==================== design 1
Fig. 1: design 1, zoomed window
The bar under the picture is 10 um long. Region (39, 39) to (64, 64) um. Cells in gray, sequential cells in the stronger gray; small squares are vias.
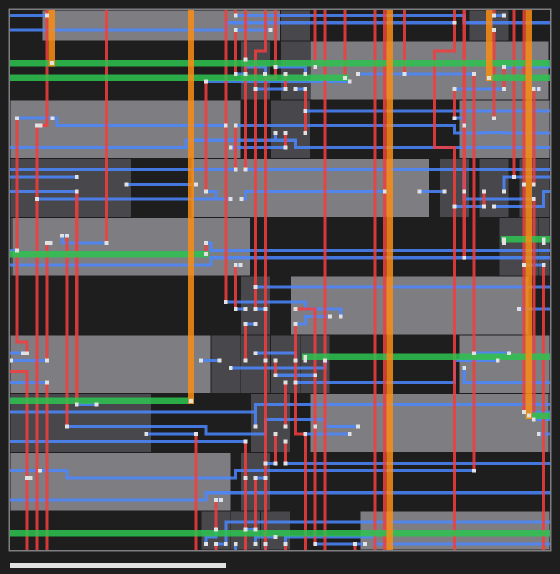

==> src/rtl/serial_pkg.sv <==
// Shared encodings, FSM state types and oversampling constants for the
// serial command-channel bridge.
package serial_pkg;

   localparam int OVERSAMPLE = 16;
   localparam int MID_TICK   = 8;

   localparam logic [1:0] PAR_NONE = 2'b00;
   localparam logic [1:0] PAR_ODD  = 2'b01;
   localparam logic [1:0] PAR_EVEN = 2'b10;

   typedef enum logic [2:0] {TX_IDLE, TX_START, TX_DATA, TX_PARITY, TX_STOP} tx_state_e;
   typedef enum logic [2:0] {RX_IDLE, RX_START, RX_DATA, RX_PARITY, RX_STOP} rx_state_e;

   // 2'b11 is a second encoding of "no parity".
   function automatic logic par_enabled(input logic [1:0] p);
      return (p != PAR_NONE) && (p != 2'b11);
   endfunction

endpackage

==> src/rtl/serial_fifo_iface_sync_fifo.sv <==
// First-word-fall-through synchronous FIFO with wrap-bit pointers; a pop on
// an empty FIFO is ignored and a push on a full FIFO lands only with a pop.
module sync_fifo #(
   parameter int WIDTH = 8,
   parameter int DEPTH = 16
) (
   input  logic             clk_i,
   input  logic             rst_ni,
   input  logic             push_i,
   input  logic [WIDTH-1:0] data_i,
   input  logic             pop_i,
   output logic             full_o,
   output logic             empty_o,
   output logic [WIDTH-1:0] head_o
);
   localparam int AW = $clog2(DEPTH);

   logic [WIDTH-1:0] mem_q [DEPTH];
   logic [AW:0]      wr_q, rd_q;
   logic             do_push, do_pop;

   assign empty_o = (wr_q == rd_q);
   assign full_o  = (wr_q[AW] != rd_q[AW]) && (wr_q[AW-1:0] == rd_q[AW-1:0]);
   assign do_pop  = pop_i && !empty_o;
   assign do_push = push_i && (!full_o || do_pop);
   assign head_o  = mem_q[rd_q[AW-1:0]];

   always_ff @(posedge clk_i) begin
      if (do_push) mem_q[wr_q[AW-1:0]] <= data_i;
   end

   always_ff @(posedge clk_i or negedge rst_ni) begin
      if (!rst_ni) begin
         wr_q <= '0;
         rd_q <= '0;
      end else begin
         if (do_push) wr_q <= wr_q + 1'b1;
         if (do_pop)  rd_q <= rd_q + 1'b1;
      end
   end

endmodule

==> src/rtl/serial_fifo_iface.sv <==
// UART bridge between the board serial pins and the cmdfifo_* byte-stream
// handshake: RX/TX FIFOs, runtime baud divisor, parity, 1/2 stop bits.
module serial_fifo_iface
   import serial_pkg::*;
#(
   parameter int DATA_BITS = 8,
   parameter int RX_DEPTH  = 16,
   parameter int TX_DEPTH  = 16,
   parameter int DIV_W     = 16
) (
   input  logic             clk_i,
   input  logic             reset_i,
   input  logic             rx_i,
   output logic             tx_o,
   input  logic [DIV_W-1:0] baud_div_i,
   input  logic [1:0]       parity_i,
   input  logic             stop2_i,
   output logic             cmdfifo_rxf,
   output logic [7:0]       cmdfifo_din,
   input  logic             cmdfifo_rd,
   output logic             cmdfifo_txe,
   input  logic             cmdfifo_wr,
   input  logic [7:0]       cmdfifo_dout,
   input  logic             err_clr_i,
   output logic             rx_parity_err,
   output logic             rx_frame_err,
   output logic             rx_overrun,
   output logic             tx_overflow,
   output logic             tx_busy
);
   localparam int BW = $clog2(DATA_BITS);
   localparam logic [3:0]    OS_LAST  = 4'(OVERSAMPLE - 1);
   localparam logic [3:0]    OS_MID   = 4'(MID_TICK);
   localparam logic [BW-1:0] IDX_LAST = BW'(DATA_BITS - 1);

   // ---------------- TX path ----------------
   tx_state_e            tx_state_q;
   logic [DIV_W-1:0]     tx_div_q, tx_cnt_q;
   logic [3:0]           tx_os_q;
   logic [DATA_BITS-1:0] tx_sh_q, tx_head;
   logic [BW-1:0]        tx_idx_q;
   logic [1:0]           tx_par_q;
   logic                 tx_par_bit_q, tx_stop2_q, tx_stop_idx_q, tx_q, tx_busy_q;
   logic                 tx_full, tx_empty, tx_pop, tx_bit_end;

   assign tx_pop     = (tx_state_q == TX_IDLE) && !tx_empty;
   assign tx_bit_end = (tx_cnt_q == tx_div_q) && (tx_os_q == OS_LAST);

   sync_fifo #(.WIDTH(DATA_BITS), .DEPTH(TX_DEPTH)) u_tx_fifo (
      .clk_i   (clk_i),
      .rst_ni  (reset_i),
      .push_i  (cmdfifo_wr),
      .data_i  (cmdfifo_dout[DATA_BITS-1:0]),
      .pop_i   (tx_pop),
      .full_o  (tx_full),
      .empty_o (tx_empty),
      .head_o  (tx_head)
   );

   always_ff @(posedge clk_i or negedge reset_i) begin
      if (!reset_i) begin
         tx_state_q    <= TX_IDLE;
         tx_q          <= 1'b1;
         tx_busy_q     <= 1'b0;
         tx_div_q      <= '0;
         tx_cnt_q      <= '0;
         tx_os_q       <= '0;
         tx_sh_q       <= '0;
         tx_idx_q      <= '0;
         tx_par_q      <= PAR_NONE;
         tx_par_bit_q  <= 1'b0;
         tx_stop2_q    <= 1'b0;
         tx_stop_idx_q <= 1'b0;
      end else begin
         // Bit-period counter restarts on every pop so the start bit is full length.
         if (tx_pop) begin
            tx_cnt_q <= '0;
            tx_os_q  <= '0;
         end else if (tx_cnt_q == tx_div_q) begin
            tx_cnt_q <= '0;
            tx_os_q  <= tx_os_q + 1'b1;
         end else begin
            tx_cnt_q <= tx_cnt_q + 1'b1;
         end
         case (tx_state_q)
            TX_IDLE: if (!tx_empty) begin
               tx_state_q    <= TX_START;
               tx_q          <= 1'b0;
               tx_busy_q     <= 1'b1;
               tx_sh_q       <= tx_head;
               tx_div_q      <= baud_div_i;
               tx_par_q      <= parity_i;
               tx_stop2_q    <= stop2_i;
               tx_par_bit_q  <= (^tx_head) ^ (parity_i == PAR_ODD);
               tx_idx_q      <= '0;
               tx_stop_idx_q <= 1'b0;
            end
            TX_START: if (tx_bit_end) begin
               tx_state_q <= TX_DATA;
               tx_q       <= tx_sh_q[0];
            end
            TX_DATA: if (tx_bit_end) begin
               if (tx_idx_q == IDX_LAST) begin
                  if (par_enabled(tx_par_q)) begin
                     tx_state_q <= TX_PARITY;
                     tx_q       <= tx_par_bit_q;
                  end else begin
                     tx_state_q <= TX_STOP;
                     tx_q       <= 1'b1;
                  end
               end else begin
                  tx_idx_q <= tx_idx_q + 1'b1;
                  tx_sh_q  <= tx_sh_q >> 1;
                  tx_q     <= tx_sh_q[1];
               end
            end
            TX_PARITY: if (tx_bit_end) begin
               tx_state_q <= TX_STOP;
               tx_q       <= 1'b1;
            end
            TX_STOP: if (tx_bit_end) begin
               if (tx_stop2_q && !tx_stop_idx_q) begin
                  tx_stop_idx_q <= 1'b1;
               end else begin
                  tx_state_q <= TX_IDLE;
                  tx_busy_q  <= 1'b0;
               end
            end
            default: tx_state_q <= TX_IDLE;
         endcase
      end
   end

   assign tx_o        = tx_q;
   assign tx_busy     = tx_busy_q;
   assign cmdfifo_txe = !tx_full;

   // ---------------- RX path ----------------
   rx_state_e            rx_state_q;
   logic                 rx_meta_q, rx_sync_q, rx_prev_q;
   logic [DIV_W-1:0]     rx_div_q, rx_cnt_q;
   logic [3:0]           rx_os_q;
   logic [DATA_BITS-1:0] rx_sh_q, rx_head;
   logic [BW-1:0]        rx_idx_q;
   logic [1:0]           rx_par_q;
   logic                 rx_par_bit_q, rx_stop2_q, rx_stop_idx_q, rx_stop_bad_q;
   logic                 rx_full, rx_empty, rx_fall, rx_sample, rx_bit_end;
   logic                 rx_done, rx_par_bad, rx_frame_bad, rx_push;

   assign rx_fall      = rx_prev_q && !rx_sync_q;
   assign rx_sample    = (rx_cnt_q == '0) && (rx_os_q == OS_MID);
   assign rx_bit_end   = (rx_cnt_q == rx_div_q) && (rx_os_q == OS_LAST);
   // Frame completes at the mid-bit sample of the final stop bit.
   assign rx_done      = (rx_state_q == RX_STOP) && rx_sample && (!rx_stop2_q || rx_stop_idx_q);
   assign rx_par_bad   = par_enabled(rx_par_q) && ((^rx_sh_q) ^ rx_par_bit_q ^ (rx_par_q == PAR_ODD));
   assign rx_frame_bad = rx_stop_bad_q || !rx_sync_q;
   assign rx_push      = rx_done && !rx_par_bad && !rx_frame_bad;

   sync_fifo #(.WIDTH(DATA_BITS), .DEPTH(RX_DEPTH)) u_rx_fifo (
      .clk_i   (clk_i),
      .rst_ni  (reset_i),
      .push_i  (rx_push),
      .data_i  (rx_sh_q),
      .pop_i   (cmdfifo_rd),
      .full_o  (rx_full),
      .empty_o (rx_empty),
      .head_o  (rx_head)
   );

   always_ff @(posedge clk_i or negedge reset_i) begin
      if (!reset_i) begin
         rx_meta_q     <= 1'b1;
         rx_sync_q     <= 1'b1;
         rx_prev_q     <= 1'b1;
         rx_state_q    <= RX_IDLE;
         rx_div_q      <= '0;
         rx_cnt_q      <= '0;
         rx_os_q       <= '0;
         rx_sh_q       <= '0;
         rx_idx_q      <= '0;
         rx_par_q      <= PAR_NONE;
         rx_par_bit_q  <= 1'b0;
         rx_stop2_q    <= 1'b0;
         rx_stop_idx_q <= 1'b0;
         rx_stop_bad_q <= 1'b0;
      end else begin
         rx_meta_q <= rx_i;
         rx_sync_q <= rx_meta_q;
         rx_prev_q <= rx_sync_q;
         if (rx_state_q == RX_IDLE) begin
            rx_cnt_q <= '0;
            rx_os_q  <= '0;
         end else if (rx_cnt_q == rx_div_q) begin
            rx_cnt_q <= '0;
            rx_os_q  <= rx_os_q + 1'b1;
         end else begin
            rx_cnt_q <= rx_cnt_q + 1'b1;
         end
         case (rx_state_q)
            RX_IDLE: if (rx_fall) begin
               rx_state_q    <= RX_START;
               rx_div_q      <= baud_div_i;
               rx_par_q      <= parity_i;
               rx_stop2_q    <= stop2_i;
               rx_idx_q      <= '0;
               rx_stop_idx_q <= 1'b0;
               rx_stop_bad_q <= 1'b0;
            end
            RX_START: begin
               if (rx_sample && rx_sync_q) rx_state_q <= RX_IDLE;
               else if (rx_bit_end)        rx_state_q <= RX_DATA;
            end
            RX_DATA: begin
               if (rx_sample) rx_sh_q <= {rx_sync_q, rx_sh_q[DATA_BITS-1:1]};
               if (rx_bit_end) begin
                  if (rx_idx_q == IDX_LAST)
                     rx_state_q <= par_enabled(rx_par_q) ? RX_PARITY : RX_STOP;
                  else
                     rx_idx_q <= rx_idx_q + 1'b1;
               end
            end
            RX_PARITY: begin
               if (rx_sample)  rx_par_bit_q <= rx_sync_q;
               if (rx_bit_end) rx_state_q   <= RX_STOP;
            end
            RX_STOP: begin
               if (rx_done) begin
                  rx_state_q <= RX_IDLE;
               end else begin
                  if (rx_sample)  rx_stop_bad_q <= rx_stop_bad_q || !rx_sync_q;
                  if (rx_bit_end) rx_stop_idx_q <= 1'b1;
               end
            end
            default: rx_state_q <= RX_IDLE;
         endcase
      end
   end

   assign cmdfifo_rxf = !rx_empty;
   assign cmdfifo_din = rx_empty ? 8'h00 : 8'(rx_head);

   // ---------------- sticky error flags ----------------
   logic par_err_q, frame_err_q, overrun_q, overflow_q;
   logic par_err_d, frame_err_d, overrun_d, overflow_d;

   // A fresh error in the clear cycle wins over err_clr_i.
   always_comb begin
      par_err_d   = (par_err_q   && !err_clr_i) || (rx_done && rx_par_bad);
      frame_err_d = (frame_err_q && !err_clr_i) || (rx_done && rx_frame_bad);
      overrun_d   = (overrun_q   && !err_clr_i) || (rx_push && rx_full && !cmdfifo_rd);
      overflow_d  = (overflow_q  && !err_clr_i) || (cmdfifo_wr && tx_full && !tx_pop);
   end

   always_ff @(posedge clk_i or negedge reset_i) begin
      if (!reset_i) begin
         par_err_q   <= 1'b0;
         frame_err_q <= 1'b0;
         overrun_q   <= 1'b0;
         overflow_q  <= 1'b0;
      end else begin
         par_err_q   <= par_err_d;
         frame_err_q <= frame_err_d;
         overrun_q   <= overrun_d;
         overflow_q  <= overflow_d;
      end
   end

   assign rx_parity_err = par_err_q;
   assign rx_frame_err  = frame_err_q;
   assign rx_overrun    = overrun_q;
   assign tx_overflow   = overflow_q;

endmodule

==> config.mk <==
export PLATFORM = sky130hd
export DESIGN_NAME = serial_fifo_iface
export DESIGN_NICKNAME = d
export VERILOG_FILES = /design/src/rtl/serial_pkg.sv /design/src/rtl/serial_fifo_iface_sync_fifo.sv /design/src/rtl/serial_fifo_iface.sv
export SDC_FILE = /design/constraint.sdc
export NUM_CORES = 1
export LEC_CHECK = 0
export ABC_AREA = 1
export CORE_MARGIN = 4
export CORE_UTILIZATION = 45
export DETAILED_ROUTE_END_ITERATION = 7
export GPL_TIMING_DRIVEN = 0
export SYNTH_ARGS = -nofsm -noshare
export SYNTH_HDL_FRONTEND = slang
export SYNTH_SLANG_ARGS = --single-unit
==> constraint.sdc <==
create_clock -name clk_i -period 4.6 [get_ports clk_i]
set_clock_uncertainty 0.15 [all_clocks]
set_input_delay 1.38 -clock clk_i [delete_from_list [all_inputs] [get_ports clk_i]]
set_output_delay 1.38 -clock clk_i [all_outputs]
set_load 0.05 [all_outputs]
==================== design 2
## src/rtl/fpu_pkg.sv

```systemverilog
// Shared types and constants for the fpu and the units that share it.
// Holds the arbiter state encoding, command codes and float-format widths.
package fpu_pkg;

    typedef enum logic [2:0] {
        ST_IDLE,
        ST_ISSUE,
        ST_WAIT,
        ST_DRAIN,
        ST_RESPOND
    } arb_state_t;

    localparam logic [3:0] CMD_ADD = 4'h4;
    localparam logic [3:0] CMD_SUB = 4'h6;
    localparam logic [3:0] CMD_MUL = 4'h7;
    localparam logic [3:0] CMD_DIV = 4'h8;

    // IEEE-754 field widths for the operand width the fpu is built with
    function automatic int unsigned exp_width(input int unsigned width);
        case (width)
            16:      return 5;
            64:      return 11;
            default: return 8;
        endcase
    endfunction

    function automatic int unsigned mant_width(input int unsigned width);
        return width - exp_width(width) - 1;
    endfunction

endpackage

```

## src/rtl/fpu_arbiter_rr_arbiter.sv

```systemverilog
// Combinational round-robin picker: first asserted request at or after ptr,
// wrapping modulo NUM_REQ. Produces a one-hot grant and the winner index.
module rr_arbiter #(
    parameter int unsigned NUM_REQ = 4,
    localparam int unsigned IDX_W  = $clog2(NUM_REQ)
) (
    input  logic [NUM_REQ-1:0] req,
    input  logic [IDX_W-1:0]   ptr,
    output logic [NUM_REQ-1:0] grant,
    output logic [IDX_W-1:0]   index,
    output logic               found
);

    int unsigned cand;

    always_comb begin
        grant = '0;
        index = '0;
        found = 1'b0;
        cand  = 0;
        for (int unsigned off = 0; off < NUM_REQ; off++) begin
            cand = (32'(ptr) + off) % NUM_REQ;
            if (!found && req[IDX_W'(cand)]) begin
                found              = 1'b1;
                index              = IDX_W'(cand);
                grant[IDX_W'(cand)] = 1'b1;
            end
        end
    end

endmodule

```

## src/rtl/fpu_arbiter.sv

```systemverilog
// Shares one fpu between NUM_REQ requesters: round-robin grant, single
// operation in flight, held response channel and a stall watchdog.
module fpu_arbiter
    import fpu_pkg::*;
#(
    parameter int unsigned bitness = 32,
    parameter int unsigned NUM_REQ = 4,
    parameter int unsigned TIMEOUT = 1024
) (
    input  logic                       clock,
    input  logic                       reset,
    input  logic [NUM_REQ-1:0]         req_valid,
    output logic [NUM_REQ-1:0]         req_ready,
    input  logic [NUM_REQ*bitness-1:0] req_data_a,
    input  logic [NUM_REQ*bitness-1:0] req_data_b,
    input  logic [NUM_REQ*4-1:0]       req_command,
    output logic [NUM_REQ-1:0]         rsp_valid,
    input  logic [NUM_REQ-1:0]         rsp_ack,
    output logic [bitness-1:0]         rsp_result,
    output logic                       rsp_error,
    output logic                       fpu_input_rdy,
    input  logic                       fpu_input_ack,
    input  logic                       fpu_output_rdy,
    output logic                       fpu_output_ack,
    output logic [bitness-1:0]         fpu_data_a,
    output logic [bitness-1:0]         fpu_data_b,
    output logic [3:0]                 fpu_command,
    input  logic [bitness-1:0]         fpu_result,
    output logic                       busy
);

    localparam int unsigned IDX_W = $clog2(NUM_REQ);
    localparam int unsigned WD_W  = $clog2(TIMEOUT + 1);
    localparam logic [WD_W-1:0]  WD_LAST  = WD_W'(TIMEOUT - 1);
    localparam logic [IDX_W-1:0] LAST_IDX = IDX_W'(NUM_REQ - 1);

    arb_state_t          state;
    arb_state_t          next_state;
    logic [IDX_W-1:0]    rr_ptr;
    logic [IDX_W-1:0]    owner;
    logic [WD_W-1:0]     watchdog;
    logic [NUM_REQ-1:0]  grant;
    logic [IDX_W-1:0]    win_idx;
    logic                win_found;
    logic                wd_expired;
    logic                owner_ack;
    logic                abort;
    logic [NUM_REQ-1:0]  owner_onehot;

    rr_arbiter #(.NUM_REQ(NUM_REQ)) u_rr (
        .req   (req_valid),
        .ptr   (rr_ptr),
        .grant (grant),
        .index (win_idx),
        .found (win_found)
    );

    assign wd_expired   = (watchdog == WD_LAST);
    assign owner_ack    = rsp_ack[owner];
    assign owner_onehot = NUM_REQ'(1) << owner;
    assign busy         = (state != ST_IDLE);
    assign req_ready    = (state == ST_IDLE) ? grant : '0;

    always_ff @(posedge clock) begin
        if (reset) begin
            state <= ST_IDLE;
        end else begin
            state <= next_state;
        end
    end

    // A result sampled on the expiry cycle takes priority over the abort
    always_comb begin
        next_state = state;
        abort      = 1'b0;
        case (state)
            ST_IDLE: begin
                if (win_found) begin
                    next_state = ST_ISSUE;
                end
            end
            ST_ISSUE: begin
                if (fpu_input_ack) begin
                    next_state = ST_WAIT;
                end else if (wd_expired) begin
                    next_state = ST_RESPOND;
                    abort      = 1'b1;
                end
            end
            ST_WAIT: begin
                if (fpu_output_rdy) begin
                    next_state = ST_DRAIN;
                end else if (wd_expired) begin
                    next_state = ST_RESPOND;
                    abort      = 1'b1;
                end
            end
            ST_DRAIN: begin
                if (!fpu_output_rdy) begin
                    next_state = ST_RESPOND;
                end
            end
            ST_RESPOND: begin
                if (owner_ack) begin
                    next_state = ST_IDLE;
                end
            end
            default: next_state = ST_IDLE;
        endcase
    end

    always_ff @(posedge clock) begin
        if (reset) begin
            rr_ptr         <= '0;
            owner          <= '0;
            watchdog       <= '0;
            fpu_input_rdy  <= 1'b0;
            fpu_output_ack <= 1'b0;
            fpu_data_a     <= '0;
            fpu_data_b     <= '0;
            fpu_command    <= '0;
            rsp_valid      <= '0;
            rsp_result     <= '0;
            rsp_error      <= 1'b0;
        end else begin
            fpu_output_ack <= 1'b0;
            if (abort) begin
                fpu_input_rdy <= 1'b0;
                rsp_result    <= '0;
                rsp_error     <= 1'b1;
                rsp_valid     <= owner_onehot;
                watchdog      <= '0;
            end else begin
                case (state)
                    ST_IDLE: begin
                        if (win_found) begin
                            fpu_data_a    <= req_data_a[32'(win_idx) * bitness +: bitness];
                            fpu_data_b    <= req_data_b[32'(win_idx) * bitness +: bitness];
                            fpu_command   <= req_command[32'(win_idx) * 4 +: 4];
                            owner         <= win_idx;
                            rr_ptr        <= (win_idx == LAST_IDX) ? '0 : win_idx + 1'b1;
                            fpu_input_rdy <= 1'b1;
                            watchdog      <= '0;
                        end
                    end
                    ST_ISSUE: begin
                        if (fpu_input_ack) begin
                            fpu_input_rdy <= 1'b0;
                            watchdog      <= '0;
                        end else begin
                            watchdog <= watchdog + 1'b1;
                        end
                    end
                    ST_WAIT: begin
                        if (fpu_output_rdy) begin
                            rsp_result     <= fpu_result;
                            rsp_error      <= 1'b0;
                            fpu_output_ack <= 1'b1;
                            watchdog       <= '0;
                        end else begin
                            watchdog <= watchdog + 1'b1;
                        end
                    end
                    ST_DRAIN: begin
                        if (!fpu_output_rdy) begin
                            rsp_valid <= owner_onehot;
                        end
                    end
                    ST_RESPOND: begin
                        if (owner_ack) begin
                            rsp_valid <= '0;
                        end
                    end
                    default: ;
                endcase
            end
        end
    end

endmodule

```

## config.mk

```make
export PLATFORM = sky130hd
export DESIGN_NAME = fpu_arbiter
export DESIGN_NICKNAME = d
export VERILOG_FILES = /design/src/rtl/fpu_pkg.sv /design/src/rtl/fpu_arbiter_rr_arbiter.sv /design/src/rtl/fpu_arbiter.sv
export SDC_FILE = /design/constraint.sdc
export NUM_CORES = 1
export LEC_CHECK = 0
export CAP_MARGIN = 25
export CORE_AREA = 3 3 164 166
export DETAILED_ROUTE_END_ITERATION = 7
export DIE_AREA = 0 0 167 169
export HOLD_SLACK_MARGIN = 0.03
export PLACE_DENSITY = 0.72
export SETUP_SLACK_MARGIN = 0.2
export SLEW_MARGIN = 20
export SYNTH_ARGS = -nofsm -noshare
export SYNTH_HDL_FRONTEND = slang
export SYNTH_SLANG_ARGS = --single-unit
```

## constraint.sdc

```tcl
create_clock -name clock -period 3 [get_ports clock]
set_input_delay 0.75 -clock clock [delete_from_list [all_inputs] [get_ports clock]]
set_output_delay 0.75 -clock clock [all_outputs]
set_load 0.05 [all_outputs]
```

==================== design 3
File: config.mk
export PLATFORM = sky130hd
export DESIGN_NAME = l2_tlb_attr_array
export DESIGN_NICKNAME = d
export VERILOG_FILES = /design/src/rtl/l2_tlb_attr_array.sv
export SDC_FILE = /design/constraint.sdc
export NUM_CORES = 1
export LEC_CHECK = 0
export CORE_ASPECT_RATIO = 1.2
export CORE_MARGIN = 1.5
export CORE_UTILIZATION = 40
export CTS_BUF_LIST = sky130_fd_sc_hd__clkbuf_4 sky130_fd_sc_hd__clkbuf_8
export CTS_CLUSTER_DIAMETER = 100
export DETAILED_ROUTE_END_ITERATION = 6
export SLEW_MARGIN = 20
export SYNTH_ARGS = -nofsm -noshare
export SYNTH_HDL_FRONTEND = slang
export SYNTH_SLANG_ARGS = --single-unit
File: constraint.sdc
create_clock -name clk -period 24.4 [get_ports clk]
set_clock_uncertainty 0.05 [all_clocks]
set_input_delay 4.88 -clock clk [delete_from_list [all_inputs] [get_ports clk]]
set_output_delay 4.88 -clock clk [all_outputs]
set_load 0.01 [all_outputs]
File: src/rtl/l2_tlb_attr_array.sv
// L2 TLB page-attribute store: per-set tree-PLRU victim choice, one-cycle set reads,
// and a set-walking flush that clears valid and PLRU state.
module l2_tlb_attr_array #(
    parameter int WAYS = 4,
    parameter int SETS = 16,
    localparam int IW = $clog2(SETS),
    localparam int WW = $clog2(WAYS)
) (
    input  logic            clk,
    input  logic            reset,
    input  logic            lookup_valid,
    input  logic [IW-1:0]   lookup_idx,
    output logic            resp_valid,
    output logic [WAYS-1:0] resp_v,
    output logic [WAYS-1:0] resp_u,
    output logic [WAYS-1:0] resp_sw,
    output logic [WAYS-1:0] resp_d,
    output logic [WAYS-1:0] resp_w,
    output logic [WAYS-1:0] resp_r,
    output logic [WAYS-1:0] resp_x,
    input  logic            touch_valid,
    input  logic [IW-1:0]   touch_idx,
    input  logic [WW-1:0]   touch_way,
    input  logic            io_ptw_resp_valid,
    input  logic [IW-1:0]   refill_idx,
    input  logic            io_ptw_resp_bits_pte_v,
    input  logic            io_ptw_resp_bits_pte_u,
    input  logic            io_ptw_resp_bits_pte_w,
    input  logic            io_ptw_resp_bits_pte_x,
    input  logic            io_ptw_resp_bits_pte_r,
    input  logic            io_ptw_resp_bits_pte_d,
    input  logic            prot_w,
    output logic [WW-1:0]   refill_way,
    input  logic            flush_req,
    output logic            flush_ready,
    output logic            flush_done
);

    typedef enum logic {IDLE, FLUSH} state_e;

    typedef logic [SETS-1:0][WAYS-1:0] arr_t;
    typedef logic [SETS-1:0][WAYS-2:0] plru_arr_t;

    state_e          state_q, state_d;
    logic [IW-1:0]   ptr_q, ptr_d;
    logic            done_q, done_d;

    arr_t            v_q, u_q, sw_q, d_q, w_q, r_q, x_q;
    arr_t            v_d, u_d, sw_d, d_d, w_d, r_d, x_d;
    plru_arr_t       plru_q, plru_d;

    logic            rsp_vld_q;
    logic [WAYS-1:0] rv_q, ru_q, rsw_q, rd_q, rw_q, rr_q, rx_q;

    logic [WW-1:0]   victim;
    logic [WAYS-1:0] set_v;
    logic            refill_ok, touch_ok, flushing;

    // Heap-ordered tree: node n lives at bit n-1, children are 2n and 2n+1.
    function automatic logic [WW-1:0] plru_victim(input logic [WAYS-2:0] t);
        int n;
        n = 1;
        for (int l = 0; l < WW; l++) begin
            n = 2 * n + int'(t[n-1]);
        end
        return WW'(n - WAYS);
    endfunction

    function automatic logic [WAYS-2:0] plru_mru(input logic [WAYS-2:0] t,
                                                 input logic [WW-1:0]   way);
        logic [WAYS-2:0] res;
        logic            b;
        int              n;
        res = t;
        n   = 1;
        for (int l = 0; l < WW; l++) begin
            b        = way[WW-1-l];
            res[n-1] = ~b;
            n        = 2 * n + int'(b);
        end
        return res;
    endfunction

    always_comb begin
        set_v  = v_q[refill_idx];
        victim = plru_victim(plru_q[refill_idx]);
        for (int i = WAYS - 1; i >= 0; i--) begin
            if (!set_v[i]) victim = WW'(i);
        end
    end

    assign refill_way  = victim;
    assign flush_ready = (state_q == IDLE);
    assign flush_done  = done_q;
    assign flushing    = (state_q == FLUSH);
    assign refill_ok   = io_ptw_resp_valid && (state_q == IDLE);
    assign touch_ok    = touch_valid && !(flushing && ptr_q == touch_idx);

    always_comb begin
        state_d = state_q;
        ptr_d   = ptr_q;
        done_d  = 1'b0;
        unique case (state_q)
            IDLE: begin
                if (flush_req) begin
                    state_d = FLUSH;
                    ptr_d   = '0;
                end
            end
            FLUSH: begin
                if (ptr_q == IW'(SETS - 1)) begin
                    state_d = IDLE;
                    ptr_d   = '0;
                    done_d  = 1'b1;
                end else begin
                    ptr_d = ptr_q + 1'b1;
                end
            end
        endcase
    end

    // Refill's PLRU update is applied on top of a same-set touch so it wins.
    always_comb begin
        v_d    = v_q;
        u_d    = u_q;
        sw_d   = sw_q;
        d_d    = d_q;
        w_d    = w_q;
        r_d    = r_q;
        x_d    = x_q;
        plru_d = plru_q;
        if (touch_ok) begin
            plru_d[touch_idx] = plru_mru(plru_d[touch_idx], touch_way);
        end
        if (refill_ok) begin
            v_d[refill_idx][victim]  = 1'b1;
            u_d[refill_idx][victim]  = io_ptw_resp_bits_pte_u;
            d_d[refill_idx][victim]  = io_ptw_resp_bits_pte_d;
            w_d[refill_idx][victim]  = io_ptw_resp_bits_pte_w;
            r_d[refill_idx][victim]  = io_ptw_resp_bits_pte_r;
            x_d[refill_idx][victim]  = io_ptw_resp_bits_pte_x;
            sw_d[refill_idx][victim] = io_ptw_resp_bits_pte_v
                                     & io_ptw_resp_bits_pte_r
                                     & io_ptw_resp_bits_pte_w
                                     & prot_w;
            plru_d[refill_idx] = plru_mru(plru_d[refill_idx], victim);
        end
        if (flushing) begin
            v_d[ptr_q]    = '0;
            plru_d[ptr_q] = '0;
        end
    end

    always_ff @(posedge clk or posedge reset) begin
        if (reset) begin
            state_q <= IDLE;
            ptr_q   <= '0;
            done_q  <= 1'b0;
            v_q     <= '0;
            u_q     <= '0;
            sw_q    <= '0;
            d_q     <= '0;
            w_q     <= '0;
            r_q     <= '0;
            x_q     <= '0;
            plru_q  <= '0;
        end else begin
            state_q <= state_d;
            ptr_q   <= ptr_d;
            done_q  <= done_d;
            v_q     <= v_d;
            u_q     <= u_d;
            sw_q    <= sw_d;
            d_q     <= d_d;
            w_q     <= w_d;
            r_q     <= r_d;
            x_q     <= x_d;
            plru_q  <= plru_d;
        end
    end

    // Read captures pre-update contents, so same-cycle writes stay invisible.
    always_ff @(posedge clk or posedge reset) begin
        if (reset) begin
            rsp_vld_q <= 1'b0;
            rv_q      <= '0;
            ru_q      <= '0;
            rsw_q     <= '0;
            rd_q      <= '0;
            rw_q      <= '0;
            rr_q      <= '0;
            rx_q      <= '0;
        end else begin
            rsp_vld_q <= lookup_valid;
            rv_q      <= lookup_valid ? v_q[lookup_idx]  : '0;
            ru_q      <= lookup_valid ? u_q[lookup_idx]  : '0;
            rsw_q     <= lookup_valid ? sw_q[lookup_idx] : '0;
            rd_q      <= lookup_valid ? d_q[lookup_idx]  : '0;
            rw_q      <= lookup_valid ? w_q[lookup_idx]  : '0;
            rr_q      <= lookup_valid ? r_q[lookup_idx]  : '0;
            rx_q      <= lookup_valid ? x_q[lookup_idx]  : '0;
        end
    end

    assign resp_valid = rsp_vld_q;
    assign resp_v     = rv_q;
    assign resp_u     = ru_q;
    assign resp_sw    = rsw_q;
    assign resp_d     = rd_q;
    assign resp_w     = rw_q;
    assign resp_r     = rr_q;
    assign resp_x     = rx_q;

endmodule

==================== design 4
## src/rtl/goldschmidt_seq.sv

```systemverilog
// rtl/goldschmidt_seq.sv - sequencer for the shared-multiplier Goldschmidt divide/sqrt datapath
// Steps LOAD, N/D(/D)/K refinement iterations, the Q*D product and the rounding REM cycle.
module goldschmidt_seq #(
  parameter int N_ITER  = 3,
  parameter int MUL_LAT = 1
) (
  input  logic       clk,
  input  logic       reset,
  input  logic       start,
  input  logic [1:0] op,
  output logic       busy,
  output logic       done,
  output logic       enableN,
  output logic       enableD,
  output logic       enableK,
  output logic       enableQD,
  output logic       rem,
  output logic [1:0] mul_sel,
  output logic [3:0] iter
);

  typedef enum logic [2:0] {
    S_IDLE,
    S_LOAD,
    S_MULN,
    S_MULD,
    S_MULD2,
    S_CALCK,
    S_QD,
    S_REM
  } state_t;

  localparam logic [1:0] LAT_M1    = 2'(MUL_LAT - 1);
  localparam logic       ONE_CYC   = (MUL_LAT == 1);
  localparam logic [3:0] LAST_ITER = 4'(N_ITER - 1);

  localparam logic [1:0] SEL_NK   = 2'b00;
  localparam logic [1:0] SEL_DK   = 2'b01;
  localparam logic [1:0] SEL_QD   = 2'b10;
  localparam logic [1:0] SEL_IDLE = 2'b11;

  state_t     r_state;
  logic       r_sqrt;
  logic [1:0] r_cnt;

  logic w_win_end;
  logic w_win_penult;

  assign w_win_end    = (r_cnt == 2'd0);
  assign w_win_penult = (r_cnt == 2'd1);

  // Outputs are registered alongside the state: each transition sets the values for the cycle it enters.
  // A multiplier window lasts MUL_LAT cycles; its enable fires only in the cycle where r_cnt is 0.
  always_ff @(posedge clk or negedge reset) begin
    if (!reset) begin
      r_state  <= S_IDLE;
      r_sqrt   <= 1'b0;
      r_cnt    <= 2'd0;
      busy     <= 1'b0;
      done     <= 1'b0;
      enableN  <= 1'b0;
      enableD  <= 1'b0;
      enableK  <= 1'b0;
      enableQD <= 1'b0;
      rem      <= 1'b0;
      mul_sel  <= SEL_IDLE;
      iter     <= 4'd0;
    end else begin
      enableN  <= 1'b0;
      enableD  <= 1'b0;
      enableK  <= 1'b0;
      enableQD <= 1'b0;
      rem      <= 1'b0;
      done     <= 1'b0;
      case (r_state)
        S_IDLE: begin
          if (start && !op[1]) begin
            r_sqrt  <= op[0];
            r_state <= S_LOAD;
            busy    <= 1'b1;
            enableN <= 1'b1;
            enableD <= 1'b1;
          end
        end
        S_LOAD: begin
          r_state <= S_MULN;
          r_cnt   <= LAT_M1;
          mul_sel <= SEL_NK;
          enableN <= ONE_CYC;
          iter    <= 4'd0;
        end
        S_MULN: begin
          if (!w_win_end) begin
            r_cnt   <= r_cnt - 2'd1;
            enableN <= w_win_penult;
          end else begin
            r_state <= S_MULD;
            r_cnt   <= LAT_M1;
            mul_sel <= SEL_DK;
            enableD <= ONE_CYC;
          end
        end
        S_MULD: begin
          if (!w_win_end) begin
            r_cnt   <= r_cnt - 2'd1;
            enableD <= w_win_penult;
          end else if (r_sqrt) begin
            r_state <= S_MULD2;
            r_cnt   <= LAT_M1;
            mul_sel <= SEL_DK;
            enableD <= ONE_CYC;
          end else begin
            r_state <= S_CALCK;
            mul_sel <= SEL_IDLE;
            enableK <= 1'b1;
          end
        end
        S_MULD2: begin
          if (!w_win_end) begin
            r_cnt   <= r_cnt - 2'd1;
            enableD <= w_win_penult;
          end else begin
            r_state <= S_CALCK;
            mul_sel <= SEL_IDLE;
            enableK <= 1'b1;
          end
        end
        S_CALCK: begin
          r_cnt <= LAT_M1;
          if (iter == LAST_ITER) begin
            r_state  <= S_QD;
            iter     <= 4'd0;
            mul_sel  <= SEL_QD;
            enableQD <= ONE_CYC;
          end else begin
            r_state <= S_MULN;
            iter    <= iter + 4'd1;
            mul_sel <= SEL_NK;
            enableN <= ONE_CYC;
          end
        end
        S_QD: begin
          if (!w_win_end) begin
            r_cnt    <= r_cnt - 2'd1;
            enableQD <= w_win_penult;
          end else begin
            r_state <= S_REM;
            mul_sel <= SEL_IDLE;
            rem     <= 1'b1;
            done    <= 1'b1;
          end
        end
        S_REM: begin
          r_state <= S_IDLE;
          busy    <= 1'b0;
        end
        default: begin
          r_state <= S_IDLE;
          busy    <= 1'b0;
          mul_sel <= SEL_IDLE;
          iter    <= 4'd0;
        end
      endcase
    end
  end

endmodule

```

## config.mk

```make
export PLATFORM = sky130hd
export DESIGN_NAME = goldschmidt_seq
export DESIGN_NICKNAME = d
export VERILOG_FILES = /design/src/rtl/goldschmidt_seq.sv
export SDC_FILE = /design/constraint.sdc
export NUM_CORES = 1
export LEC_CHECK = 0
export CAP_MARGIN = 20
export CORE_MARGIN = 8
export CORE_UTILIZATION = 30
export CTS_CLUSTER_SIZE = 10
export DETAILED_ROUTE_END_ITERATION = 10
export PLACE_DENSITY_LB_ADDON = 0.2
export SKIP_LAST_GASP = 1
export SLEW_MARGIN = 25
export SYNTH_ARGS = -nofsm -noshare
export SYNTH_HDL_FRONTEND = slang
export SYNTH_SLANG_ARGS = --single-unit
```

## constraint.sdc

```tcl
create_clock -name clk -period 3.4 [get_ports clk]
set_clock_uncertainty 0.15 [all_clocks]
set_input_delay 0.51 -clock clk [delete_from_list [all_inputs] [get_ports clk]]
set_output_delay 0.51 -clock clk [all_outputs]
set_load 0.01 [all_outputs]
```

Fig. 2: design 4, zoomed window
The bar under the picture is 10 um long. Region (7, 7) to (32, 32) um. Cells in gray, sequential cells in the stronger gray; small squares are vias.
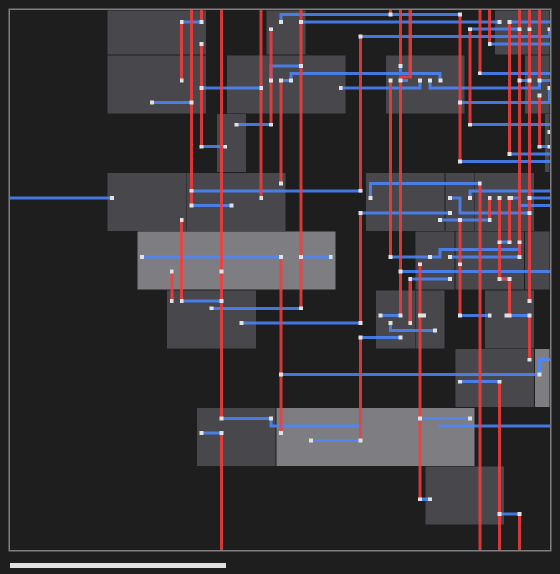
Blue stands for metal 1. Red stands for metal 2.
Netlist names of flops here include `busy` (1), `r_sqrt` (1). Sequential cells in the window: 2. 23 logic cells have their middle in the window. Most frequent: clkdlybuf4s50_1 (5), o21ai_0 (3), ha_1 (3).

==> impl_metrics.env, design 4 <==
# physical design summary
export IMPL_outcome="finished clean"
export IMPL_coreArea_um2=3940
export IMPL_enable_flop_cells=0
export IMPL_min_period_over_period_pct=63.4
export IMPL_hold_buffers=0
export IMPL_final_tns_setup_ps=0
export IMPL_cts_htree_levels=1
export IMPL_postSynth_asyncResetShare_pct=100
export IMPL_largest_reg_flops=4
export IMPL_post_synth_main_area_contributors="sky130_fd_sc_hd__dfrtp_1 (33%), sky130_fd_sc_hd__ha_1 (12%), sky130_fd_sc_hd__dfstp_2 (4.4%)"
export IMPL_worstPathRequired_ps=3380
export IMPL_grt_setup_unrepaired="no"
export IMPL_r2r_worst_path_cells=6
export IMPL_setup_worst_path_class="flop to flop"
export IMPL_yosysTopAreaCellShare_pct=33.2
export IMPL_registers_with_the_most_flip_flops="iter x4, r_state x3"
export IMPL_critical_path_max_fanout=9
design 4: report_power, final:
group	switching (mW)	leakage (nW)	total, mW	internal, mW
Clock	0.0703	0.0288	0.173	0.103
Sequential	0.0840	0.229	0.376	0.292
Combinational	0.382	0.413	0.717	0.335
design 4: final cells by class:
cell class	count	area share, %
Multi-Input combinational cell	88	45.7
Sequential cell	18	31.4
Timing Repair Buffer	17	11.8
Tap cell	50	4.34
Clock buffer	4	3.82
Inverter	11	2.86
design 4: worst max-delay path, cell delays in order, from the launching register on:
cell                      delay (ps)
sky130_fd_sc_hd__dfrtp_1         520
sky130_fd_sc_hd__inv_1           150
sky130_fd_sc_hd__ha_1            350
sky130_fd_sc_hd__o21ai_1         350
sky130_fd_sc_hd__a211o_1         150
sky130_fd_sc_hd__o21ai_0          70
sky130_fd_sc_hd__mux2_1          290
design 4: per-layer routing:
metal | share of wire (%) | global-route usage (%) | up-vias
li1 | - | - | 457
met1 | 43 | 10.3 | 444
met2 | 51 | 15.9 | 18
met3 | 3.9 | 1.91 | 6
met4 | 2.0 | 3.89 | 0
met5 | 0 | 0 | -
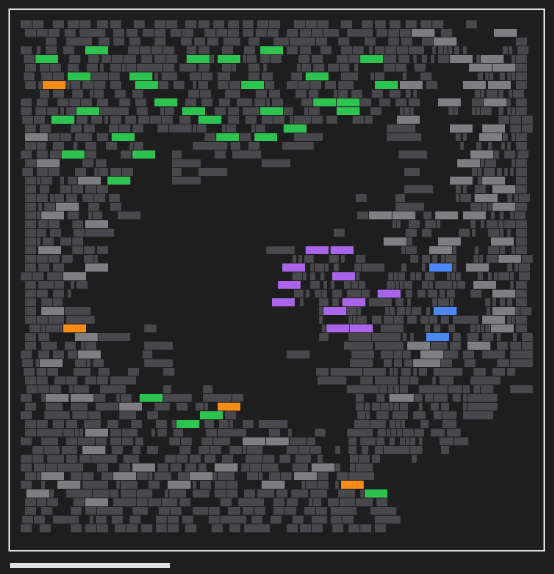
Fig. 3. Register map, names as in the netlist (design 2).
The bar under the picture is 50 um long.
Purple stands for `watchdog`, flops 11, where center. Blue stands for `state`, flops 3. Orange stands for `fpu_command`, flops 4. Green stands for `fpu_data_b`, flops 32.
Another 75 sequential cells are not colored.
reported sequential group power: 2.51 mW
final standard cell utilization of the core: 51.9%
Seq/total area: 18.7%
area used by sequential logic in the layout: 2510 um^2

==> impl_metrics.env, design 2 <==
# physical design summary
export IMPL_registers_with_the_most_flip_flops="fpu_data_a x32, fpu_data_b x32, rsp_result x32"
export IMPL_hold_path_class="flop to flop"
export IMPL_global_route_overflow_total=0
export IMPL_post_synth_main_area_contributors="sky130_fd_sc_hd__dfxtp_1 (38%), sky130_fd_sc_hd__mux2i_1 (21%), sky130_fd_sc_hd__nand2_1 (8.2%)"
export IMPL_instances_no_fill=1541
export IMPL_report_final_slew_viol_count=0
export IMPL_finalHoldViolCount=0
export IMPL_worst_endpoint_arrival_ps=2490
export IMPL_worst_r2r_endpoint="fpu_data_b[4]$_SDFFE_PP0P_"
export IMPL_combinationalPowerShare_pct=67.9
export IMPL_buffer_ports_inserted=427
export IMPL_cts_num_sinks=125
export IMPL_cts_htree_levels=4
export IMPL_min_path_cells=2
export IMPL_grt_max_degree=40
export IMPL_maxCapViolCount=0
export IMPL_drt_pass1_iter_count=5
export IMPL_groute_usage_overall_pct=18.2
export IMPL_proportion_of_synthesized_chip_area_in_sequential_cells_pct=37.5
export IMPL_power_frac_clock_pct=14.9
export IMPL_postSynth_asyncResetShare_pct=0
export IMPL_chipHeight_um=169
export IMPL_post_route_cells_drive_above_1_share_pct=19.3
export IMPL_critPathLaunch="rr_ptr[1]$_SDFFE_PP0P_"
export IMPL_setup_violations=4
export IMPL_layout_setup_ws_ps=-239
export IMPL_p_sw_share_pct=42.2
export IMPL_p_total_mw=14.6
export IMPL_top_layer_used_by_detailed_routing="met4"
export IMPL_area_growth_synth_to_final_pct=101
export IMPL_multi_input_combinational=531
export IMPL_ctsRootBufferMaster="sky130_fd_sc_hd__clkbuf_16"
export IMPL_outcome="finished with violations"
export IMPL_worst_r2r_setup_slack_ps=140
export IMPL_cts_repair_resized=32
export IMPL_wl_per_cell_um=18.6
export IMPL_failed_checks="setup timing"
## design 2: synth_stat cells, drive strengths merged (5+ instances only)
cell and count:
nand2 146, buf 26, nor2 39, ha 9
xnor2 8, o221ai 68, a21oi 44, inv 7
mux2i 143, dfxtp 125, o21ai 7, clkbuf 33
xor2 5
## design 2: logic make-up (layout without fill, tap and decap cells)
group | after synthesis | in the layout | share of synthesized area [%]
AND/OR/NAND/NOR | 222 | 222 | 14.1
multiplexers | 148 | 148 | 23.0
AND-OR/OR-AND | 139 | 139 | 17.1
flip-flops | 125 | 125 | 37.5
buffers and inverters | 66 | 548 | 4.73
XOR/XNOR | 13 | 13 | 1.82
adder cells (fa/ha/maj) | 9 | 9 | 1.69
other | 0 | 2 | 0
## design 2: critical path: stages (launching register included)
cell and delay (ps):
sky130_fd_sc_hd__dfxtp_4 370, sky130_fd_sc_hd__buf_8 120, sky130_fd_sc_hd__mux4_2 510, sky130_fd_sc_hd__or3_4 420, sky130_fd_sc_hd__nor2b_4 270, sky130_fd_sc_hd__a221oi_4 110, sky130_fd_sc_hd__nor2_4 140, sky130_fd_sc_hd__buf_12 150
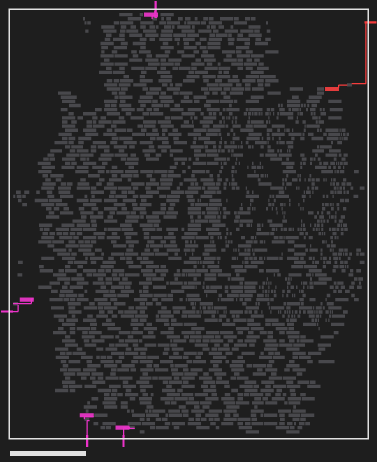
Fig. 4. I/O nets highlighted (design 3).
The bar under the picture is 50 um long.
Red stands for `flush_done`, bits 1, direction output, end cells 1, buffers 1, wire 57.4 um. Magenta stands for `resp_w`, bits 4, direction output, end cells 4, buffers 4, wire 72.6 um.
count of buffers from port buffering: 59
total I/O pin count: 60

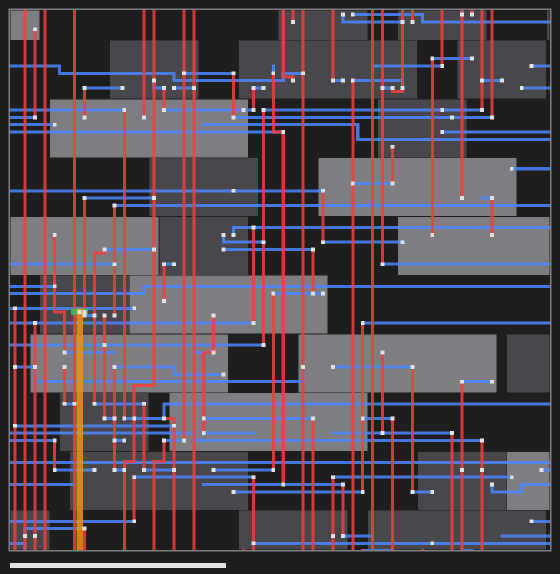
Fig. 5. Zoomed window (design 3).
The bar under the picture is 10 um long. Region (46, 58) to (71, 83) um. Cells in gray, sequential cells in the stronger gray; small squares are vias.
Blue stands for metal 1. Red stands for metal 2. Orange stands for metal 4. Green stands for metal 3.
23 logic cells have their middle in the window. Most frequent: mux2_2 (9), dfrtp_1 (8), mux4_2 (3). Sequential cells in the window: 8. Netlist names of flops here include `r_q` (5), `x_q` (2).

==> impl_metrics.env, design 3 <==
# physical design summary
export IMPL_outcome="finished clean"
export IMPL_final_tns_setup_ps=0
export IMPL_cts_num_sinks=531
export IMPL_placementRows=102
export IMPL_groute_usage_overall_pct=23.8
export IMPL_globalRouteMet1Util_pct=31.2
export IMPL_numCtsBuffers=86
export IMPL_power_density_cell_area_nw_per_um2=76.3
export IMPL_post_cts_buffers=0
export IMPL_crit_path_top_delay_cell="sky130_fd_sc_hd__clkdlybuf4s50_1"
export IMPL_yosys_register_bits=531
export IMPL_ys_dominant_reg_cell="sky130_fd_sc_hd__dfrtp_1"
export IMPL_post_route_ant_nets=0
export IMPL_ys_top_logic_family="multiplexers"
export IMPL_timing_rr_start="v_q[27]$_DFF_PP0_"
export IMPL_min_period_over_period_pct=57.1
export IMPL_synthDominantAreaCellType="sky130_fd_sc_hd__dfrtp_1"
export IMPL_kind_of_capture_point_of_the_worst_setup_path="output port"
export IMPL_critPathLaunch="refill_idx[3]"
export IMPL_antenna_violations_before_repair=2
export IMPL_yosysTopAreaCellShare_pct=51.3
export IMPL_first_global_vias=17800
export IMPL_fa_ha_area_share_pct=0.193
export IMPL_grt_util_met3_pct=4.39
export IMPL_proportion_of_synthesized_chip_area_in_sequential_cells_pct=51.3
export IMPL_hold_path_startpoint="r_q[43]$_DFFE_PP0P_"
export IMPL_drt_pass1_iter_count=5
export IMPL_finalHoldViolCount=0
export IMPL_setup_violations=0
export IMPL_leakage_nw=13.2
export IMPL_ys_cells=1855
==> design 3: stage by stage <==
| stage | worst slack (ps) | utilization, % | instance area [um^2] | instances | hold slack (ps) |
|---|---|---|---|---|---|
| after floorplan | 4630 | - | 25900 | 1855 | 424 |
| after global placement | 10580 | 42.3 | 27200 | 2643 | 432 |
| after detailed placement | 10480 | 42.3 | 27200 | 2643 | 438 |
| after CTS | 10470 | 45.2 | 29000 | 2791 | 451 |
| after global routing | 10390 | 45.2 | 29100 | 2793 | 459 |
| final | 10470 | 45.2 | 29100 | 2793 | 448 |
==> design 3: worst max-delay path, delay by kind of cell <==
kind            cells  cell delay [ps]
buf+inv             3             2330
simple gates        4             1550
compound gates      1              230
==> design 3: area by class of cell <==
type | count | area (um^2)
Antenna cell | 1 | 2.50
Sequential cell | 531 | 13300
Clock inverter | 15 | 180
Tap cell | 832 | 1040
Inverter | 19 | 78.8
Timing Repair Buffer | 87 | 798
Fill cell | 5785 | 35200
Multi-Input combinational cell | 1175 | 12000
Clock buffer | 133 | 1670
==> design 3: power by group <==
group	internal, mW	switching (mW)
Sequential	0.956	0.0741
Combinational	0.151	0.209
Clock	0.467	0.364
Total	1.57	0.647
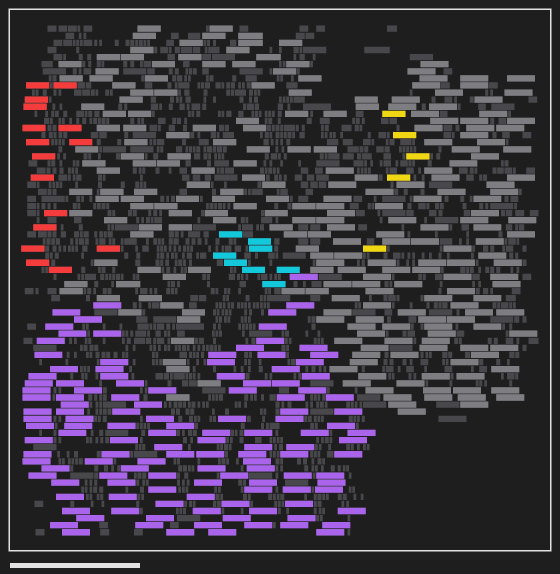
Fig. 6. Register map, names as in the netlist (design 1).
The bar under the picture is 50 um long.
Purple stands for `u_tx_fifo.mem_q`, flops 128. Yellow stands for `u_rx_fifo.rd_q`, flops 5, where north-east. Cyan stands for `tx_sh_q`, flops 8, where center. Red stands for `tx_cnt_q`, flops 16.
Another 239 sequential cells are not colored.
area used by sequential logic in the layout: 11200 um^2
final standard cell utilization of the core: 52.4%
reported sequential group power: 4.28 mW
Seq/total area: 54.9%

Notes on Fig. 1 above:
Blue stands for metal 1. Orange stands for metal 4. Red stands for metal 2. Green stands for metal 3.
Most frequent: edfxtp_1 (10), nor2_1 (6), nand2_1 (6). 31 logic cells have their middle in the window. Sequential cells in the window: 10. Netlist names of flops here include `u_tx_fifo.mem_q` (10).

==> impl_metrics.env, design 1 <==
# physical design summary
export IMPL_power_density_cell_area_nw_per_um2=491
export IMPL_syn_area_um2=17800
export IMPL_grt_pass1_wl_um=67800
export IMPL_worst_endpoint_arrival_ps=3040
export IMPL_mostFrequentLayoutCells="sky130_fd_sc_hd__nand2_1 (380), sky130_fd_sc_hd__edfxtp_1 (256), sky130_fd_sc_hd__nor2_1 (241), sky130_fd_sc_hd__inv_1 (194), sky130_fd_sc_hd__dfrtp_1 (136)"
export IMPL_grt_util_met3_pct=3.28
export IMPL_post_synth_main_area_contributors="sky130_fd_sc_hd__edfxtp_1 (43%), sky130_fd_sc_hd__dfrtp_1 (19%), sky130_fd_sc_hd__nand2_1 (8.0%)"
export IMPL_tritoncts="built"
export IMPL_maxCapViolCount=0
export IMPL_proportion_of_synthesized_chip_area_in_sequential_cells_pct=62.8
export IMPL_crit_path_end="cmdfifo_din[0]"
export IMPL_placementRows=72
export IMPL_final_min_clock_period_ps=4570
export IMPL_finalNetCount=1916
export IMPL_cts_num_sinks=396
export IMPL_drt_iter0_drcs=886
export IMPL_kind_of_capture_point_of_the_worst_setup_path="output port"
export IMPL_critical_path_top_delay_family="buffers and inverters"
export IMPL_global_route_overflow_total=0
export IMPL_comb_power_mw=2.32
export IMPL_outcome="finished clean"
design 1: cell type report:
| type | count | area [um^2] |
|---|---|---|
| repair buffers | 49 | 487 |
| plain buffers | 61 | 319 |
| fillers | 3527 | 18500 |
| well taps | 518 | 648 |
| clock inverters | 17 | 154 |
| inverters | 206 | 773 |
| multi-input cells | 1105 | 5560 |
| clock buffers | 62 | 1240 |
| flip-flops and latches | 396 | 11200 |
design 1: worst register-to-register path: stages, from the launching register on:
cell and delay (ps):
sky130_fd_sc_hd__dfrtp_1 860, sky130_fd_sc_hd__xnor2_1 200, sky130_fd_sc_hd__xnor2_1 230, sky130_fd_sc_hd__xnor2_1 110, sky130_fd_sc_hd__xor2_1 140, sky130_fd_sc_hd__nand2_1 130, sky130_fd_sc_hd__nand2_1 130, sky130_fd_sc_hd__nor2_4 290
sky130_fd_sc_hd__nand2_4 120, sky130_fd_sc_hd__nor2_1 690
design 1: cell families after synthesis:
group	Yosys count	share of synthesized area, %
XOR/XNOR	56	2.75
multiplexers	19	1.12
adder cells (fa/ha/maj)	21	1.47
flip-flops	396	62.8
AND-OR/OR-AND	223	7.30
buffers and inverters	267	6.07
AND/OR/NAND/NOR	786	18.5

==================== design 5
Fig. 7: design 5, register map, names as in the netlist
The bar under the picture is 20 um long.
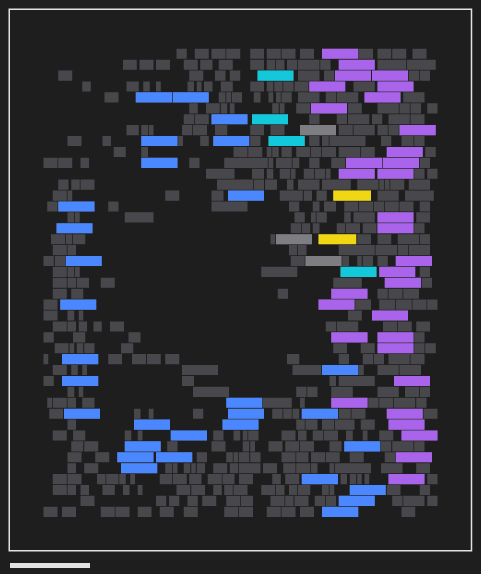

[src/rtl/mips_avalon_arbiter.sv]
// mips_avalon_arbiter: one Avalon-MM master port shared by three CPU requestors.
// The requestors are the data-cache write buffer drain, the data-cache read miss
// and instruction fetch. One bus transaction is in flight at a time. A data read
// is held back until the write buffer is empty, so it never overtakes a buffered
// write.
module mips_avalon_arbiter (
   input  logic        clk,
   input  logic        rst,
   input  logic        wb_write,
   input  logic [31:0] wb_addr,
   input  logic [31:0] wb_writedata,
   input  logic [3:0]  wb_byteenable,
   input  logic        wb_empty,
   output logic        wb_waitrequest,
   input  logic        dr_read,
   input  logic [31:0] dr_addr,
   input  logic [3:0]  dr_byteenable,
   output logic        dr_waitrequest,
   output logic [31:0] dr_readdata,
   input  logic        ir_read,
   input  logic [31:0] ir_addr,
   output logic        ir_waitrequest,
   output logic [31:0] ir_readdata,
   output logic [31:0] avm_address,
   output logic        avm_read,
   output logic        avm_write,
   output logic [31:0] avm_writedata,
   output logic [3:0]  avm_byteenable,
   input  logic        avm_waitrequest,
   input  logic [31:0] avm_readdata,
   output logic [1:0]  state_out
);

   typedef enum logic [1:0] {
      ST_IDLE   = 2'd0,
      ST_WRITE  = 2'd1,
      ST_READ_D = 2'd2,
      ST_READ_I = 2'd3
   } state_t;

   localparam logic [31:0] WORD_MASK = 32'hFFFF_FFFC;

   state_t      state_q, state_d;
   state_t      grant_s;
   logic        last_wr_q, last_wr_d;
   logic [31:0] avm_address_q, avm_address_d;
   logic        avm_read_q, avm_read_d;
   logic        avm_write_q, avm_write_d;
   logic [31:0] avm_writedata_q, avm_writedata_d;
   logic [3:0]  avm_byteenable_q, avm_byteenable_d;
   logic        wr_elig_s, dr_elig_s, ir_elig_s;

   // Pick the winning requestor from the current requests and the fairness flag.
   always_comb begin
      wr_elig_s = wb_write;
      dr_elig_s = dr_read & wb_empty;
      ir_elig_s = ir_read;
      grant_s   = ST_IDLE;
      if (!last_wr_q) begin
         if (wr_elig_s) begin
            grant_s = ST_WRITE;
         end else if (dr_elig_s) begin
            grant_s = ST_READ_D;
         end else if (ir_elig_s) begin
            grant_s = ST_READ_I;
         end else begin
            grant_s = ST_IDLE;
         end
      end else begin
         if (dr_elig_s) begin
            grant_s = ST_READ_D;
         end else if (ir_elig_s) begin
            grant_s = ST_READ_I;
         end else if (wr_elig_s) begin
            grant_s = ST_WRITE;
         end else begin
            grant_s = ST_IDLE;
         end
      end
   end

   // Next state: capture the granted request in IDLE, return to IDLE on completion.
   always_comb begin
      state_d          = state_q;
      last_wr_d        = last_wr_q;
      avm_address_d    = avm_address_q;
      avm_read_d       = avm_read_q;
      avm_write_d      = avm_write_q;
      avm_writedata_d  = avm_writedata_q;
      avm_byteenable_d = avm_byteenable_q;
      case (state_q)
         ST_IDLE: begin
            case (grant_s)
               ST_WRITE: begin
                  state_d          = ST_WRITE;
                  last_wr_d        = 1'b1;
                  avm_address_d    = wb_addr & WORD_MASK;
                  avm_writedata_d  = wb_writedata;
                  avm_byteenable_d = wb_byteenable;
                  avm_write_d      = 1'b1;
                  avm_read_d       = 1'b0;
               end
               ST_READ_D: begin
                  state_d          = ST_READ_D;
                  last_wr_d        = 1'b0;
                  avm_address_d    = dr_addr & WORD_MASK;
                  avm_byteenable_d = dr_byteenable;
                  avm_read_d       = 1'b1;
                  avm_write_d      = 1'b0;
               end
               ST_READ_I: begin
                  state_d          = ST_READ_I;
                  last_wr_d        = 1'b0;
                  avm_address_d    = ir_addr & WORD_MASK;
                  avm_byteenable_d = 4'hF;
                  avm_read_d       = 1'b1;
                  avm_write_d      = 1'b0;
               end
               default: begin
                  state_d = ST_IDLE;
               end
            endcase
         end
         ST_WRITE, ST_READ_D, ST_READ_I: begin
            if (!avm_waitrequest) begin
               state_d     = ST_IDLE;
               avm_read_d  = 1'b0;
               avm_write_d = 1'b0;
            end else begin
               state_d = state_q;
            end
         end
         default: begin
            state_d     = ST_IDLE;
            avm_read_d  = 1'b0;
            avm_write_d = 1'b0;
         end
      endcase
   end

   // State and bus-side output registers; reset may abort a transaction at any time.
   always_ff @(posedge clk or negedge rst) begin
      if (!rst) begin
         state_q          <= ST_IDLE;
         last_wr_q        <= 1'b0;
         avm_address_q    <= 32'h0000_0000;
         avm_read_q       <= 1'b0;
         avm_write_q      <= 1'b0;
         avm_writedata_q  <= 32'h0000_0000;
         avm_byteenable_q <= 4'h0;
      end else begin
         state_q          <= state_d;
         last_wr_q        <= last_wr_d;
         avm_address_q    <= avm_address_d;
         avm_read_q       <= avm_read_d;
         avm_write_q      <= avm_write_d;
         avm_writedata_q  <= avm_writedata_d;
         avm_byteenable_q <= avm_byteenable_d;
      end
   end

   assign avm_address    = avm_address_q;
   assign avm_read       = avm_read_q;
   assign avm_write      = avm_write_q;
   assign avm_writedata  = avm_writedata_q;
   assign avm_byteenable = avm_byteenable_q;
   assign state_out      = state_q;

   // Only the owner of the current transaction sees waitrequest drop, and only
   // in the cycle the bus completes it.
   assign wb_waitrequest = !((state_q == ST_WRITE)  && !avm_waitrequest);
   assign dr_waitrequest = !((state_q == ST_READ_D) && !avm_waitrequest);
   assign ir_waitrequest = !((state_q == ST_READ_I) && !avm_waitrequest);
   assign dr_readdata    = avm_readdata;
   assign ir_readdata    = avm_readdata;

endmodule

[config.mk]
export PLATFORM = sky130hd
export DESIGN_NAME = mips_avalon_arbiter
export DESIGN_NICKNAME = d
export VERILOG_FILES = /design/src/rtl/mips_avalon_arbiter.sv
export SDC_FILE = /design/constraint.sdc
export NUM_CORES = 1
export LEC_CHECK = 0
export CAP_MARGIN = 25
export CORE_ASPECT_RATIO = 1.2
export CORE_MARGIN = 8
export CORE_UTILIZATION = 33
export DETAILED_ROUTE_END_ITERATION = 10
export PLACE_DENSITY = 0.81
export SLEW_MARGIN = 20
export SYNTH_ARGS = -nofsm -noshare
export SYNTH_HDL_FRONTEND = slang
export SYNTH_SLANG_ARGS = --single-unit
[constraint.sdc]
create_clock -name clk -period 2.1 [get_ports clk]
set_input_delay 0.42 -clock clk [delete_from_list [all_inputs] [get_ports clk]]
set_output_delay 0.42 -clock clk [all_outputs]
set_load 0.1 [all_outputs]
==================== design 6
`src/rtl/data_memory_unit.sv`:
```
// data_memory_unit: doubleword data memory with a three-state IDLE/ACCESS/RESP handshake and fault detection
module data_memory_unit #(
    parameter int          DEPTH     = 32,
    parameter logic [63:0] BASE_ADDR = 64'h0
) (
    input  logic        clock,
    input  logic        reset_n,
    input  logic        memread,
    input  logic        memwrite,
    input  logic [63:0] address,
    input  logic [63:0] write_data,
    output logic [63:0] read_data,
    output logic        ready,
    output logic        error,
    output logic        busy
);
    localparam int IW = $clog2(DEPTH);
    typedef enum logic [1:0] {IDLE, ACCESS, RESP} state_t;
    state_t          state;
    logic [63:0]     mem [DEPTH];
    logic [63:0]     offset;
    logic [63:0]     wdata_q;
    logic [IW-1:0]   idx_q;
    logic            write_q;
    logic            fault;
    // Full 64-bit offset so addresses past the array never alias onto low entries
    assign offset = address - BASE_ADDR;
    assign fault  = (memread & memwrite) | (|address[2:0]) | (address < BASE_ADDR) |
                    ((offset >> 3) >= 64'(DEPTH));
    assign busy   = state != IDLE;
    // Request handshake, memory access and registered response; reset clears the whole array
    always_ff @(posedge clock or negedge reset_n) begin
        if (!reset_n) begin
            state     <= IDLE;
            ready     <= 1'b0;
            error     <= 1'b0;
            read_data <= '0;
            write_q   <= 1'b0;
            idx_q     <= '0;
            wdata_q   <= '0;
            for (int i = 0; i < DEPTH; i++) mem[i] <= '0;
        end else begin
            unique case (state)
                IDLE: if (memread | memwrite) begin
                    state   <= fault ? RESP : ACCESS;
                    ready   <= fault;
                    error   <= fault;
                    write_q <= memwrite;
                    idx_q   <= offset[IW+2:3];
                    wdata_q <= write_data;
                end
                ACCESS: begin
                    state <= RESP;
                    ready <= 1'b1;
                    error <= 1'b0;
                    if (write_q) mem[idx_q] <= wdata_q;
                    else read_data <= mem[idx_q];
                end
                default: begin
                    state <= IDLE;
                    ready <= 1'b0;
                    error <= 1'b0;
                end
            endcase
        end
    end
endmodule

```
`config.mk`:
```
export PLATFORM = sky130hd
export DESIGN_NAME = data_memory_unit
export DESIGN_NICKNAME = d
export VERILOG_FILES = /design/src/rtl/data_memory_unit.sv
export SDC_FILE = /design/constraint.sdc
export NUM_CORES = 2
export LEC_CHECK = 0
export CORE_MARGIN = 4
export CORE_UTILIZATION = 55
export DETAILED_ROUTE_END_ITERATION = 16
export PLACE_DENSITY = 0.72
export SYNTH_ARGS = -nofsm -noshare
export SYNTH_HDL_FRONTEND = slang
export SYNTH_SLANG_ARGS = --single-unit
```
`constraint.sdc`:
```
create_clock -name clock -period 2.8 [get_ports clock]
set_input_delay 0.84 -clock clock [delete_from_list [all_inputs] [get_ports clock]]
set_output_delay 0.84 -clock clock [all_outputs]
set_load 0.05 [all_outputs]
```
==================== design 7
File: src/rtl/imem_loader_pkg.sv
// rtl/imem_loader_pkg.sv - shared states and memory geometry for the instruction memory loader
package imem_loader_pkg;

    typedef enum logic [2:0] {
        LEN_LO = 3'd0,
        LEN_HI = 3'd1,
        DATA   = 3'd2,
        WRITE  = 3'd3,
        DONE   = 3'd4,
        ERR    = 3'd5
    } state_t;

    localparam int IMEM_DEPTH    = 1024;
    localparam int IMEM_ADDR_LSB = 2;
    localparam int IMEM_ADDR_MSB = 11;

endpackage

File: src/rtl/imem_loader.sv
// rtl/imem_loader.sv - byte stream to instruction memory writer, holds core in reset until loaded
module imem_loader
    import imem_loader_pkg::*;
#(
    parameter int n     = 32,
    parameter int DEPTH = IMEM_DEPTH
) (
    input  logic         clk,
    input  logic         rst_n,
    input  logic         start,
    input  logic         byte_valid,
    input  logic [7:0]   byte_data,
    output logic         byte_ready,
    output logic         mem_we,
    output logic [n-1:0] mem_addr,
    output logic [n-1:0] mem_wdata,
    output logic         load_done,
    output logic         load_err,
    output logic         cpu_rst_n
);

    localparam logic [15:0] DEPTH_W = DEPTH[15:0];

    state_t         r_state;
    state_t         w_next;
    logic [10:0]    r_word_idx;
    logic [1:0]     r_byte_cnt;
    logic [15:0]    r_len;
    logic [n-1:0]   r_shift;
    logic [n-1:0]   r_mem_addr;
    logic [n-1:0]   r_mem_wdata;

    logic           w_byte_ready;
    logic           w_mem_we;
    logic           w_done;
    logic           w_err;
    logic           w_cpu_rst_n;
    logic           w_accept;
    logic [15:0]    w_len_full;
    logic [10:0]    w_idx_inc;
    logic [n-1:0]   w_shift_next;
    logic [n-1:0]   w_addr;

    assign w_accept     = byte_valid & w_byte_ready;
    // The high header byte is still on the bus when the length decision is made.
    assign w_len_full   = {byte_data, r_len[7:0]};
    assign w_idx_inc    = r_word_idx + 11'd1;
    // Bytes enter at the top, so after four accepts the first byte sits in [7:0].
    assign w_shift_next = {byte_data, r_shift[n-1:8]};

    // Byte address of the current word: index in [11:2], everything else zero.
    always_comb begin
        w_addr = '0;
        w_addr[IMEM_ADDR_MSB:IMEM_ADDR_LSB] = r_word_idx[IMEM_ADDR_MSB-IMEM_ADDR_LSB:0];
    end

    // State register.
    always_ff @(posedge clk) begin
        if (!rst_n) begin
            r_state <= LEN_LO;
        end else begin
            r_state <= w_next;
        end
    end

    // Next-state decode and state-derived outputs.
    always_comb begin
        w_next       = r_state;
        w_byte_ready = 1'b0;
        w_mem_we     = 1'b0;
        w_done       = 1'b0;
        w_err        = 1'b0;
        w_cpu_rst_n  = 1'b0;
        case (r_state)
            LEN_LO: begin
                w_byte_ready = 1'b1;
                if (byte_valid) w_next = LEN_HI;
            end
            LEN_HI: begin
                w_byte_ready = 1'b1;
                if (byte_valid) begin
                    if (w_len_full == 16'd0)         w_next = DONE;
                    else if (w_len_full > DEPTH_W)   w_next = ERR;
                    else                             w_next = DATA;
                end
            end
            DATA: begin
                w_byte_ready = 1'b1;
                if (byte_valid && r_byte_cnt == 2'd3) w_next = WRITE;
            end
            WRITE: begin
                w_mem_we = 1'b1;
                if ({5'd0, w_idx_inc} == r_len) w_next = DONE;
                else                            w_next = DATA;
            end
            DONE: begin
                w_done      = 1'b1;
                w_cpu_rst_n = 1'b1;
                if (start) w_next = LEN_LO;
            end
            ERR: begin
                w_err = 1'b1;
                if (start) w_next = LEN_LO;
            end
            default: w_next = LEN_LO;
        endcase
    end

    // Header capture, word assembly, write-port registers and word index.
    always_ff @(posedge clk) begin
        if (!rst_n) begin
            r_word_idx  <= '0;
            r_byte_cnt  <= '0;
            r_len       <= '0;
            r_shift     <= '0;
            r_mem_addr  <= '0;
            r_mem_wdata <= '0;
        end else begin
            case (r_state)
                LEN_LO: if (w_accept) r_len[7:0]  <= byte_data;
                LEN_HI: if (w_accept) r_len[15:8] <= byte_data;
                DATA: begin
                    if (w_accept) begin
                        r_shift    <= w_shift_next;
                        r_byte_cnt <= r_byte_cnt + 2'd1;
                        if (r_byte_cnt == 2'd3) begin
                            r_mem_addr  <= w_addr;
                            r_mem_wdata <= w_shift_next;
                        end
                    end
                end
                WRITE: begin
                    r_word_idx <= w_idx_inc;
                    r_byte_cnt <= '0;
                end
                DONE, ERR: begin
                    if (start) begin
                        r_word_idx <= '0;
                        r_byte_cnt <= '0;
                        r_len      <= '0;
                    end
                end
                default: ;
            endcase
        end
    end

    assign byte_ready = w_byte_ready;
    assign mem_we     = w_mem_we;
    assign mem_addr   = r_mem_addr;
    assign mem_wdata  = r_mem_wdata;
    assign load_done  = w_done;
    assign load_err   = w_err;
    assign cpu_rst_n  = w_cpu_rst_n;

endmodule

File: config.mk
export PLATFORM = sky130hd
export DESIGN_NAME = imem_loader
export DESIGN_NICKNAME = d
export VERILOG_FILES = /design/src/rtl/imem_loader_pkg.sv /design/src/rtl/imem_loader.sv
export SDC_FILE = /design/constraint.sdc
export NUM_CORES = 1
export LEC_CHECK = 0
export CORE_MARGIN = 3
export CORE_UTILIZATION = 52
export DETAILED_ROUTE_END_ITERATION = 7
export GPL_TIMING_DRIVEN = 0
export PLACE_DENSITY = 0.79
export SKIP_CTS_REPAIR_TIMING = 1
export SYNTH_ARGS = -nofsm -noshare
export SYNTH_HDL_FRONTEND = slang
export SYNTH_SLANG_ARGS = --single-unit
File: constraint.sdc
create_clock -name clk -period 2.2 [get_ports clk]
set_input_delay 0.44 -clock clk [delete_from_list [all_inputs] [get_ports clk]]
set_output_delay 0.44 -clock clk [all_outputs]
set_load 0.02 [all_outputs]
Fig. 8: design 6, register map, names as in the netlist
The bar under the picture is 100 um long.
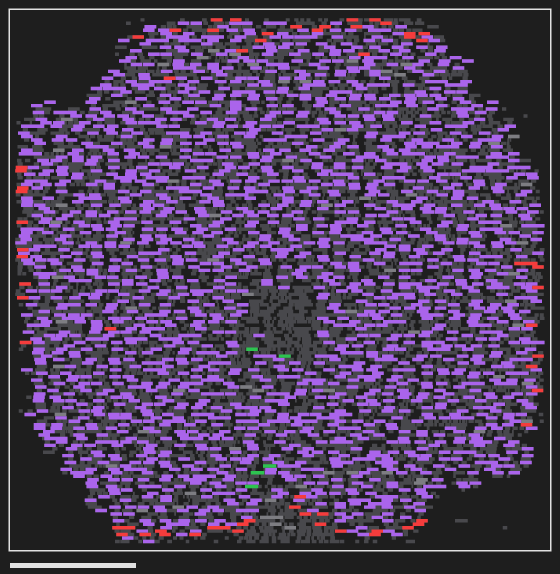
Green stands for `idx_q`, flops 5, where south. Purple stands for `mem`, flops 2048, where widely spread. Red stands for `wdata_q`, flops 64, where widely spread.

==> impl_metrics.env, design 6 <==
# physical design summary
export IMPL_maxCapViolCount=0
export IMPL_antenna_violations_before_repair=6
export IMPL_area_growth_synth_to_final_pct=14.6
export IMPL_register_with_the_most_flip_flops="mem"
export IMPL_drt_pass1_iter_count=5
export IMPL_min_path_cells=1
export IMPL_net_switching_power_mw=17.8
export IMPL_kind_of_capture_point_of_the_worst_setup_path="output port"
export IMPL_intPower_mw=51.0
export IMPL_cp_start_kind="flop"
export IMPL_buffer_ports_inserted=198
export IMPL_route_met2_wl_um=131000
export IMPL_largest_reg_flops=2048
export IMPL_finalNetCount=6617
export IMPL_r2r_worst_path_cells=8
export IMPL_dp_hpwl_um=159000
export IMPL_ys_warn_count=0
export IMPL_wl_per_cell_um=30.2
export IMPL_outcome="finished clean"
export IMPL_yosys_mux_area_fraction_pct=36.1
export IMPL_max_slew_worst_pin_slew_ps=1240
design 6: what timing repair did:
item / CTS / global route
hold buffers: 1 / 0
endpoints found under the hold margin: 35 / 0
endpoints found under the setup margin: 65 / 1
setup buffers: 0 / 0
gates resized: 83 / 1
design 6: worst max-delay path by stage:
stage	cells past startpoint	endpoint	start	slack (ps)
after floorplan	6	mem[2013]$_DFFE_PN0P_	ready$_DFFE_PN0P_	430
after global placement	6	error$_DFFE_PN0P_	address[58]	120
after detailed placement	6	error$_DFFE_PN0P_	address[45]	130
after CTS	4	busy	ready$_DFFE_PN0P_	0.08
after global routing	4	busy	ready$_DFFE_PN0P_	20
final	1	read_data[38]	read_data[38]$_DFFE_PN0P_	50
design 6: cells by family after synthesis:
logic type | Yosys count
DFF | 2185
and+or+nand+nor | 357
buffers and inverters | 601
AOI/OAI and AO/OA | 380
muxes | 2812
design 6: layout make-up:
class	count	area share, %
sequential	2185	49.2
multi-input combinational	3549	35.7
timing repair buffer	530	5.97
clock buffer	328	5.87
tap	2325	2.62
clock inverter	68	0.654
antenna	3	0.00675
inverter	1	0.00337
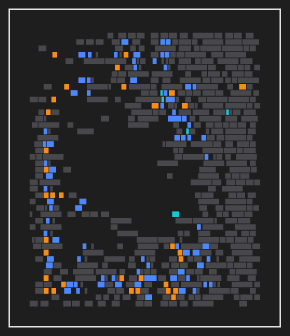
Fig. 9. Gate families picked out (design 5).
Cyan stands for NOR gates, cells 5, most used nor2_1. Blue stands for inverting AOI/OAI gates, cells 78, most used o21ai_0. Orange stands for AND and OR gates, cells 33, most used and3_1.

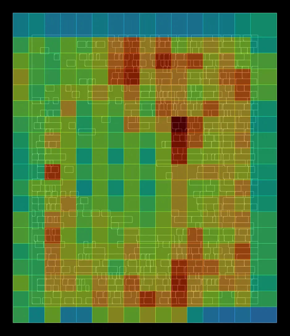
Fig. 10. Routing congestion (design 5).
average detailed-routed wire length per instance: 22.1 um
GRT met1 Usage: 19.1%

Notes on Fig. 7 above:
Cyan stands for `avm_byteenable`, flops 4, where north. Yellow stands for `state_out`, flops 2. Blue stands for `avm_address`, flops 30. Purple stands for `avm_writedata`, flops 32, where a column on the right.
Another 3 sequential cells are not colored.
Seq/total area: 30.0%
area used by sequential logic in the layout: 1780 um^2
reported sequential group power: 2.49 mW
final standard cell utilization of the core: 51.5%

==> impl_metrics.env, design 5 <==
# physical design summary
export IMPL_worst_r2r_endpoint="avm_address[13]$_DFFE_PN0P_"
export IMPL_hold_end="avm_write$_DFFE_PN0P_"
export IMPL_hold_path_class="flop to flop"
export IMPL_yosys_cell_count_top_type="sky130_fd_sc_hd__dfrtp_1"
export IMPL_syn_area_um2=3870
export IMPL_synth_cell_type_count=34
export IMPL_finalHoldViolCount=0
export IMPL_drt_pass1_iter_count=4
export IMPL_numCtsBuffers=9
export IMPL_outcome="finished clean"
export IMPL_cp_start_kind="input port"
export IMPL_floorplan_core_util_pct=33.6
export IMPL_and_or_or_and_share_of_the_synthesized_area_pct=14.8
export IMPL_leakage_nw=2.70
export IMPL_grt_pass1_wl_um=21700
export IMPL_drt_iter0_drcs=129
export IMPL_cts_htree_levels=3
export IMPL_fa_ha_area_share_pct=0
export IMPL_r2r_worst_path_cells=5
export IMPL_setup_violations=0
export IMPL_maximum_root_to_sink_buffer_count=2
export IMPL_xor_xnor_cells_area_fraction_pct=0
export IMPL_post_route_ant_nets=0
export IMPL_first_global_vias=3649
==> design 5: registers in the layout (all words and copies together) (netlist names) <==
signal	flops
state_out	2
avm_writedata	32
avm_read	1
avm_address	30
avm_byteenable	4
avm_write	1
last_wr_q	1
==> design 5: power by group <==
part           internal (mW)  switching [mW]
combinational           2.09            6.27
sequential              2.06           0.434
clock                  0.955           0.595
==> design 5: layer usage <==
layer / track usage [%] / vias up / wire length (um)
met3: 8.22 / 40 / 1710
met5: 0 / - / 16
met4: 7.75 / 2 / 354
li1: - / 1513 / -
met2: 31.8 / 201 / 7330
met1: 19.1 / 1539 / 5430
==> design 5: repair_timing <==
item | CTS | global route
hold endpoints to repair | 19 | 0
hold buffers | 1 | 0
gates resized | 0 | 0
==> design 5: cell type report <==
class	count	area, um^2
Clock buffer	10	239
Clock inverter	6	67.6
Fill cell	1039	5580
Multi-Input combinational cell	196	1460
Sequential cell	71	1780
Tap cell	157	196
Timing Repair Buffer	232	2190
==> design 5: per-stage QoR <==
stage                     worst slack [ps]  cell area, um^2
final                                  117             5930
after global routing                   101             5930
after CTS                              116             5930
after detailed placement             -28.4             5620
after global placement               0.907             5620
after floorplan                       88.4             3880
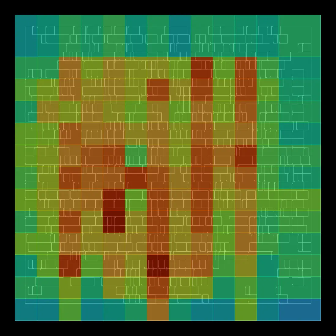
Fig. 11. Routing congestion (design 7).
GRT busiest layer: met2
final standard cell utilization of the core: 67.3%
global router's overall resource usage: 23.4%
met2 Usage GRT: 37.1%
average detailed-routed wire length per instance: 14.1 um

==> impl_metrics.env, design 7 <==
# physical design summary
export IMPL_outcome="finished clean"
export IMPL_worst_skew_pair_late_latency_ps=360
export IMPL_clock_fmax_ghz=0.479
export IMPL_grt_max_degree=19
export IMPL_hold_end="mem_wdata[4]$_SDFFE_PN0P_"
export IMPL_numCtsBuffers=9
export IMPL_maximum_root_to_sink_buffer_count=2
export IMPL_vias_per_cell=5.23
export IMPL_power_frac_clock_pct=36.3
export IMPL_final_min_clock_period_ps=2090
export IMPL_tritoncts="built"
export IMPL_critical_path_top_delay_family="simple AND/OR/NAND/NOR gates"
export IMPL_antenna_violations_before_repair=0
export IMPL_setup_worst_path_class="input port to flop"
export IMPL_mi_logic_area_um2=2040
export IMPL_chipHeight_um=95.9
export IMPL_power_ir_vdd_worst_uv=407
export IMPL_globalRouteMet1Util_pct=31.9
export IMPL_postSynth_asyncResetShare_pct=0
export IMPL_global_route_overflow_total=0
export IMPL_number_of_warnings_the_tools_reported=26
export IMPL_setup_violations=0
export IMPL_min_path_cells=2
export IMPL_timing_max_slew_rel_slack_pct=57.4
export IMPL_timing_rr_start="r_word_idx[1]$_SDFFE_PN0P_"
export IMPL_crit_path_largest_cell_delay_ps=530
export IMPL_synth_cell_type_count=46
-- design 7: state kept, by name (all words and copies together) (netlist names) --
| name | flops |
|---|---|
| mem_addr | 10 |
| mem_wdata | 32 |
| r_len | 16 |
| r_state | 3 |
| r_shift | 24 |
| r_byte_cnt | 2 |
| r_word_idx | 11 |
-- design 7: layer usage --
metal  part of all wire, %  vias up
met5                     0        -
met4                   1.7        0
met3                   6.4       15
met2                    46      147
met1                    46     1771
li1                      -     1892
-- design 7: worst register-to-register path, stage by stage (launching register included) --
cell and delay [ps]:
sky130_fd_sc_hd__dfxtp_1 440, sky130_fd_sc_hd__ha_1 300, sky130_fd_sc_hd__nand3_2 190, sky130_fd_sc_hd__nor3_4 310, sky130_fd_sc_hd__and3_1 250, sky130_fd_sc_hd__xnor2_1 140, sky130_fd_sc_hd__nand4_1 170, sky130_fd_sc_hd__o2bb2ai_1 160
-- design 7: layout make-up --
type / instances / area share, %
Buffer: 51 / 5.60
Multi-Input combinational cell: 398 / 38.8
Clock inverter: 7 / 1.62
Tap cell: 102 / 2.43
Sequential cell: 98 / 37.4
Timing Repair Buffer: 59 / 11.3
Clock buffer: 9 / 2.36
Inverter: 7 / 0.572


## Gallery

Routing congestion.
panel A
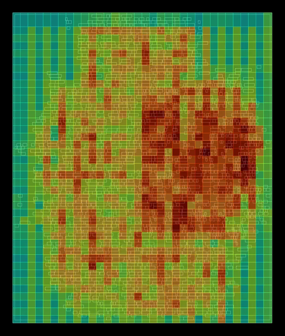
panel B
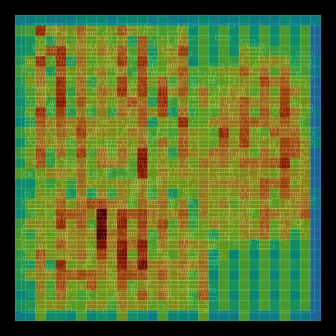
panel C
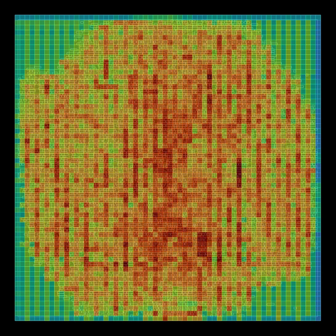
panel D
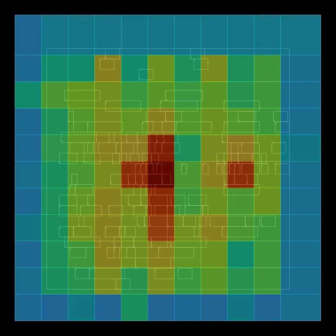
panel E
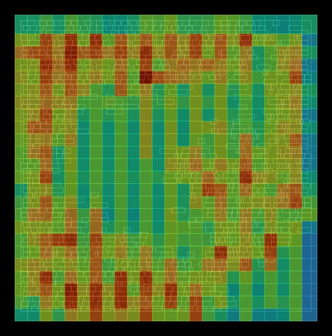
The one with the highest track usage is panel C.
Panel B comes from design 1.
Panel E comes from design 2.
Panel A comes from design 3.
Panel D comes from design 4.
Panel C comes from design 6.


==> notes/layouts.md <==
Pictures saved along the way, in no particular order.

Zoomed window.
picture 1
The bar under the picture is 10 um long. Region (29, 30) to (54, 55) um. Cells in gray, sequential cells in the stronger gray; small squares are vias.
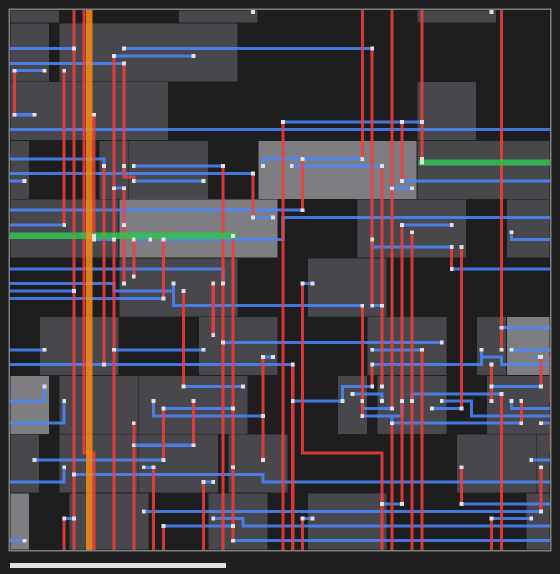
picture 2
The bar under the picture is 10 um long. Region (16, 21) to (41, 46) um. Cells in gray, sequential cells in the stronger gray; small squares are vias.
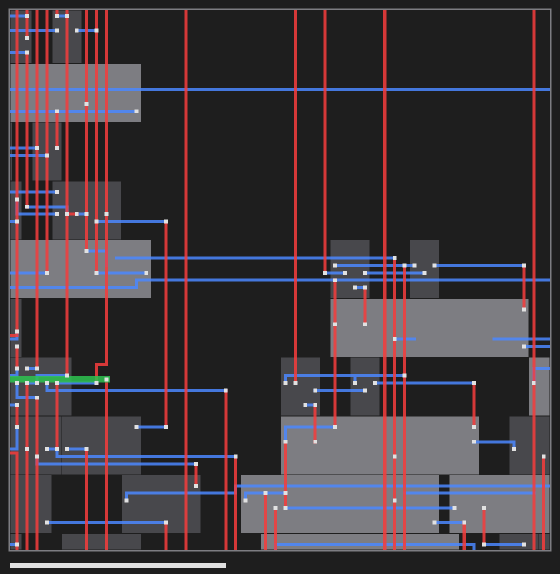
picture 3
The bar under the picture is 10 um long. Region (11, 11) to (36, 36) um. Cells in gray, sequential cells in the stronger gray; small squares are vias.
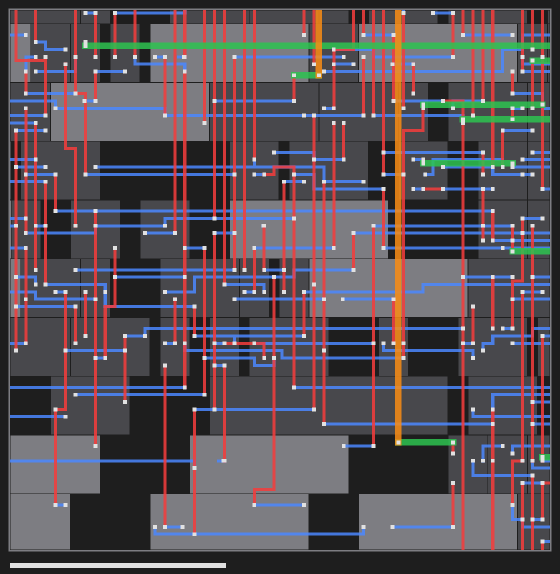
picture 4
The bar under the picture is 10 um long. Region (95, 95) to (120, 120) um. Cells in gray, sequential cells in the stronger gray; small squares are vias.
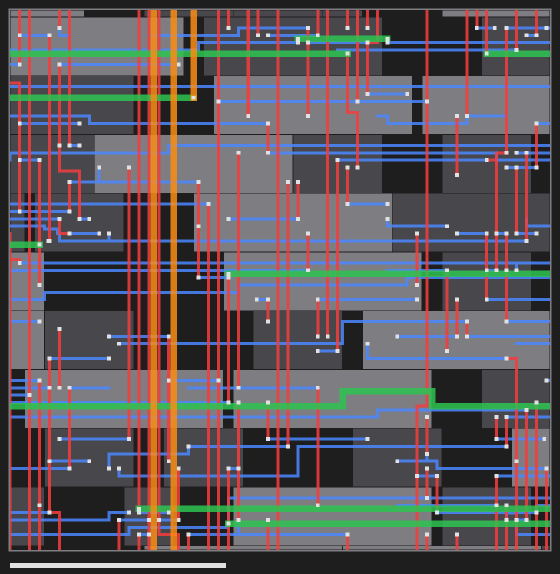
Of these, largest die: picture 4
Of these, smallest die: picture 3
picture 1 -> design 2
picture 2 -> design 5
picture 3 -> design 7
picture 4 -> design 6

Power is estimated from default activity; no workload was simulated.
